=== block 1 ===
block_1/power_grid.png
Pins as bars on the die edge. Tap cells in grey.
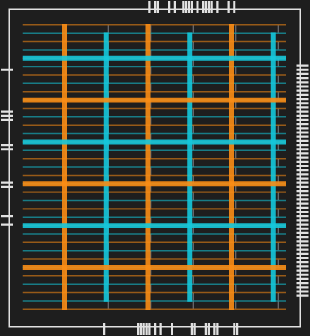

## config.mk

```make
export PLATFORM = sky130hd
export DESIGN_NAME = aes_wb_tracker
export DESIGN_NICKNAME = d
export VERILOG_FILES = /design/src/rtl/aes_wb_tracker.sv
export SDC_FILE = /design/constraint.sdc
export NUM_CORES = 1
export LEC_CHECK = 0
export CORE_ASPECT_RATIO = 1.1
export CORE_MARGIN = 4
export CORE_UTILIZATION = 54
export DETAILED_ROUTE_END_ITERATION = 8
export GPL_TIMING_DRIVEN = 0
export PLACE_DENSITY = 0.85
export SYNTH_ARGS = -nofsm -noshare
export SYNTH_HDL_FRONTEND = slang
export SYNTH_SLANG_ARGS = --single-unit
export TNS_END_PERCENT = 5
```

## constraint.sdc

```tcl
create_clock -name clk_i -period 7.4 [get_ports clk_i]
set_input_delay 1.48 -clock clk_i [delete_from_list [all_inputs] [get_ports clk_i]]
set_output_delay 1.48 -clock clk_i [all_outputs]
set_load 0.005 [all_outputs]
```

## src/rtl/aes_wb_tracker.sv

```systemverilog
// In-order writeback tracker for the AES32 coprocessor: queues issued packets,
// pairs returning results with the oldest one, and drives core writeback.

module aes_wb_slot (
  input  logic       clk,
  input  logic       rst,
  input  logic       wr,
  input  logic [3:0] wr_id,
  input  logic [4:0] wr_rd,
  input  logic       wr_kill,
  input  logic       clr,
  input  logic       kill_valid,
  input  logic [3:0] kill_id,
  output logic [3:0] id,
  output logic [4:0] rd,
  output logic       kill
);
  logic vld;

  // A slot is never written and cleared in the same cycle: push needs a free
  // slot, pop needs an occupied one.
  always_ff @(posedge clk) begin
    if (rst) begin
      vld  <= 1'b0;
      id   <= '0;
      rd   <= '0;
      kill <= 1'b0;
    end else if (wr) begin
      vld  <= 1'b1;
      id   <= wr_id;
      rd   <= wr_rd;
      kill <= wr_kill;
    end else begin
      if (clr) begin
        vld  <= 1'b0;
        kill <= 1'b0;
      end else if (kill_valid && vld && id == kill_id) begin
        kill <= 1'b1;
      end
    end
  end
endmodule

module aes_wb_tracker #(
  parameter int DEPTH = 4
) (
  input  logic                       clk_i,
  input  logic                       rst_i,
  input  logic                       issue_valid_i,
  output logic                       issue_ready_o,
  input  logic [9:0]                 issue_pkt_i,
  input  logic                       kill_valid_i,
  input  logic [3:0]                 kill_id_i,
  input  logic                       res_valid_i,
  input  logic [31:0]                res_data_i,
  output logic                       res_ready_o,
  output logic                       wb_valid_o,
  input  logic                       wb_ready_i,
  output logic [4:0]                 wb_rd_adr_o,
  output logic [31:0]                wb_data_o,
  output logic [3:0]                 wb_instr_id_o,
  output logic [$clog2(DEPTH+1)-1:0] outstanding_o,
  output logic                       err_o
);
  localparam int PW = (DEPTH > 1) ? $clog2(DEPTH) : 1;
  localparam int CW = $clog2(DEPTH+1);

  typedef struct packed {
    logic [3:0] instr_id;
    logic [4:0] rd_adr;
    logic       kill;
  } id_rd_packet_t;

  id_rd_packet_t pkt_in;
  assign pkt_in = issue_pkt_i;

  logic [PW-1:0] wr_ptr, rd_ptr;
  logic [CW-1:0] count;
  logic full, empty, push, pop;

  logic [DEPTH-1:0][3:0] slot_id;
  logic [DEPTH-1:0][4:0] slot_rd;
  logic [DEPTH-1:0]      slot_kill;

  assign full          = (count == CW'(DEPTH));
  assign empty         = (count == '0);
  assign issue_ready_o = !full;
  assign res_ready_o   = !empty && (!wb_valid_o || wb_ready_i);
  assign push          = issue_valid_i && !full;
  assign pop           = res_valid_i && res_ready_o;
  assign outstanding_o = count;

  for (genvar g = 0; g < DEPTH; g++) begin : g_slot
    aes_wb_slot u_slot (
      .clk        (clk_i),
      .rst        (rst_i),
      .wr         (push && wr_ptr == PW'(g)),
      .wr_id      (pkt_in.instr_id),
      .wr_rd      (pkt_in.rd_adr),
      .wr_kill    (pkt_in.kill),
      .clr        (pop && rd_ptr == PW'(g)),
      .kill_valid (kill_valid_i),
      .kill_id    (kill_id_i),
      .id         (slot_id[g]),
      .rd         (slot_rd[g]),
      .kill       (slot_kill[g])
    );
  end

  logic [3:0] head_id;
  logic [4:0] head_rd;
  logic       head_kill, deliver;

  assign head_id   = slot_id[rd_ptr];
  assign head_rd   = slot_rd[rd_ptr];
  // A kill arriving in the pop cycle still discards the head's result.
  assign head_kill = slot_kill[rd_ptr] || (kill_valid_i && kill_id_i == head_id);
  assign deliver   = pop && !head_kill && (head_rd != '0);

  always_ff @(posedge clk_i) begin
    if (rst_i) begin
      wr_ptr        <= '0;
      rd_ptr        <= '0;
      count         <= '0;
      wb_valid_o    <= 1'b0;
      wb_rd_adr_o   <= '0;
      wb_data_o     <= '0;
      wb_instr_id_o <= '0;
      err_o         <= 1'b0;
    end else begin
      if (push) wr_ptr <= wr_ptr + 1'b1;
      if (pop)  rd_ptr <= rd_ptr + 1'b1;
      case ({push, pop})
        2'b10:   count <= count + 1'b1;
        2'b01:   count <= count - 1'b1;
        default: count <= count;
      endcase

      if (deliver) begin
        wb_valid_o    <= 1'b1;
        wb_rd_adr_o   <= head_rd;
        wb_data_o     <= res_data_i;
        wb_instr_id_o <= head_id;
      end else if (wb_valid_o && wb_ready_i) begin
        wb_valid_o    <= 1'b0;
        wb_rd_adr_o   <= '0;
        wb_data_o     <= '0;
        wb_instr_id_o <= '0;
      end

      if ((res_valid_i && empty) || (issue_valid_i && full)) err_o <= 1'b1;
    end
  end
endmodule

```

=== block 2 ===
**config.mk**
```make
export PLATFORM = sky130hd
export DESIGN_NAME = layer_compositor
export DESIGN_NICKNAME = d
export VERILOG_FILES = /design/src/rtl/layer_compositor.sv
export SDC_FILE = /design/constraint.sdc
export NUM_CORES = 1
export LEC_CHECK = 0
export ABC_AREA = 0
export CORE_ASPECT_RATIO = 0.5
export CORE_MARGIN = 2
export CORE_UTILIZATION = 45
export CTS_BUF_LIST = sky130_fd_sc_hd__clkbuf_8 sky130_fd_sc_hd__clkbuf_16
export CTS_CLUSTER_DIAMETER = 200
export CTS_CLUSTER_SIZE = 16
export DETAILED_ROUTE_END_ITERATION = 12
export PLACE_DENSITY_LB_ADDON = 0.1
export RECOVER_POWER = 50
export SYNTH_ARGS = -nofsm -noshare
export SYNTH_HDL_FRONTEND = slang
export SYNTH_SLANG_ARGS = --single-unit
```
**constraint.sdc**
```tcl
create_clock -name pixel_clk -period 1.1 [get_ports pixel_clk]
set_clock_uncertainty 0.15 [all_clocks]
set_input_delay 0.22 -clock pixel_clk [delete_from_list [all_inputs] [get_ports pixel_clk]]
set_output_delay 0.22 -clock pixel_clk [all_outputs]
set_load 0.02 [all_outputs]
```
**src/rtl/layer_compositor.sv**
```systemverilog
// Layer compositor: selects the front-most opaque sprite layer (or a full-screen overlay)
// through a two-cycle pipeline, with frame-synchronous ranks and per-frame collision flags.
`timescale 1ns/1ps
module layer_compositor #(
  parameter int NUM_LAYERS = 5,
  parameter int COLOR_W    = 8,
  parameter int BLEND_MODE = 0,
  localparam int RANK_W    = $clog2(NUM_LAYERS)
) (
  input  logic                              pixel_clk,
  input  logic                              rst_n,
  input  logic                              fsync,
  input  logic                              active_in,
  input  logic [NUM_LAYERS-1:0]             layer_active,
  input  logic [NUM_LAYERS*3*COLOR_W-1:0]   layer_pixel,
  input  logic                              ovl_en,
  input  logic [3*COLOR_W-1:0]              ovl_pixel,
  input  logic                              prio_wr_en,
  input  logic [RANK_W-1:0]                 prio_wr_idx,
  input  logic [RANK_W-1:0]                 prio_wr_rank,
  output logic [3*COLOR_W-1:0]              pixel_out,
  output logic                              active_out,
  output logic [NUM_LAYERS*NUM_LAYERS-1:0]  coll_flags,
  output logic                              coll_valid
);

  localparam int PIX_W  = 3 * COLOR_W;
  localparam int PAIR_W = NUM_LAYERS * NUM_LAYERS;

  logic [1:0]                  rank_rst_q;
  logic                        rank_rst_n_s;
  logic [RANK_W-1:0]           shadow_q [NUM_LAYERS];
  logic [RANK_W-1:0]           live_q   [NUM_LAYERS];

  logic                        active_q;
  logic                        fsync_q;
  logic [NUM_LAYERS-1:0]       layer_active_q;
  logic [NUM_LAYERS*PIX_W-1:0] layer_pixel_q;
  logic                        ovl_en_q;
  logic [PIX_W-1:0]            ovl_pixel_q;

  logic [NUM_LAYERS-1:0]       take_s;
  logic                        win_found_s;
  logic [RANK_W-1:0]           win_rank_s;
  logic [PIX_W-1:0]            win_pix_s;
  logic [PIX_W-1:0]            or_pix_s;
  logic [PIX_W-1:0]            mix_s;
  logic [PIX_W-1:0]            pixel_d;
  logic [PAIR_W-1:0]           pair_s;
  logic [PAIR_W-1:0]           acc_q;

  // Rank registers see reset asserted asynchronously but released on a clock edge.
  always_ff @(posedge pixel_clk or negedge rst_n) begin
    if (!rst_n) begin
      rank_rst_q <= 2'b00;
    end else begin
      rank_rst_q <= {rank_rst_q[0], 1'b1};
    end
  end

  assign rank_rst_n_s = rank_rst_q[1];

  always_ff @(posedge pixel_clk or negedge rank_rst_n_s) begin
    if (!rank_rst_n_s) begin
      for (int i = 0; i < NUM_LAYERS; i++) begin
        shadow_q[i] <= RANK_W'(i);
        live_q[i]   <= RANK_W'(i);
      end
    end else begin
      if (prio_wr_en && (int'(prio_wr_idx) < NUM_LAYERS)) begin
        shadow_q[prio_wr_idx] <= prio_wr_rank;
      end
      // live copies the pre-write shadow, so a write in the fsync cycle waits a frame
      if (fsync) begin
        live_q <= shadow_q;
      end
    end
  end

  always_ff @(posedge pixel_clk or negedge rst_n) begin
    if (!rst_n) begin
      active_q       <= 1'b0;
      fsync_q        <= 1'b0;
      layer_active_q <= '0;
      layer_pixel_q  <= '0;
      ovl_en_q       <= 1'b0;
      ovl_pixel_q    <= '0;
    end else begin
      active_q       <= active_in;
      fsync_q        <= fsync;
      layer_active_q <= layer_active;
      layer_pixel_q  <= layer_pixel;
      ovl_en_q       <= ovl_en;
      ovl_pixel_q    <= ovl_pixel;
    end
  end

  // Strict less-than keeps the lower index on equal ranks.
  always_comb begin
    take_s      = '0;
    win_found_s = 1'b0;
    win_rank_s  = '0;
    win_pix_s   = '0;
    or_pix_s    = '0;
    for (int i = 0; i < NUM_LAYERS; i++) begin
      take_s[i]   = layer_active_q[i] & (~win_found_s | (live_q[i] < win_rank_s));
      win_found_s = win_found_s | take_s[i];
      win_rank_s  = take_s[i] ? live_q[i] : win_rank_s;
      win_pix_s   = take_s[i] ? layer_pixel_q[i*PIX_W +: PIX_W] : win_pix_s;
      or_pix_s    = or_pix_s | (layer_active_q[i] ? layer_pixel_q[i*PIX_W +: PIX_W] : {PIX_W{1'b0}});
    end
  end

  assign mix_s = (BLEND_MODE != 0) ? or_pix_s : win_pix_s;

  always_comb begin
    pixel_d = '0;
    if (!active_q) begin
      pixel_d = '0;
    end else if (ovl_en_q) begin
      pixel_d = ovl_pixel_q;
    end else if (!win_found_s) begin
      pixel_d = '0;
    end else begin
      pixel_d = mix_s;
    end
  end

  always_comb begin
    pair_s = '0;
    for (int i = 0; i < NUM_LAYERS; i++) begin
      for (int j = 0; j < NUM_LAYERS; j++) begin
        pair_s[i*NUM_LAYERS+j] = active_q & layer_active_q[i] & layer_active_q[j] & (i != j);
      end
    end
  end

  always_ff @(posedge pixel_clk or negedge rst_n) begin
    if (!rst_n) begin
      pixel_out  <= '0;
      active_out <= 1'b0;
      coll_flags <= '0;
      coll_valid <= 1'b0;
      acc_q      <= '0;
    end else begin
      pixel_out  <= pixel_d;
      active_out <= active_q;
      // the fsync pixel's own overlaps belong to the frame being reported
      if (fsync_q) begin
        coll_flags <= acc_q | pair_s;
        acc_q      <= '0;
        coll_valid <= 1'b1;
      end else begin
        acc_q      <= acc_q | pair_s;
        coll_valid <= 1'b0;
      end
    end
  end

endmodule

```
=== block 3 ===
--- src/rtl/xdbus_arbiter_pkg.sv ---
// Shared types and defaults for the two-master Versat data-bus arbiter.
// The state encoding and hold-counter sizing live here so the RTL and any user agree on them.
package xdbus_arbiter_pkg;

  localparam int DATA_W       = 32;
  localparam int ADDR_W       = 16;
  localparam int DEF_MAX_HOLD = 4;

  typedef enum logic [1:0] {
    ARB_IDLE = 2'd0,
    ARB_OWN0 = 2'd1,
    ARB_OWN1 = 2'd2
  } arb_state_e;

  // One spare bit above clog2 keeps MAX_HOLD=1 at a legal 1-bit width.
  function automatic int hold_w(input int max_hold);
    return $clog2(max_hold) + 1;
  endfunction

endpackage

--- src/rtl/xdbus_arbiter_if.sv ---
// One master channel of the Versat data bus: request side driven by a master,
// grant/ack/read-data side driven by the arbiter.
interface xdbus_arbiter_if
  import xdbus_arbiter_pkg::*;
#(
  parameter int DW = DATA_W,
  parameter int AW = ADDR_W
) ();

  logic          req;
  logic          we;
  logic [AW-1:0] addr;
  logic [DW-1:0] wdata;
  logic          gnt;
  logic          ack;
  logic [DW-1:0] rdata;

  modport master (output req, we, addr, wdata, input gnt, ack, rdata);
  modport slave  (input req, we, addr, wdata, output gnt, ack, rdata);

endinterface

--- src/rtl/xdbus_arbiter.sv ---
// Two-master round-robin arbiter for the Versat data bus: registered grant,
// one access per cycle, one-cycle ack, and a bounded tenure under contention.
module xdbus_arbiter
  import xdbus_arbiter_pkg::*;
#(
  parameter int MAX_HOLD = DEF_MAX_HOLD
) (
  input  logic               clk,
  input  logic               rst,
  xdbus_arbiter_if.slave     m0,
  xdbus_arbiter_if.slave     m1,
  output logic               s_sel,
  output logic               s_we,
  output logic [ADDR_W-1:0]  s_addr,
  output logic [DATA_W-1:0]  s_wdata,
  input  logic [DATA_W-1:0]  s_rdata
);

  localparam int               HOLD_W    = hold_w(MAX_HOLD);
  localparam logic [HOLD_W-1:0] HOLD_LAST = HOLD_W'(MAX_HOLD - 1);

  arb_state_e        state_q, state_d;
  logic [HOLD_W-1:0] hold_q, hold_d;
  logic              rr_last_q, rr_last_d;
  logic              ack0_q, ack1_q;
  logic              acc0, acc1;

  assign acc0 = (state_q == ARB_OWN0) & m0.req;
  assign acc1 = (state_q == ARB_OWN1) & m1.req;

  // rr_last resets to 1 so that master 0 wins the first tie.
  always_ff @(posedge clk or negedge rst) begin
    if (!rst) begin
      state_q   <= ARB_IDLE;
      hold_q    <= '0;
      rr_last_q <= 1'b1;
      ack0_q    <= 1'b0;
      ack1_q    <= 1'b0;
    end else begin
      // NOTE: non-blocking assignments here so every flop samples pre-edge values.
      state_q   <= state_d;
      hold_q    <= hold_d;
      rr_last_q <= rr_last_d;
      ack0_q    <= acc0;
      ack1_q    <= acc1;
    end
  end

  always_comb begin
    // NOTE: defaults first so no path through this block leaves a variable unassigned (no latch).
    state_d   = state_q;
    hold_d    = hold_q;
    rr_last_d = rr_last_q;

    unique case (state_q)
      ARB_IDLE: begin
        if (m0.req && m1.req) state_d = rr_last_q ? ARB_OWN0 : ARB_OWN1;
        else if (m0.req)      state_d = ARB_OWN0;
        else if (m1.req)      state_d = ARB_OWN1;
      end
      ARB_OWN0: begin
        if (!m0.req)                         state_d = m1.req ? ARB_OWN1 : ARB_IDLE;
        else if (m1.req && hold_q == HOLD_LAST) state_d = ARB_OWN1;
      end
      ARB_OWN1: begin
        if (!m1.req)                         state_d = m0.req ? ARB_OWN0 : ARB_IDLE;
        else if (m0.req && hold_q == HOLD_LAST) state_d = ARB_OWN0;
      end
      default: state_d = ARB_IDLE;
    endcase

    // Leaving IDLE has no previous owner, so rr_last only moves when an owner gives up the bus.
    if (state_d != state_q) begin
      hold_d = '0;
      if (state_q == ARB_OWN0)      rr_last_d = 1'b0;
      else if (state_q == ARB_OWN1) rr_last_d = 1'b1;
    end else if ((acc0 || acc1) && hold_q != HOLD_LAST) begin
      hold_d = hold_q + HOLD_W'(1);
    end
  end

  always_comb begin
    m0.gnt   = (state_q == ARB_OWN0);
    m1.gnt   = (state_q == ARB_OWN1);
    m0.ack   = ack0_q;
    m1.ack   = ack1_q;
    m0.rdata = ack0_q ? s_rdata : '0;
    m1.rdata = ack1_q ? s_rdata : '0;

    s_sel   = acc0 | acc1;
    s_we    = 1'b0;
    s_addr  = '0;
    s_wdata = '0;
    if (acc0) begin
      s_we    = m0.we;
      s_addr  = m0.addr;
      s_wdata = m0.wdata;
    end else if (acc1) begin
      s_we    = m1.we;
      s_addr  = m1.addr;
      s_wdata = m1.wdata;
    end
  end

endmodule

--- src/flat_wrapper.sv ---
// flat-port wrapper written by rule: the top's interface ports become plain ports
module xdbus_arbiter_flat import xdbus_arbiter_pkg::*;
#(
  parameter int MAX_HOLD = DEF_MAX_HOLD
)
  (clk, rst, s_sel, s_we, s_addr, s_wdata, s_rdata, m0_req, m0_we, m0_addr, m0_wdata, m0_gnt, m0_ack, m0_rdata, m1_req, m1_we, m1_addr, m1_wdata, m1_gnt, m1_ack, m1_rdata);
  xdbus_arbiter_if m0_i ();
  xdbus_arbiter_if m1_i ();
  input  logic clk;
  input  logic rst;
  output logic s_sel;
  output logic s_we;
  output logic [ADDR_W-1:0] s_addr;
  output logic [DATA_W-1:0] s_wdata;
  input  logic [DATA_W-1:0] s_rdata;
  input wire logic [$bits(m0_i.req)-1:0] m0_req;
  input wire logic [$bits(m0_i.we)-1:0] m0_we;
  input wire logic [$bits(m0_i.addr)-1:0] m0_addr;
  input wire logic [$bits(m0_i.wdata)-1:0] m0_wdata;
  output wire logic [$bits(m0_i.gnt)-1:0] m0_gnt;
  output wire logic [$bits(m0_i.ack)-1:0] m0_ack;
  output wire logic [$bits(m0_i.rdata)-1:0] m0_rdata;
  input wire logic [$bits(m1_i.req)-1:0] m1_req;
  input wire logic [$bits(m1_i.we)-1:0] m1_we;
  input wire logic [$bits(m1_i.addr)-1:0] m1_addr;
  input wire logic [$bits(m1_i.wdata)-1:0] m1_wdata;
  output wire logic [$bits(m1_i.gnt)-1:0] m1_gnt;
  output wire logic [$bits(m1_i.ack)-1:0] m1_ack;
  output wire logic [$bits(m1_i.rdata)-1:0] m1_rdata;
  assign m0_i.req = m0_req;
  assign m0_i.we = m0_we;
  assign m0_i.addr = m0_addr;
  assign m0_i.wdata = m0_wdata;
  assign m0_gnt = m0_i.gnt;
  assign m0_ack = m0_i.ack;
  assign m0_rdata = m0_i.rdata;
  assign m1_i.req = m1_req;
  assign m1_i.we = m1_we;
  assign m1_i.addr = m1_addr;
  assign m1_i.wdata = m1_wdata;
  assign m1_gnt = m1_i.gnt;
  assign m1_ack = m1_i.ack;
  assign m1_rdata = m1_i.rdata;
  xdbus_arbiter #(.MAX_HOLD(MAX_HOLD)) u_core (.clk(clk), .rst(rst), .m0(m0_i), .m1(m1_i), .s_sel(s_sel), .s_we(s_we), .s_addr(s_addr), .s_wdata(s_wdata), .s_rdata(s_rdata));
endmodule
--- config.mk ---
export PLATFORM = sky130hd
export DESIGN_NAME = xdbus_arbiter_flat
export DESIGN_NICKNAME = d
export VERILOG_FILES = /design/src/rtl/xdbus_arbiter_pkg.sv /design/src/rtl/xdbus_arbiter_if.sv /design/src/rtl/xdbus_arbiter.sv /design/src/flat_wrapper.sv
export SDC_FILE = /design/constraint.sdc
export NUM_CORES = 1
export LEC_CHECK = 0
export CAP_MARGIN = 20
export CORE_AREA = 2 2 98 100
export CTS_CLUSTER_SIZE = 16
export DETAILED_ROUTE_END_ITERATION = 10
export DIE_AREA = 0 0 100 102
export PLACE_DENSITY_LB_ADDON = 0.2
export SYNTH_ARGS = -nofsm -noshare
export SYNTH_HDL_FRONTEND = slang
export SYNTH_SLANG_ARGS = --single-unit
--- constraint.sdc ---
create_clock -name clk -period 1.69 [get_ports clk]
set_input_delay 0.169 -clock clk [delete_from_list [all_inputs] [get_ports clk]]
set_output_delay 0.169 -clock clk [all_outputs]
set_load 0.05 [all_outputs]
=== block 4 ===
### src/rtl/ps2_key_decoder.sv
// PS/2 scan-code decoder: folds E0/F0 prefixes into make/break key events
// and keeps a held-note bitmap for the 13 keys of a one-octave keyboard.
module ps2_key_decoder #(
  parameter int unsigned TIMEOUT = 2000000
) (
  input  logic        iClk,
  input  logic        iReset,
  input  logic        iFlag,
  input  logic [7:0]  iData,
  output logic        oValid,
  output logic        oMake,
  output logic        oExt,
  output logic [7:0]  oCode,
  output logic [12:0] oKeys,
  output logic [3:0]  oNote,
  output logic        oNoteValid
);

  typedef enum logic [1:0] {IDLE, BRK, EXT, EXT_BRK} state_t;

  localparam logic [20:0] TIMEOUT_LAST = 21'(TIMEOUT - 1);

  state_t      r_state, w_nextState;
  logic [20:0] r_cnt, w_nextCnt;
  logic        r_flag;
  logic        r_valid, r_make, r_ext;
  logic [7:0]  r_code;
  logic [12:0] r_keys;

  logic        w_accept;
  logic        w_event, w_eventMake, w_eventExt;
  logic        w_discard;
  logic        w_noteHit;
  logic [3:0]  w_noteIdx;
  logic [3:0]  w_lowest;

  assign w_accept = iFlag & ~r_flag;

  always_comb begin
    w_discard = 1'b0;
    case (iData)
      8'h00, 8'hAA, 8'hE1, 8'hEE, 8'hFA, 8'hFE, 8'hFF: w_discard = 1'b1;
      default: w_discard = 1'b0;
    endcase
  end

  always_comb begin
    w_noteHit = 1'b1;
    w_noteIdx = 4'd0;
    case (iData)
      8'h1C: w_noteIdx = 4'd0;
      8'h1D: w_noteIdx = 4'd1;
      8'h1B: w_noteIdx = 4'd2;
      8'h24: w_noteIdx = 4'd3;
      8'h23: w_noteIdx = 4'd4;
      8'h2B: w_noteIdx = 4'd5;
      8'h2C: w_noteIdx = 4'd6;
      8'h34: w_noteIdx = 4'd7;
      8'h35: w_noteIdx = 4'd8;
      8'h33: w_noteIdx = 4'd9;
      8'h3C: w_noteIdx = 4'd10;
      8'h3B: w_noteIdx = 4'd11;
      8'h42: w_noteIdx = 4'd12;
      default: w_noteHit = 1'b0;
    endcase
  end

  // Any accepted byte restarts the prefix timer; an abandoned prefix falls back to IDLE.
  always_comb begin
    w_nextState = r_state;
    w_nextCnt   = r_cnt;
    w_event     = 1'b0;
    w_eventMake = (r_state != BRK) && (r_state != EXT_BRK);
    w_eventExt  = (r_state == EXT) || (r_state == EXT_BRK);
    if (w_accept) begin
      w_nextCnt = '0;
      if (iData == 8'hE0) begin
        w_nextState = EXT;
      end else if (iData == 8'hF0) begin
        case (r_state)
          IDLE:    w_nextState = BRK;
          EXT:     w_nextState = EXT_BRK;
          default: w_nextState = r_state;
        endcase
      end else if (!(r_state == IDLE && w_discard)) begin
        w_event     = 1'b1;
        w_nextState = IDLE;
      end
    end else if (r_state != IDLE) begin
      if (r_cnt == TIMEOUT_LAST) begin
        w_nextState = IDLE;
        w_nextCnt   = '0;
      end else begin
        w_nextCnt = r_cnt + 21'd1;
      end
    end else begin
      w_nextCnt = '0;
    end
  end

  always_ff @(posedge iClk or posedge iReset) begin
    if (iReset) begin
      r_state <= IDLE;
      r_cnt   <= '0;
      r_flag  <= 1'b0;
    end else begin
      r_state <= w_nextState;
      r_cnt   <= w_nextCnt;
      r_flag  <= iFlag;
    end
  end

  always_ff @(posedge iClk or posedge iReset) begin
    if (iReset) begin
      r_valid <= 1'b0;
      r_make  <= 1'b0;
      r_ext   <= 1'b0;
      r_code  <= '0;
      r_keys  <= '0;
    end else begin
      r_valid <= w_event;
      if (w_event) begin
        r_make <= w_eventMake;
        r_ext  <= w_eventExt;
        r_code <= iData;
        if (!w_eventExt && w_noteHit) begin
          r_keys[w_noteIdx] <= w_eventMake;
        end
      end
    end
  end

  // Scan from the top so the lowest held note wins.
  always_comb begin
    w_lowest = 4'd0;
    for (int i = 12; i >= 0; i--) begin
      if (r_keys[i]) w_lowest = 4'(i);
    end
  end

  assign oValid     = r_valid;
  assign oMake      = r_make;
  assign oExt       = r_ext;
  assign oCode      = r_code;
  assign oKeys      = r_keys;
  assign oNote      = w_lowest;
  assign oNoteValid = |r_keys;

endmodule

### config.mk
export PLATFORM = sky130hd
export DESIGN_NAME = ps2_key_decoder
export DESIGN_NICKNAME = d
export VERILOG_FILES = /design/src/rtl/ps2_key_decoder.sv
export SDC_FILE = /design/constraint.sdc
export NUM_CORES = 1
export LEC_CHECK = 0
export CAP_MARGIN = 10
export CORE_MARGIN = 10
export CORE_UTILIZATION = 30
export DETAILED_ROUTE_END_ITERATION = 12
export GPL_TIMING_DRIVEN = 0
export PLACE_DENSITY = 0.55
export SETUP_SLACK_MARGIN = 0.05
export SKIP_LAST_GASP = 1
export SLEW_MARGIN = 5
export SYNTH_ARGS = -nofsm -noshare
export SYNTH_HDL_FRONTEND = slang
export SYNTH_SLANG_ARGS = --single-unit
### constraint.sdc
create_clock -name iClk -period 2.2 [get_ports iClk]
set_clock_uncertainty 0.2 [all_clocks]
set_input_delay 0.44 -clock iClk [delete_from_list [all_inputs] [get_ports iClk]]
set_output_delay 0.44 -clock iClk [all_outputs]
set_load 0.01 [all_outputs]
block_1/clk_routes.png
The bar under the picture is 20 microns long.
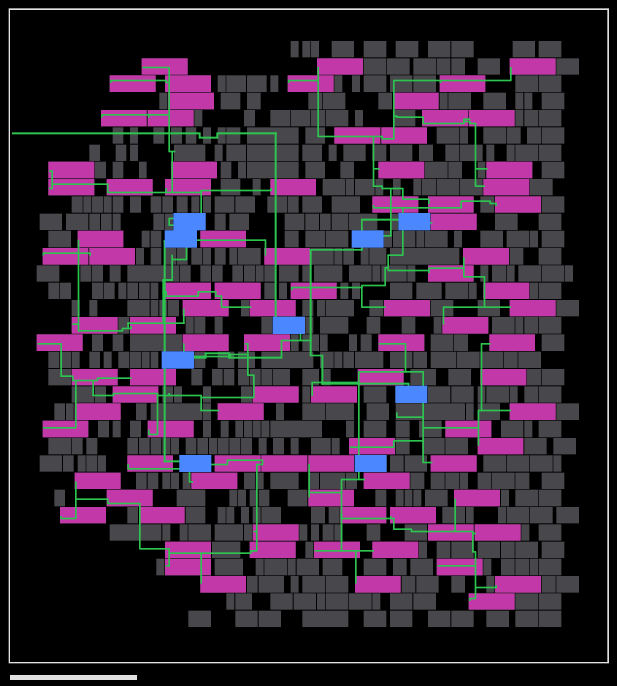
- blue: clock drivers (count 9)
- magenta: flip-flops (count 94)
- green: clock wires (length 1010 microns)
- flops lie: all over the die

Notes on block_1/power_grid.png above:
- cyan: VDD
- orange: VSS
- tap cells: 108
- rows: 34
- met1 rails: 35
- signal pins: 100

==> summary.txt, block 1 <==
outcome: completed
combinational power: 485 uW
Clock buffers and inverters, area share: 0.0378
number of global-route vias before repair: 3911
Simple Share, Synth: 0.215
CP max stage cell: clkdlybuf4s50_1
Synth area leaders: dfxtp_1, mux2i_1, nand2_1
met2 GRT Util: 0.447
GR Layer Usage met1: 0.279
total track usage: 0.241
fmax: 0.236 GHz
GPL Wtd Cong: 0.896
Top logic family: simple AND/OR/NAND/NOR gates
Tmin final: 4.24 ns
tool warnings: 32
Final Max Slew Viols: 0
Worst Path Arrival: 2.76 ns
WL per Instance: 16.1 microns
Leading cell kind: combinational gates
Total Routed Length: 11.5 mm
Synth Warn #: 0
adder share: 0.0301
Post-CTS Setup Repair Bufs: 0
hold path endpoint: g_slot[0].u_slot.rd[4]
most frequent cells after synthesis: dfxtp_1, nand2_1, a21oi_1
final-layout clock buffer total: 12
syn avg cell area: 8.94 sq um
non-clk buf share: 0.198
n_taps: 108
cts bufs inserted: 9
Non-Filler Instances: 711
Starting DRT DRC Count: 247
Sequential Area: 0.00188 sq mm
worst setup path start: wb_ready_i
max reg flops: 32
M3 GR Usage: 0.0431
r2r setup slk: 4.49 ns
YS chip area: 0.00441 sq mm
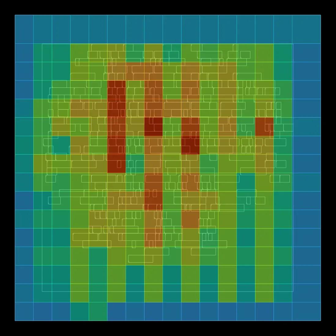
block_4/congestion.png
GRT Max-Usage Layer: met2
M3 GR Usage: 0.0304
met2 GRT Util: 0.147
final core occ: 0.433
GR Layer Usage met1: 0.143

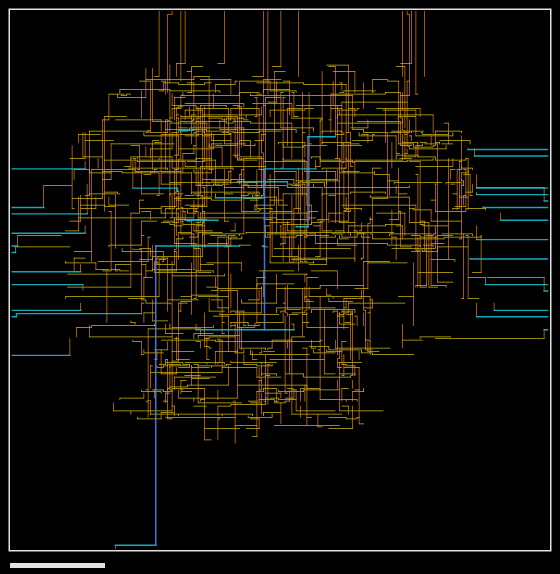
block_4/wires.png
The bar under the picture is 20 microns long.
- blue: metal 4 (wire length 116 microns)
- cyan: metal 3 (wire length 405 microns)
- yellow: metal 1 (wire length 3320 microns)
- orange: metal 2 (wire length 3020 microns)

==> summary.txt, block 4 <==
Die X: 114 microns
final worst slack: -0.0412 ns
Tmin final: 2.24 ns
final hold vios: 0
Sequential Area: 0.00121 sq mm
# IOs: 40
detailed placer's ending HPWL: 4.49 mm
First-pass DRT Iterations: 4
outcome: finished, violations left
Worst Setup Start Kind: register
adder share: 0.00470
worst path required time: 1.56 ns
area share, top type: 0.452
GPL Wtd Cong: 0.790
MI comb area: 0.00158 sq mm
Slew HR: 0.639
syn avg cell area: 10.0 sq um
Final nets: 348
Top reg by flops: r_cnt
Die Y: 114 microns
cts bufs inserted: 5
post-synth top area cell: dfrtp_1
final setup vio count: 2
Non-Filler Instances: 445
sequential cell area share: 0.322
failing checks: negative setup slack
RSZ-0062 raised after global routing: true
Top power group: registers
worst setup path start: oKeys[10]
Tcrit/Tclk final: 1.02
WL per Instance: 15.4 microns
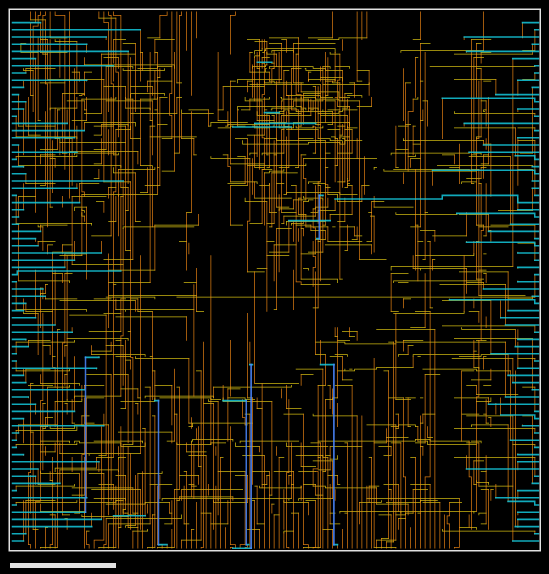
block_3/wires.png
The bar under the picture is 20 microns long.
- yellow: metal 1 (wire length 3200 microns)
- blue: metal 4 (wire length 161 microns)
- orange: metal 2 (wire length 5970 microns)
- cyan: metal 3 (wire length 1020 microns)

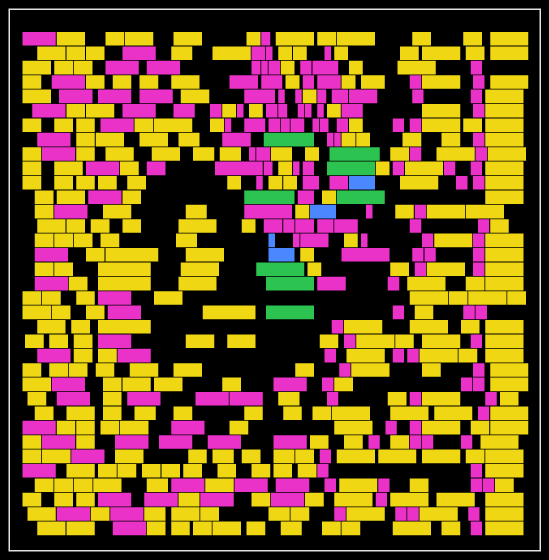
block_3/placement_by_type.png
- blue: clock drivers and dummy loads (cells 4; share of their area 0.76%)
- magenta: combinational and other logic (cells 174; share of their area 30%)
- yellow: remaining buffers and delay cells (cells 295; share of their area 66%)
- green: sequential cells (cells 8; share of their area 3.4%)

==> summary.txt, block 3 <==
outcome: finished, violations left
failing checks: negative setup slack
Sequential Area: 204 sq um
final setup vio count: 53
total track usage: 0.195
# Cells Yosys: 198
Tmin final: 1.91 ns
RSZ-0062 raised after global routing: true
Unique cell types: 29
net load switching power: 3.36 mW
# IOs: 252
clock group total power: 240 uW
Worst Path Arrival: 1.74 ns
final worst slack: -0.221 ns
clk latency of the worst-skew pair: 0.23 ns
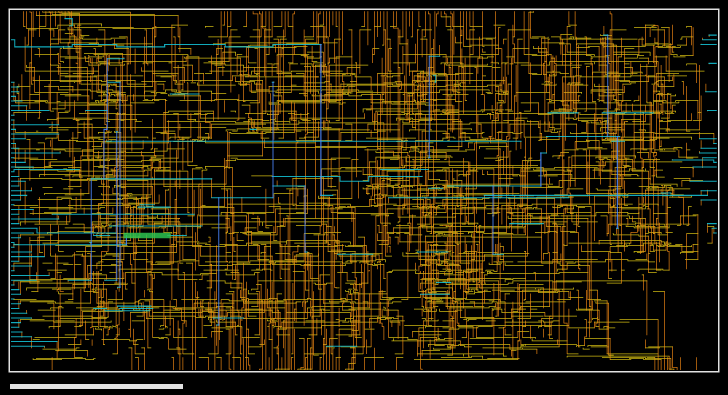
block_2/wires.png
The bar under the picture is 50 microns long.
- blue: metal 4 (wire length 416 microns)
- yellow: metal 1 (wire length 10600 microns)
- cyan: metal 3 (wire length 1180 microns)
- green: metal 5 (wire length 12.0 microns)
- orange: metal 2 (wire length 11200 microns)

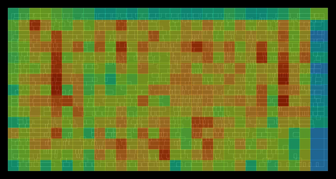
block_2/congestion.png
GR Layer Usage met1: 0.323
GRT Max-Usage Layer: met2
total track usage: 0.223
WL per Instance: 18.4 microns
met2 GRT Util: 0.359

==> summary.txt, block 2 <==
GPL Wtd Cong: 0.828
Worst Setup Start Kind: register
highest routed layer: met5
Synth area leaders: dfrtp_1, mux2_2, mux2i_1
Post-Synthesis Cells: 686
first-pass GRT wire length: 36.9 mm
yosys aoi share: 0.0977
final worst slack: -3.73 ns
CP max stage cell: dfrtp_1
Unique cell types: 44
fmax: 0.207 GHz
r2r worst-path depth: 24
Num Clock Sinks: 250
final setup vio count: 330
Top reg by flops: layer_pixel_q
leakage: 6.11 nW
Total Routed Length: 23.5 mm
Hold Path Origin: prio_wr_idx[2]
FP Rows: 36
outcome: finished, violations left
r2r setup slk: -3.73 ns
WP buf/inv: 2
multi-input gates: 387
failing checks: negative setup slack
Die X: 204 microns
reg2reg end: pixel_out[8]
Reg-to-Reg Start: layer_active_q[0]

==> notes/layouts.md <==
Pictures saved along the way, in no particular order.

Supply network.
Pins as bars on the die edge. Tap cells in grey.
shot_01.png
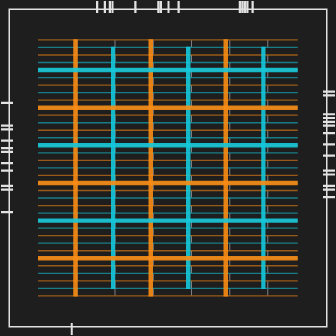
shot_02.png
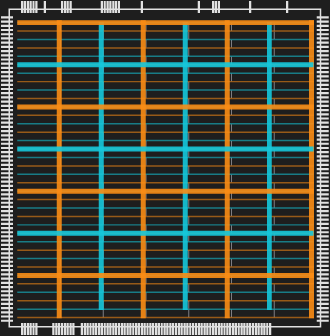
shot_03.png
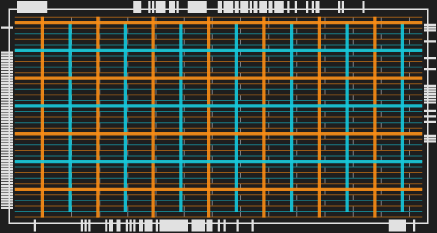
Of these, largest die: shot_03.png
Of these, most pins: shot_02.png
- block 2 = shot_03.png
- block 3 = shot_02.png
- block 4 = shot_01.png

Key to shot_02.png:
- cyan: VDD
- orange: VSS
- met1 rails: 36
- met4 straps: 7


=== block 5 ===
block_5/congestion.png
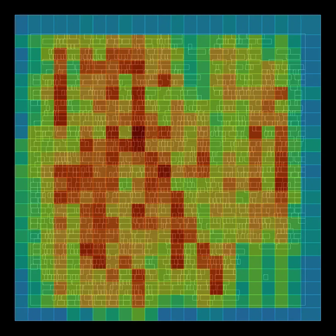

<file path="config.mk">
export PLATFORM = sky130hd
export DESIGN_NAME = ftdi_cmd_encoder
export DESIGN_NICKNAME = d
export VERILOG_FILES = /design/src/rtl/ftdi_cmd_encoder.sv
export SDC_FILE = /design/constraint.sdc
export NUM_CORES = 1
export LEC_CHECK = 0
export ABC_CLOCK_PERIOD_IN_PS = 6100
export CORE_MARGIN = 8
export CORE_UTILIZATION = 50
export DETAILED_ROUTE_END_ITERATION = 8
export PLACE_DENSITY = 0.74
export SETUP_SLACK_MARGIN = 0.3
export SYNTH_ARGS = -nofsm -noshare
export SYNTH_HDL_FRONTEND = slang
export SYNTH_SLANG_ARGS = --single-unit
</file>
<file path="constraint.sdc">
create_clock -name clk_i -period 6.1 [get_ports clk_i]
set_input_delay 1.525 -clock clk_i [delete_from_list [all_inputs] [get_ports clk_i]]
set_output_delay 1.525 -clock clk_i [all_outputs]
set_load 0.005 [all_outputs]
</file>
<file path="src/rtl/ftdi_cmd_encoder.sv">
// Host-side initiator for the FTDI bridge byte protocol: serialises requests into
// cmd/len/addr/data bytes and reassembles the bridge's response bytes.
module ftdi_cmd_encoder #(
  parameter bit LITTLE_ENDIAN = 1'b1,
  parameter int GP_W          = 8,
  parameter int RESP_TIMEOUT  = 65535
) (
  input  logic            clk_i,
  input  logic            rst_ni,
  input  logic            req_valid_i,
  output logic            req_ready_o,
  input  logic [3:0]      req_cmd_i,
  input  logic [11:0]     req_len_i,
  input  logic [31:0]     req_addr_i,
  input  logic [GP_W-1:0] req_gp_i,
  input  logic [31:0]     wdata_i,
  input  logic            wdata_valid_i,
  output logic            wdata_ready_o,
  output logic [7:0]      tx_data_o,
  output logic            tx_valid_o,
  input  logic            tx_accept_i,
  output logic            rx_rd_o,
  input  logic [7:0]      rx_data_i,
  input  logic            rx_ready_i,
  output logic [31:0]     rdata_o,
  output logic            rdata_valid_o,
  output logic [GP_W-1:0] gp_rdata_o,
  output logic            gp_valid_o,
  output logic            err_o,
  output logic            busy_o
);

  localparam logic [3:0] S_IDLE = 4'd0, S_CMD = 4'd1, S_LEN = 4'd2,
                         S_ADDR0 = 4'd3, S_ADDR1 = 4'd4, S_ADDR2 = 4'd5, S_ADDR3 = 4'd6,
                         S_WDATA = 4'd7, S_RDATA = 4'd8, S_GP_VAL = 4'd9, S_GP_RESP = 4'd10;

  localparam logic [3:0] C_NOP = 4'd0, C_WR = 4'd1, C_RD = 4'd2, C_GPWR = 4'd3, C_GPRD = 4'd4;

  localparam logic [16:0] TO_LIM = 17'(RESP_TIMEOUT);
  localparam bit          TO_EN  = (RESP_TIMEOUT != 0);

  typedef struct packed {
    logic [3:0]  cmd;
    logic [11:0] len;
    logic [31:0] addr;
    logic [7:0]  gp;
  } req_t;

  logic [3:0]  state;
  req_t        cur;
  logic [11:0] rem;
  logic [1:0]  lane;
  logic        need_word;
  logic [31:0] wword;
  logic [10:0] words_rem;
  logic [1:0]  byte_idx;
  logic [31:0] shreg;
  logic [16:0] to_cnt;

  logic [7:0]  cmd_byte, gp_byte;
  logic        is_wrrd, bad_req;
  logic [31:0] rx_word;
  logic [10:0] rd_words;

  // Lane k of a write word, honouring the bridge byte order.
  function automatic logic [7:0] lane_byte(input logic [31:0] w, input logic [1:0] k);
    if (LITTLE_ENDIAN) return w[{k, 3'b000} +: 8];
    else               return w[{~k, 3'b000} +: 8];
  endfunction

  assign is_wrrd  = (req_cmd_i == C_WR) || (req_cmd_i == C_RD);
  assign bad_req  = (req_cmd_i > C_GPRD) || (is_wrrd && (req_len_i == 12'd0));
  assign cmd_byte = is_wrrd ? {req_len_i[11:8], req_cmd_i} : {4'h0, req_cmd_i};
  // Reads always return whole words regardless of the address low bits.
  assign rd_words = {1'b0, cur.len[11:2]} + {10'b0, |cur.len[1:0]};

  always_comb begin
    gp_byte = '0;
    gp_byte[GP_W-1:0] = req_gp_i;
  end

  always_comb begin
    rx_word = shreg;
    if (LITTLE_ENDIAN) rx_word[{byte_idx, 3'b000} +: 8] = rx_data_i;
    else               rx_word[{~byte_idx, 3'b000} +: 8] = rx_data_i;
  end

  assign req_ready_o   = (state == S_IDLE);
  assign busy_o        = (state != S_IDLE);
  assign rx_rd_o       = (state == S_RDATA) || (state == S_GP_RESP);
  assign wdata_ready_o = (state == S_WDATA) && need_word && wdata_valid_i;

  always_ff @(posedge clk_i) begin
    if (!rst_ni) begin
      state         <= S_IDLE;
      cur           <= '0;
      rem           <= '0;
      lane          <= '0;
      need_word     <= 1'b0;
      wword         <= '0;
      words_rem     <= '0;
      byte_idx      <= '0;
      shreg         <= '0;
      to_cnt        <= '0;
      tx_data_o     <= '0;
      tx_valid_o    <= 1'b0;
      rdata_o       <= '0;
      rdata_valid_o <= 1'b0;
      gp_rdata_o    <= '0;
      gp_valid_o    <= 1'b0;
      err_o         <= 1'b0;
    end else begin
      err_o         <= 1'b0;
      rdata_valid_o <= 1'b0;
      gp_valid_o    <= 1'b0;
      case (state)
        S_IDLE: if (req_valid_i) begin
          if (bad_req) err_o <= 1'b1;
          else begin
            cur        <= '{cmd: req_cmd_i, len: req_len_i, addr: req_addr_i, gp: gp_byte};
            tx_data_o  <= cmd_byte;
            tx_valid_o <= 1'b1;
            state      <= S_CMD;
          end
        end
        S_CMD: if (tx_accept_i) begin
          case (cur.cmd)
            C_WR, C_RD: begin state <= S_LEN;     tx_data_o  <= cur.len[7:0]; end
            C_GPWR:     begin state <= S_GP_VAL;  tx_data_o  <= cur.gp;       end
            C_GPRD:     begin state <= S_GP_RESP; tx_valid_o <= 1'b0; to_cnt <= '0; end
            default:    begin state <= S_IDLE;    tx_valid_o <= 1'b0;         end
          endcase
        end
        S_LEN:   if (tx_accept_i) begin state <= S_ADDR0; tx_data_o <= cur.addr[31:24]; end
        S_ADDR0: if (tx_accept_i) begin state <= S_ADDR1; tx_data_o <= cur.addr[23:16]; end
        S_ADDR1: if (tx_accept_i) begin state <= S_ADDR2; tx_data_o <= cur.addr[15:8];  end
        S_ADDR2: if (tx_accept_i) begin state <= S_ADDR3; tx_data_o <= cur.addr[7:0];   end
        S_ADDR3: if (tx_accept_i) begin
          tx_valid_o <= 1'b0;
          rem        <= cur.len;
          lane       <= cur.addr[1:0];
          need_word  <= 1'b1;
          words_rem  <= rd_words;
          byte_idx   <= '0;
          to_cnt     <= '0;
          state      <= (cur.cmd == C_WR) ? S_WDATA : S_RDATA;
        end
        S_WDATA: begin
          if (need_word) begin
            if (wdata_valid_i) begin
              wword      <= wdata_i;
              need_word  <= 1'b0;
              tx_data_o  <= lane_byte(wdata_i, lane);
              tx_valid_o <= 1'b1;
            end
          end else if (tx_accept_i) begin
            rem  <= rem - 12'd1;
            lane <= lane + 2'd1;
            if (rem == 12'd1) begin
              state      <= S_IDLE;
              tx_valid_o <= 1'b0;
            end else if (lane == 2'd3) begin
              need_word  <= 1'b1;
              tx_valid_o <= 1'b0;
            end else begin
              tx_data_o <= lane_byte(wword, lane + 2'd1);
            end
          end
        end
        S_RDATA: begin
          if (rx_ready_i) begin
            to_cnt   <= '0;
            byte_idx <= byte_idx + 2'd1;
            shreg    <= rx_word;
            if (byte_idx == 2'd3) begin
              rdata_o       <= rx_word;
              rdata_valid_o <= 1'b1;
              words_rem     <= words_rem - 11'd1;
              if (words_rem == 11'd1) state <= S_IDLE;
            end
          end else if (TO_EN && (to_cnt + 17'd1 == TO_LIM)) begin
            // Partial word in shreg is simply abandoned.
            err_o <= 1'b1;
            state <= S_IDLE;
          end else begin
            to_cnt <= to_cnt + 17'd1;
          end
        end
        S_GP_VAL: if (tx_accept_i) begin
          state      <= S_IDLE;
          tx_valid_o <= 1'b0;
        end
        S_GP_RESP: begin
          if (rx_ready_i) begin
            gp_rdata_o <= rx_data_i[GP_W-1:0];
            gp_valid_o <= 1'b1;
            state      <= S_IDLE;
          end else if (TO_EN && (to_cnt + 17'd1 == TO_LIM)) begin
            err_o <= 1'b1;
            state <= S_IDLE;
          end else begin
            to_cnt <= to_cnt + 17'd1;
          end
        end
        default: begin
          state      <= S_IDLE;
          tx_valid_o <= 1'b0;
        end
      endcase
    end
  end

endmodule

</file>
=== block 6 ===
[src/rtl/ifetch_prefetch_pkg.sv]
// Shared fetch-stage definitions: datapath widths, default reset vector and prefetch entry layout.
package ifetch_prefetch_pkg;
  localparam int XLEN    = 32;
  localparam int INSTR_W = 32;

  localparam logic [XLEN-1:0] RESET_PC_DEF = 32'h0000_0000;

  typedef struct packed {
    logic [XLEN-1:0]    pc;
    logic [INSTR_W-1:0] instr;
  } fetch_entry_t;

  function automatic logic [XLEN-1:0] word_align(input logic [XLEN-1:0] addr);
    return addr & {{(XLEN-2){1'b1}}, 2'b00};
  endfunction
endpackage

[src/rtl/ifetch_prefetch_sync_fifo.sv]
// Synchronous first-word-fall-through FIFO with flush; a written entry is visible the next cycle.
// Push and pop may coincide; a push into a full FIFO without a pop is dropped (callers use credits).
module ifetch_prefetch_sync_fifo #(
  parameter int WIDTH = 64,
  parameter int DEPTH = 4
) (
  input  logic                   clk,
  input  logic                   rst_n,
  input  logic                   flush,
  input  logic                   push,
  input  logic [WIDTH-1:0]       push_dat,
  input  logic                   pop,
  output logic [WIDTH-1:0]       pop_dat,
  output logic [$clog2(DEPTH):0] count
);
  localparam int AW = $clog2(DEPTH);
  localparam logic [AW:0] FULL_CNT = (AW+1)'(DEPTH);

  logic [WIDTH-1:0] mem [DEPTH];
  logic [AW-1:0]    wr_ptr;
  logic [AW-1:0]    rd_ptr;
  logic             do_push;
  logic             do_pop;

  assign do_pop  = pop && (count != '0);
  assign do_push = push && ((count != FULL_CNT) || do_pop);
  assign pop_dat = mem[rd_ptr];

  always_ff @(posedge clk) begin
    if (do_push) mem[wr_ptr] <= push_dat;
  end

  always_ff @(posedge clk or negedge rst_n) begin
    if (!rst_n) begin
      wr_ptr <= '0;
      rd_ptr <= '0;
      count  <= '0;
    end else if (flush) begin
      wr_ptr <= '0;
      rd_ptr <= '0;
      count  <= '0;
    end else begin
      if (do_push) wr_ptr <= wr_ptr + 1'b1;
      if (do_pop)  rd_ptr <= rd_ptr + 1'b1;
      count <= count + {{AW{1'b0}}, do_push} - {{AW{1'b0}}, do_pop};
    end
  end
endmodule

[src/rtl/ifetch_prefetch.sv]
// Fetch stage with prefetch FIFO: first instruction appears 2 cycles after the first granted request.
// Issue is throttled by in-flight + buffered credits; decode stalls via instr_ready_i; redirect flushes.
module ifetch_prefetch
  import ifetch_prefetch_pkg::*;
#(
  parameter logic [XLEN-1:0] RESET_PC   = RESET_PC_DEF,
  parameter int              FIFO_DEPTH = 4
) (
  input  logic               clk,
  input  logic               rst_n,
  output logic               imem_req_o,
  output logic [XLEN-1:0]    imem_addr_o,
  input  logic               imem_gnt_i,
  input  logic               imem_rvalid_i,
  input  logic [INSTR_W-1:0] imem_rdata_i,
  input  logic               redirect_i,
  input  logic [XLEN-1:0]    redirect_pc_i,
  output logic               instr_valid_o,
  input  logic               instr_ready_i,
  output logic [INSTR_W-1:0] instr_o,
  output logic [XLEN-1:0]    pc_o,
  output logic [XLEN-1:0]    pc_incr_o
);
  localparam int CW = $clog2(FIFO_DEPTH) + 1;
  localparam logic [CW:0] CREDITS = (CW+1)'(FIFO_DEPTH);

  logic            fetch_en;
  logic [XLEN-1:0] fetch_pc;
  logic [XLEN-1:0] push_pc;
  logic [XLEN-1:0] target_pc;
  logic [CW-1:0]   outstanding;
  logic [CW-1:0]   outstanding_nxt;
  logic [CW-1:0]   discard;
  logic [CW-1:0]   fifo_count;
  logic            issue;
  logic            push;
  logic            pop;
  fetch_entry_t    push_dat;
  fetch_entry_t    pop_dat;

  // Every issued read owns a FIFO slot until popped, so the FIFO can never overflow.
  assign imem_req_o  = fetch_en && (({1'b0, outstanding} + {1'b0, fifo_count}) < CREDITS);
  assign imem_addr_o = fetch_pc;
  assign issue       = imem_req_o && imem_gnt_i;
  assign target_pc   = word_align(redirect_pc_i);

  assign outstanding_nxt = outstanding + {{(CW-1){1'b0}}, issue}
                                       - {{(CW-1){1'b0}}, imem_rvalid_i};

  assign push     = imem_rvalid_i && !redirect_i && (discard == '0);
  assign pop      = instr_valid_o && instr_ready_i && !redirect_i;
  assign push_dat = '{pc: push_pc, instr: imem_rdata_i};

  ifetch_prefetch_sync_fifo #(
    .WIDTH ($bits(fetch_entry_t)),
    .DEPTH (FIFO_DEPTH)
  ) u_fifo (
    .clk      (clk),
    .rst_n    (rst_n),
    .flush    (redirect_i),
    .push     (push),
    .push_dat (push_dat),
    .pop      (pop),
    .pop_dat  (pop_dat),
    .count    (fifo_count)
  );

  assign instr_valid_o = (fifo_count != '0);
  assign instr_o       = instr_valid_o ? pop_dat.instr : '0;
  assign pc_o          = instr_valid_o ? pop_dat.pc    : '0;
  assign pc_incr_o     = pc_o + 32'd4;

  always_ff @(posedge clk or negedge rst_n) begin
    if (!rst_n) begin
      fetch_en    <= 1'b0;
      fetch_pc    <= RESET_PC;
      push_pc     <= RESET_PC;
      outstanding <= '0;
      discard     <= '0;
    end else begin
      fetch_en    <= 1'b1;
      outstanding <= outstanding_nxt;
      if (redirect_i) begin
        fetch_pc <= target_pc;
        push_pc  <= target_pc;
        // whatever is still in flight after this cycle belongs to the old path
        discard  <= outstanding_nxt;
      end else begin
        if (issue) fetch_pc <= fetch_pc + 32'd4;
        if (push)  push_pc  <= push_pc + 32'd4;
        if (imem_rvalid_i && (discard != '0)) discard <= discard - 1'b1;
      end
    end
  end
endmodule

[config.mk]
export PLATFORM = sky130hd
export DESIGN_NAME = ifetch_prefetch
export DESIGN_NICKNAME = d
export VERILOG_FILES = /design/src/rtl/ifetch_prefetch_pkg.sv /design/src/rtl/ifetch_prefetch_sync_fifo.sv /design/src/rtl/ifetch_prefetch.sv
export SDC_FILE = /design/constraint.sdc
export NUM_CORES = 1
export LEC_CHECK = 0
export CORE_ASPECT_RATIO = 0.6
export CORE_MARGIN = 2
export CORE_UTILIZATION = 35
export CTS_CLUSTER_SIZE = 30
export DETAILED_ROUTE_END_ITERATION = 8
export PLACE_DENSITY_LB_ADDON = 0.25
export SYNTH_ARGS = -nofsm -noshare
export SYNTH_HDL_FRONTEND = slang
export SYNTH_SLANG_ARGS = --single-unit
export TNS_END_PERCENT = 30
[constraint.sdc]
create_clock -name clk -period 4.5 [get_ports clk]
set_input_delay 0.675 -clock clk [delete_from_list [all_inputs] [get_ports clk]]
set_output_delay 0.675 -clock clk [all_outputs]
set_load 0.01 [all_outputs]
=== block 7 ===
--- src/rtl/shift_seq_ctrl.sv ---
// shift_seq_ctrl: valid/ready word in, serial shift out/in, parallel word back.
// Optional abort input enabled by defining SHIFT_SEQ_ABORT_EN.
module shift_seq_ctrl #(
    parameter int WIDTH      = 8,
    parameter int GAP_CYCLES = 0
) (
    input  logic             clk,
    input  logic             reset,
    input  logic             tx_valid,
    output logic             tx_ready,
    input  logic [WIDTH-1:0] tx_data,
    input  logic             tx_dir,
`ifdef SHIFT_SEQ_ABORT_EN
    input  logic             abort,
`endif
    output logic             ser_out,
    output logic             ser_en,
    input  logic             ser_in,
    output logic             rx_valid,
    output logic [WIDTH-1:0] rx_data,
    output logic             busy
);

    localparam int CW = $clog2(WIDTH);
    localparam int GW = (GAP_CYCLES > 1) ? $clog2(GAP_CYCLES) : 1;
    localparam logic [CW-1:0] LAST_BIT = CW'(WIDTH - 1);
    localparam logic [GW-1:0] LAST_GAP =
        (GAP_CYCLES > 0) ? GW'(GAP_CYCLES - 1) : '0;

    typedef enum logic [1:0] {
        IDLE  = 2'd0,
        SHIFT = 2'd1,
        GAP   = 2'd2
    } state_t;

    state_t           state_q;
    state_t           state_d;
    logic [WIDTH-1:0] shreg_q;
    logic [WIDTH-1:0] shifted;
    logic             dir_q;
    logic [CW-1:0]    cnt_q;
    logic [GW-1:0]    gap_q;
    logic             abort_req;
    logic             accept;
    logic             last_bit;

`ifdef SHIFT_SEQ_ABORT_EN
    assign abort_req = abort;
`else
    assign abort_req = 1'b0;
`endif

    assign accept   = tx_valid & tx_ready;
    assign last_bit = (cnt_q == LAST_BIT);
    assign shifted  = dir_q ? {ser_in, shreg_q[WIDTH-1:1]}
                            : {shreg_q[WIDTH-2:0], ser_in};

    // Port outputs decoded from state and the shift register only.
    always_comb begin
        tx_ready = reset & (state_q == IDLE);
        busy     = (state_q != IDLE);
        ser_en   = (state_q == SHIFT);
        ser_out  = ser_en & (dir_q ? shreg_q[0] : shreg_q[WIDTH-1]);
    end

    // Next-state: abort beats frame completion; GAP only exists if configured.
    always_comb begin
        state_d = state_q;
        unique case (state_q)
            IDLE: begin
                if (accept) state_d = SHIFT;
            end
            SHIFT: begin
                if (abort_req) begin
                    state_d = IDLE;
                end else if (last_bit) begin
                    state_d = (GAP_CYCLES > 0) ? GAP : IDLE;
                end
            end
            GAP: begin
                if (abort_req || gap_q == LAST_GAP) state_d = IDLE;
            end
            default: state_d = IDLE;
        endcase
    end

    // State register.
    always_ff @(posedge clk or negedge reset) begin
        if (!reset) state_q <= IDLE;
        else        state_q <= state_d;
    end

    // Shift register, counters and receive word.
    always_ff @(posedge clk or negedge reset) begin
        if (!reset) begin
            shreg_q  <= '0;
            dir_q    <= 1'b0;
            cnt_q    <= '0;
            gap_q    <= '0;
            rx_data  <= '0;
            rx_valid <= 1'b0;
        end else begin
            rx_valid <= 1'b0;
            unique case (state_q)
                IDLE: begin
                    if (accept) begin
                        shreg_q <= tx_data;
                        dir_q   <= tx_dir;
                        cnt_q   <= '0;
                    end
                end
                SHIFT: begin
                    if (abort_req) begin
                        shreg_q <= '0;
                        cnt_q   <= '0;
                    end else if (last_bit) begin
                        shreg_q  <= shifted;
                        cnt_q    <= '0;
                        gap_q    <= '0;
                        rx_data  <= shifted;
                        rx_valid <= 1'b1;
                    end else begin
                        shreg_q <= shifted;
                        cnt_q   <= cnt_q + CW'(1);
                    end
                end
                GAP: begin
                    if (abort_req) begin
                        shreg_q <= '0;
                        cnt_q   <= '0;
                        gap_q   <= '0;
                    end else begin
                        gap_q <= gap_q + GW'(1);
                    end
                end
                default: ;
            endcase
        end
    end

endmodule

--- config.mk ---
export PLATFORM = sky130hd
export DESIGN_NAME = shift_seq_ctrl
export DESIGN_NICKNAME = d
export VERILOG_FILES = /design/src/rtl/shift_seq_ctrl.sv
export SDC_FILE = /design/constraint.sdc
export NUM_CORES = 1
export LEC_CHECK = 0
export ABC_CLOCK_PERIOD_IN_PS = 1600
export CAP_MARGIN = 20
export CORE_MARGIN = 1.5
export CORE_UTILIZATION = 48
export CTS_BUF_LIST = sky130_fd_sc_hd__clkbuf_16
export DETAILED_ROUTE_END_ITERATION = 12
export PLACE_DENSITY = 0.78
export SLEW_MARGIN = 20
export SYNTH_ARGS = -nofsm -noshare
export SYNTH_HDL_FRONTEND = slang
export SYNTH_SLANG_ARGS = --single-unit
--- constraint.sdc ---
create_clock -name clk -period 1.6 [get_ports clk]
set_clock_uncertainty 0.1 [all_clocks]
set_input_delay 0.16 -clock clk [delete_from_list [all_inputs] [get_ports clk]]
set_output_delay 0.16 -clock clk [all_outputs]
set_load 0.005 [all_outputs]
=== block 8 ===
--- config.mk ---
export PLATFORM = sky130hd
export DESIGN_NAME = multi_cycle_ctrl
export DESIGN_NICKNAME = d
export VERILOG_FILES = /design/src/rtl/multi_cycle_ctrl_pkg.sv /design/src/rtl/multi_cycle_ctrl_mul_cycle_counter.sv /design/src/rtl/multi_cycle_ctrl.sv
export SDC_FILE = /design/constraint.sdc
export NUM_CORES = 1
export LEC_CHECK = 0
export CORE_MARGIN = 5
export CORE_UTILIZATION = 30
export CTS_CLUSTER_DIAMETER = 100
export DETAILED_ROUTE_END_ITERATION = 12
export PLACE_DENSITY_LB_ADDON = 0.1
export SLEW_MARGIN = 5
export SYNTH_ARGS = -nofsm -noshare
export SYNTH_HDL_FRONTEND = slang
export SYNTH_SLANG_ARGS = --single-unit
export TNS_END_PERCENT = 5
--- constraint.sdc ---
create_clock -name clk_i -period 6.2 [get_ports clk_i]
set_input_delay 1.24 -clock clk_i [delete_from_list [all_inputs] [get_ports clk_i]]
set_output_delay 1.24 -clock clk_i [all_outputs]
set_load 0.02 [all_outputs]
--- src/rtl/multi_cycle_ctrl_pkg.sv ---
// Shared control definitions for the multi-cycle controller and the ALU controller:
// FSM states, ALUOp codes, opcode/funct constants, datapath select codes, control bundle.
package multi_cycle_ctrl_pkg;

  typedef enum logic [2:0] {
    ST_IDLE   = 3'd0,
    ST_FETCH  = 3'd1,
    ST_DECODE = 3'd2,
    ST_EXEC   = 3'd3,
    ST_MUL    = 3'd4,
    ST_MEM    = 3'd5,
    ST_WB     = 3'd6
  } state_t;

  // Opcodes, instruction bits [31:26]
  localparam logic [5:0] OP_RTYPE = 6'd0;
  localparam logic [5:0] OP_J     = 6'd2;
  localparam logic [5:0] OP_BEQ   = 6'd4;
  localparam logic [5:0] OP_BNE   = 6'd5;
  localparam logic [5:0] OP_ADDI  = 6'd8;
  localparam logic [5:0] OP_SLTI  = 6'd10;
  localparam logic [5:0] OP_ORI   = 6'd13;
  localparam logic [5:0] OP_LUI   = 6'd15;
  localparam logic [5:0] OP_LW    = 6'd35;
  localparam logic [5:0] OP_SW    = 6'd43;

  // R-type funct codes, instruction bits [5:0]
  localparam logic [5:0] FN_SLL  = 6'd0;
  localparam logic [5:0] FN_SRL  = 6'd6;
  localparam logic [5:0] FN_MULT = 6'd24;
  localparam logic [5:0] FN_ADD  = 6'd32;
  localparam logic [5:0] FN_SUB  = 6'd34;
  localparam logic [5:0] FN_AND  = 6'd36;
  localparam logic [5:0] FN_OR   = 6'd37;
  localparam logic [5:0] FN_SLT  = 6'd42;

  // ALUOp codes seen by the ALU controller
  localparam logic [3:0] ALUOP_NONE  = 4'b0000;
  localparam logic [3:0] ALUOP_RTYPE = 4'b0001;
  localparam logic [3:0] ALUOP_ADDI  = 4'b0010;
  localparam logic [3:0] ALUOP_SLTI  = 4'b0011;
  localparam logic [3:0] ALUOP_BEQ   = 4'b0100;
  localparam logic [3:0] ALUOP_LUI   = 4'b0101;
  localparam logic [3:0] ALUOP_ORI   = 4'b0110;
  localparam logic [3:0] ALUOP_BNE   = 4'b0111;
  localparam logic [3:0] ALUOP_ADD   = 4'b1000;
  localparam logic [3:0] ALUOP_LW    = 4'b1000;
  localparam logic [3:0] ALUOP_SW    = 4'b1001;

  localparam logic [1:0] PC_SRC_ALU    = 2'd0;
  localparam logic [1:0] PC_SRC_ALUOUT = 2'd1;
  localparam logic [1:0] PC_SRC_JUMP   = 2'd2;

  localparam logic [1:0] SRC_B_RT      = 2'd0;
  localparam logic [1:0] SRC_B_FOUR    = 2'd1;
  localparam logic [1:0] SRC_B_IMM     = 2'd2;
  localparam logic [1:0] SRC_B_IMM_SH2 = 2'd3;

  localparam int MUL_CNT_W = 6;

  typedef struct packed {
    logic       mem_req;
    logic       mem_we;
    logic       iord;
    logic       ir_write;
    logic       pc_write;
    logic [1:0] pc_src;
    logic       reg_write;
    logic       reg_dst;
    logic       mem_to_reg;
    logic       alu_src_a;
    logic [1:0] alu_src_b;
    logic [3:0] alu_op;
    logic       mul_busy;
    logic       illegal;
  } ctrl_t;

  function automatic logic is_mult(input logic [5:0] op, input logic [5:0] funct);
    return (op == OP_RTYPE) && (funct == FN_MULT);
  endfunction

  // Instructions that take the EXEC path (everything decodable except J and MULT)
  function automatic logic is_exec_legal(input logic [5:0] op, input logic [5:0] funct);
    logic legal;
    legal = 1'b0;
    if (op == OP_RTYPE) begin
      case (funct)
        FN_ADD, FN_SUB, FN_AND, FN_OR, FN_SLT, FN_SLL, FN_SRL: legal = 1'b1;
        default: legal = 1'b0;
      endcase
    end else begin
      case (op)
        OP_ADDI, OP_SLTI, OP_BEQ, OP_LUI, OP_ORI, OP_BNE, OP_LW, OP_SW: legal = 1'b1;
        default: legal = 1'b0;
      endcase
    end
    return legal;
  endfunction

  function automatic logic [3:0] alu_op_for(input logic [5:0] op);
    logic [3:0] code;
    case (op)
      OP_RTYPE: code = ALUOP_RTYPE;
      OP_ADDI:  code = ALUOP_ADDI;
      OP_SLTI:  code = ALUOP_SLTI;
      OP_BEQ:   code = ALUOP_BEQ;
      OP_LUI:   code = ALUOP_LUI;
      OP_ORI:   code = ALUOP_ORI;
      OP_BNE:   code = ALUOP_BNE;
      OP_LW:    code = ALUOP_LW;
      OP_SW:    code = ALUOP_SW;
      default:  code = ALUOP_NONE;
    endcase
    return code;
  endfunction

endpackage

--- src/rtl/multi_cycle_ctrl_mul_cycle_counter.sv ---
// Down-counter timing the MULT execute step; load on MUL entry, decrement each MUL cycle.
// Latency: done is combinational from the count; load wins over decrement.
// Backpressure: none; holds at zero until reloaded.
module mul_cycle_counter #(
  parameter int W = 6
) (
  input  logic         clk,
  input  logic         rst_n,
  input  logic         load,
  input  logic [W-1:0] load_val,
  input  logic         dec,
  output logic         done
);

  logic [W-1:0] count;

  always_ff @(posedge clk or negedge rst_n) begin
    if (!rst_n) begin
      count <= '0;
    end else if (load) begin
      count <= load_val;
    end else if (dec && (count != '0)) begin
      count <= count - 1'b1;
    end
  end

  assign done = (count == '0);

endmodule

--- src/rtl/multi_cycle_ctrl.sv ---
// Moore control FSM for a multi-cycle MIPS-style datapath with a fixed-length MULT step.
// Latency: J 2, branch 3, R/imm/SW 4, LW 5, MULT 2+MUL_CYCLES states with zero-wait memory.
// Backpressure: FETCH and MEM hold mem_req_o until mem_ack_i; ack elsewhere is ignored.
module multi_cycle_ctrl
  import multi_cycle_ctrl_pkg::*;
#(
  parameter int MUL_CYCLES = 32
) (
  input  logic       clk_i,
  input  logic       rst_i,
  input  logic [5:0] op_i,
  input  logic [5:0] funct_i,
  input  logic       zero_i,
  input  logic       mem_ack_i,
  output logic       mem_req_o,
  output logic       mem_we_o,
  output logic       iord_o,
  output logic       ir_write_o,
  output logic       pc_write_o,
  output logic [1:0] pc_src_o,
  output logic       reg_write_o,
  output logic       reg_dst_o,
  output logic       mem_to_reg_o,
  output logic       alu_src_a_o,
  output logic [1:0] alu_src_b_o,
  output logic [3:0] alu_op_o,
  output logic       mul_busy_o,
  output logic       illegal_o
);

  localparam logic [MUL_CNT_W-1:0] MUL_LOAD = MUL_CNT_W'(MUL_CYCLES - 1);

  state_t state;
  ctrl_t  ctrl;
  logic   mul_load;
  logic   mul_dec;
  logic   mul_done;
  logic   is_branch;
  logic   is_mem_op;
  logic   branch_taken;

  assign is_branch    = (op_i == OP_BEQ) || (op_i == OP_BNE);
  assign is_mem_op    = (op_i == OP_LW) || (op_i == OP_SW);
  assign branch_taken = ((op_i == OP_BEQ) && zero_i) || ((op_i == OP_BNE) && !zero_i);

  // Loaded with N-1 so that done rises in the N-th MUL cycle
  assign mul_load = (state == ST_DECODE) && is_mult(op_i, funct_i);
  assign mul_dec  = (state == ST_MUL);

  mul_cycle_counter #(
    .W (MUL_CNT_W)
  ) u_mul_cnt (
    .clk      (clk_i),
    .rst_n    (rst_i),
    .load     (mul_load),
    .load_val (MUL_LOAD),
    .dec      (mul_dec),
    .done     (mul_done)
  );

  always_ff @(posedge clk_i or negedge rst_i) begin
    if (!rst_i) begin
      state <= ST_IDLE;
    end else begin
      case (state)
        ST_IDLE: state <= ST_FETCH;
        ST_FETCH: begin
          if (mem_ack_i) state <= ST_DECODE;
        end
        ST_DECODE: begin
          if (op_i == OP_J)                     state <= ST_FETCH;
          else if (is_mult(op_i, funct_i))      state <= ST_MUL;
          else if (is_exec_legal(op_i, funct_i)) state <= ST_EXEC;
          else                                  state <= ST_FETCH;
        end
        ST_EXEC: begin
          if (is_branch)      state <= ST_FETCH;
          else if (is_mem_op) state <= ST_MEM;
          else                state <= ST_WB;
        end
        ST_MUL: begin
          if (mul_done) state <= ST_FETCH;
        end
        ST_MEM: begin
          if (mem_ack_i) state <= (op_i == OP_LW) ? ST_WB : ST_FETCH;
        end
        ST_WB:   state <= ST_FETCH;
        default: state <= ST_IDLE;
      endcase
    end
  end

  // Output decode: state only, plus ack in FETCH, zero in EXEC, op/funct where needed
  always_comb begin
    ctrl = '0;
    case (state)
      ST_FETCH: begin
        ctrl.mem_req   = 1'b1;
        ctrl.alu_src_b = SRC_B_FOUR;
        ctrl.alu_op    = ALUOP_ADD;
        ctrl.pc_src    = PC_SRC_ALU;
        ctrl.ir_write  = mem_ack_i;
        ctrl.pc_write  = mem_ack_i;
      end
      ST_DECODE: begin
        ctrl.alu_src_b = SRC_B_IMM_SH2;
        ctrl.alu_op    = ALUOP_ADD;
        if (op_i == OP_J) begin
          ctrl.pc_write = 1'b1;
          ctrl.pc_src   = PC_SRC_JUMP;
        end else if (!is_mult(op_i, funct_i) && !is_exec_legal(op_i, funct_i)) begin
          ctrl.illegal = 1'b1;
        end
      end
      ST_EXEC: begin
        ctrl.alu_src_a = 1'b1;
        ctrl.alu_src_b = ((op_i == OP_RTYPE) || is_branch) ? SRC_B_RT : SRC_B_IMM;
        ctrl.alu_op    = alu_op_for(op_i);
        if (is_branch && branch_taken) begin
          ctrl.pc_write = 1'b1;
          ctrl.pc_src   = PC_SRC_ALUOUT;
        end
      end
      ST_MUL: begin
        ctrl.alu_op   = ALUOP_RTYPE;
        ctrl.mul_busy = 1'b1;
      end
      ST_MEM: begin
        ctrl.mem_req = 1'b1;
        ctrl.iord    = 1'b1;
        ctrl.mem_we  = (op_i == OP_SW);
      end
      ST_WB: begin
        ctrl.reg_write  = 1'b1;
        ctrl.reg_dst    = (op_i == OP_RTYPE);
        ctrl.mem_to_reg = (op_i == OP_LW);
      end
      default: ctrl = '0;
    endcase
  end

  assign mem_req_o    = ctrl.mem_req;
  assign mem_we_o     = ctrl.mem_we;
  assign iord_o       = ctrl.iord;
  assign ir_write_o   = ctrl.ir_write;
  assign pc_write_o   = ctrl.pc_write;
  assign pc_src_o     = ctrl.pc_src;
  assign reg_write_o  = ctrl.reg_write;
  assign reg_dst_o    = ctrl.reg_dst;
  assign mem_to_reg_o = ctrl.mem_to_reg;
  assign alu_src_a_o  = ctrl.alu_src_a;
  assign alu_src_b_o  = ctrl.alu_src_b;
  assign alu_op_o     = ctrl.alu_op;
  assign mul_busy_o   = ctrl.mul_busy;
  assign illegal_o    = ctrl.illegal;

endmodule

block_6/congestion.png
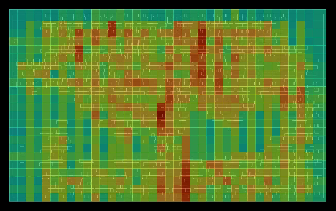
final core occ: 0.445
met2 GRT Util: 0.255
total track usage: 0.161

==> summary.txt, block 6 <==
GR Layer Usage met1: 0.233
pre-CTS setup slack: 0.514 ns
GRT Max-Usage Layer: met2
wire length on met3: 1.46 mm
layout overhead on the synthesized area: 25.0%
worst-margin pin slew: 1.24 ns
core area: 0.0406 sq mm
post-synth top area cell: edfxtp_1
port bufs: 191
Post-Synthesis Cells: 902
non-clk buf share: 0.122
fmax: 0.230 GHz
outcome: completed
Final nets: 1206
WL per Instance: 20.7 microns
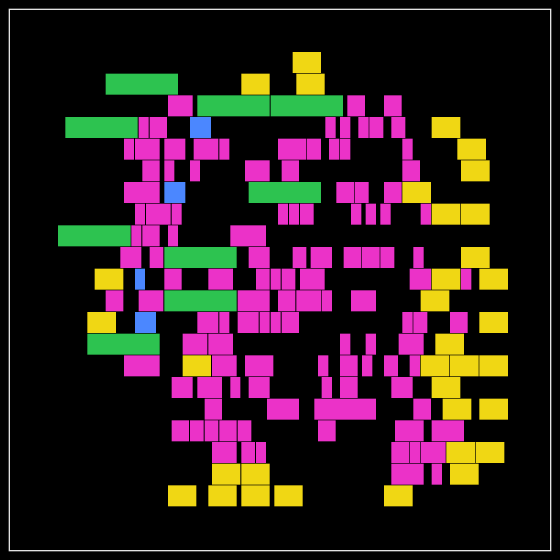
block_8/placement_by_type.png
- yellow: remaining buffers and delay cells (cells 34; share of their area 26%)
- blue: clock drivers and dummy loads (cells 4; share of their area 2.0%)
- green: sequential cells (cells 9; share of their area 17%)
- magenta: combinational and other logic (cells 117; share of their area 55%)

==> summary.txt, block 8 <==
fraction of layout cells with a size suffix above 1: 0.0671
Unique cell types: 47
final setup vio count: 0
syn avg cell area: 7.54 sq um
met2 GRT Util: 0.215
core area: 0.00328 sq mm
logic gate share of total power: 0.628
RSZ-0062 raised after global routing: false
Total Routed Length: 2.76 mm
total track usage: 0.124
top flop regs: u_mul_cnt.count (6), state (3)
clk latency of the worst-skew pair: 0.26 ns
WL met1: 1.22 mm
r2r worst-path depth: 5
Reg-to-Reg Start: state[1]
reg2reg end: u_mul_cnt.count[4]
Final Skew: 0.00134 ns
FP Rows: 21
critical path, cell by cell: clkdlybuf4s50_1, or4_4, or2_2, o21bai_1, a21oi_1, clkdlybuf4s50_1
layout overhead on the synthesized area: 38.1%
multi-input gates: 108
post-synth top area cell: dfrtp_1
r2r setup slk: 4.24 ns
Non-Filler Instances: 210
Worst Path Arrival: 3.70 ns
count leader, synth: nand2_1
worst setup path start: op_i[3]
port bufs: 34
outcome: completed
mux frac, synth: 0.0212
Synth Cell Area: 0.00100 sq mm
hold path cells: 2
placed cell count: 206
CTS Hold Bufs: 0
number of cells on the critical path: 6
Synth Warn #: 0
leakage: 0.561 nW
Init Core Util: 0.305
EDFF count, synth: 0
pre-CTS setup slack: 1.28 ns
GR Layer Usage met1: 0.151
initial antenna violation count: 0
dominant logic cell type in the layout: clkdlybuf4s50_1
Num Clock Sinks: 9
Filler cells: 343
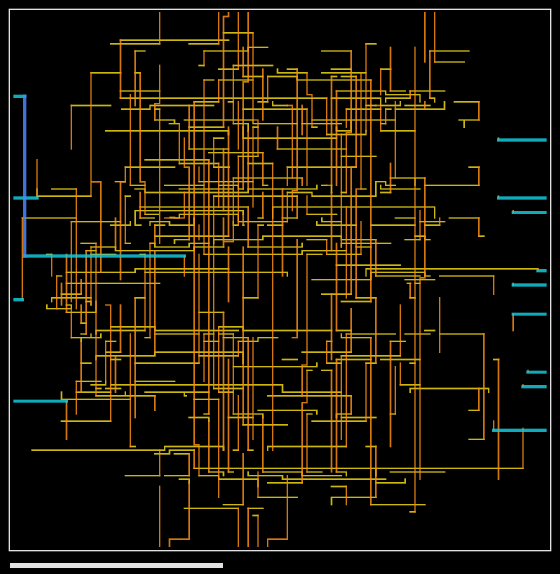
block_7/wires.png
The bar under the picture is 20 microns long.
- blue: metal 4 (wire length 15.0 microns)
- orange: metal 2 (wire length 1220 microns)
- cyan: metal 3 (wire length 50.4 microns)
- yellow: metal 1 (wire length 1040 microns)

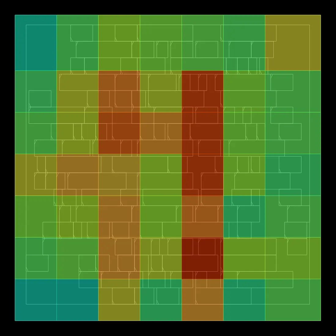
block_7/congestion.png
GRT Max-Usage Layer: met2
WL per Instance: 14.6 microns
total track usage: 0.208
met2 GRT Util: 0.357

==> summary.txt, block 7 <==
outcome: completed
Die X: 50.6 microns
Worst Path Arrival: 1.16 ns
met2 WL: 1.22 mm
EDFF count, synth: 0
cts bufs inserted: 3
CP max stage delay: 0.51 ns
placed cell areas: 0.00138 sq mm
via count: 849
most frequent cells after synthesis: dfrtp_1, a21oi_1, mux2i_1
peak supply drop: 1150 uV
Reg-to-Reg Start: cnt_q[0]
fmax: 0.702 GHz
crit path to: busy
sequential cell area share: 0.361
clock tree buffer depth: 2
CTS tree: built
Top logic family: AND-OR/OR-AND gates
Non-Filler Instances: 159
Worst setup EP type: primary output
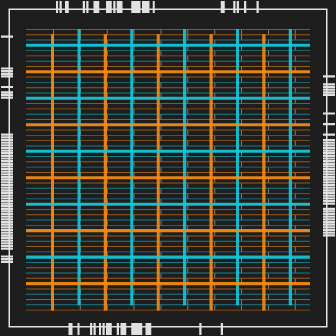
block_5/power_grid.png
Pins as bars on the die edge. Tap cells in grey.
- cyan: VDD
- orange: VSS
- met4 straps: 10
- rows: 53
- tap cells: 275
- signal pins: 158

About block_5/congestion.png:
met2 GRT Util: 0.360
total track usage: 0.219
WL per Instance: 17.6 microns

==> summary.txt, block 5 <==
global route overflow: 0
pwr/cell area: 280 mW/mm^2
EDFF count, synth: 0
htree depth: 1
root buffer cell: clkbuf_16
clock group total power: 1.46 mW
Hold Path Origin: wword[24]
Synth area leaders: dfxtp_1, nand2_1, a21oi_1
Final Skew: 0.00717 ns
clk slew on worst S/H paths: 0.06 ns
Comb/total area: 0.440
CP Max Fanout: 3
final-layout clock buffer total: 31
diode count: 0
part of the power in registers: 0.427
Setup TNS: 0 ns
antenna violation net count after detailed routing: 0
# Cells Yosys: 1335
Leading cell kind: combinational gates
First-pass DRT Iterations: 5
Top delay family on crit path: buffers and inverters
outcome: completed
detailed placer's ending HPWL: 20.9 mm
Reg-to-Reg Start: state[1]
core area: 0.0210 sq mm
CTS tree: built
CP max stage delay: 0.56 ns
Die Y: 162 microns
syn avg cell area: 8.02 sq um
MaxCap Viol Count: 0


==> screenshots <==
Clock network drawn from the DEF.
panel A
The bar under the picture is 20 microns long.
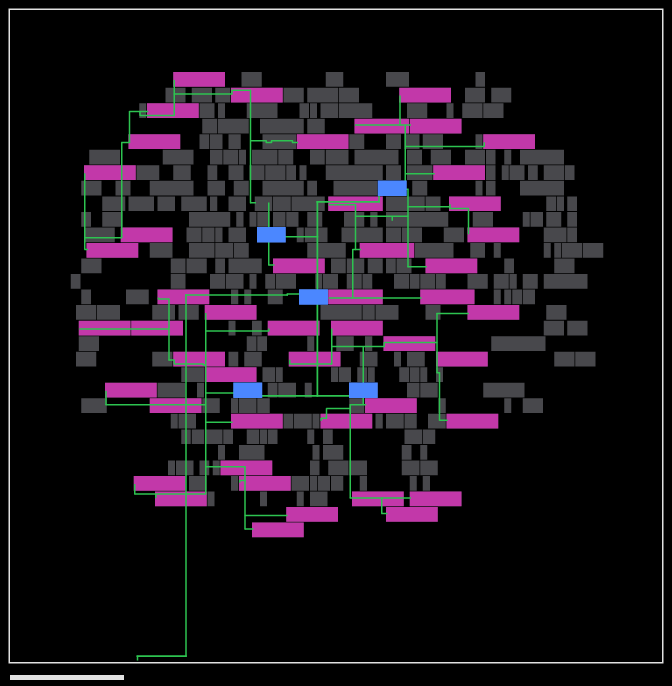
panel B
The bar under the picture is 20 microns long.
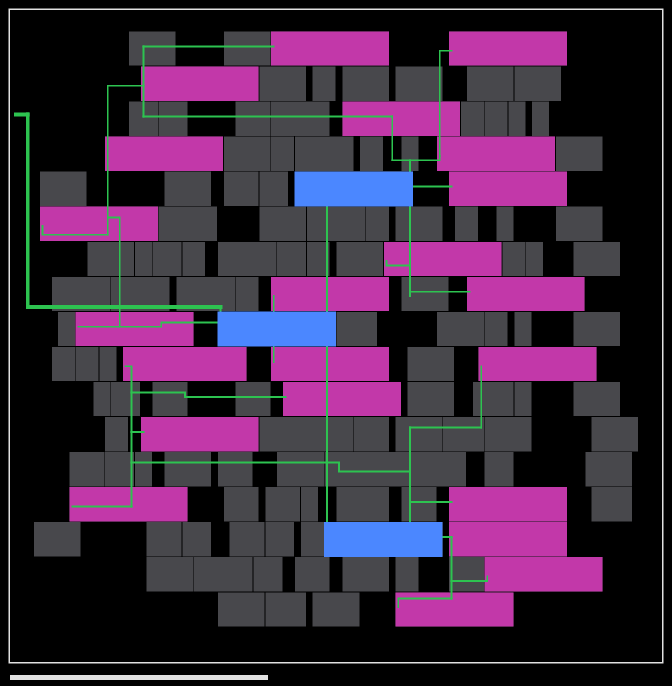
panel C
The bar under the picture is 20 microns long.
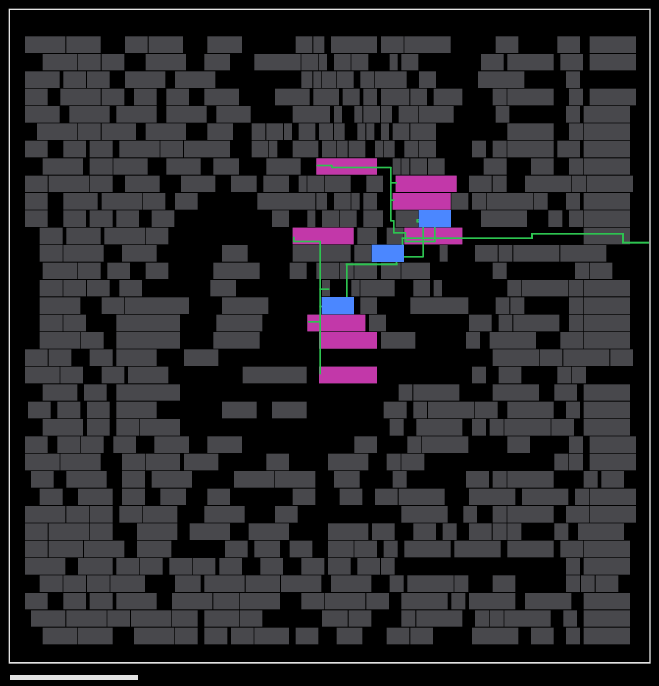
panel D
The bar under the picture is 20 microns long.
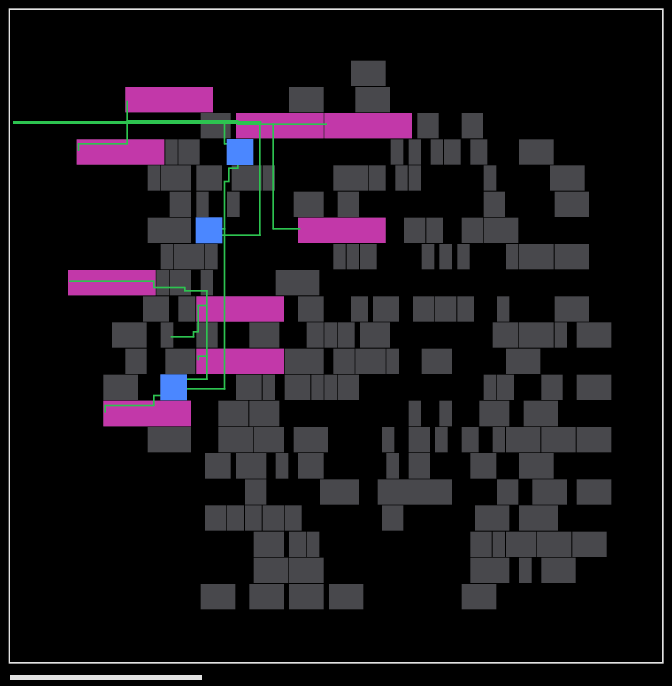
panel E
The bar under the picture is 50 microns long.
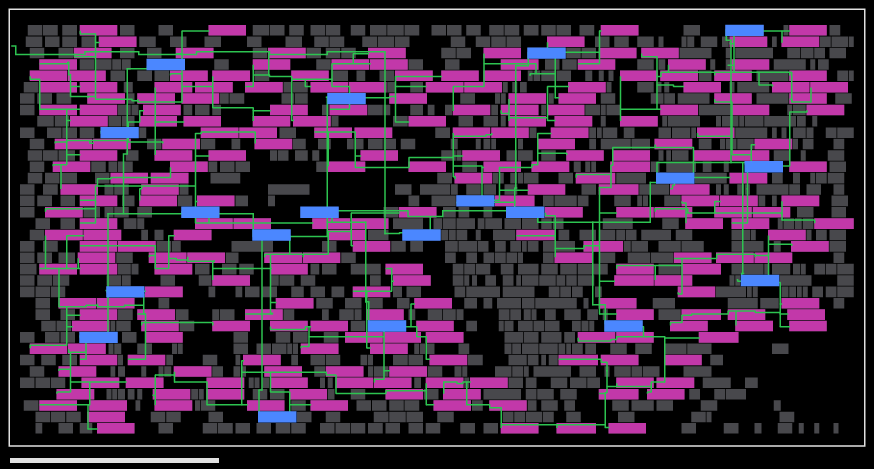
panel F
The bar under the picture is 100 microns long.
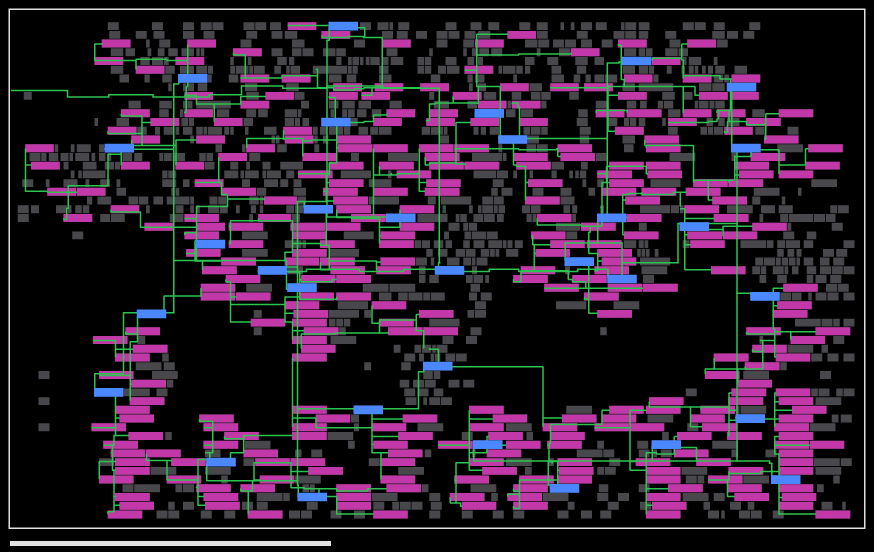
- most sequential cells: panel F
| from | picture |
|---|---|
| block 3 | panel C |
| block 8 | panel D |
| block 2 | panel E |
| block 6 | panel F |
| block 7 | panel B |
| block 4 | panel A |

Key to panel E:
- magenta: flip-flops (count 250)
- blue: clock drivers (count 19)
- green: clock wires (length 2680 microns)
- flops lie: all over the die


==> screenshots <==
Supply network.
Pins as bars on the die edge. Tap cells in grey.
picture 1
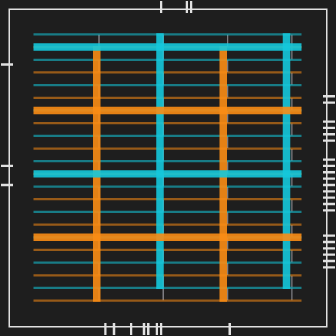
picture 2
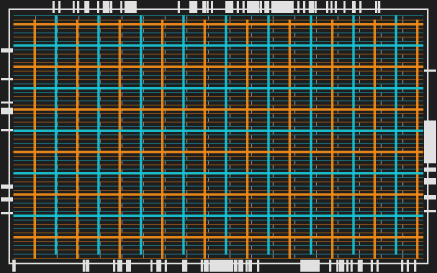
picture 3
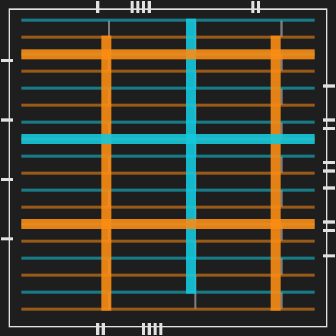
Of these, fewest pins: picture 3
Of these, most pins: picture 2
block 8 -> picture 1
block 7 -> picture 3
block 6 -> picture 2

No activity file was given, so power comes from the tool's default toggle rates.
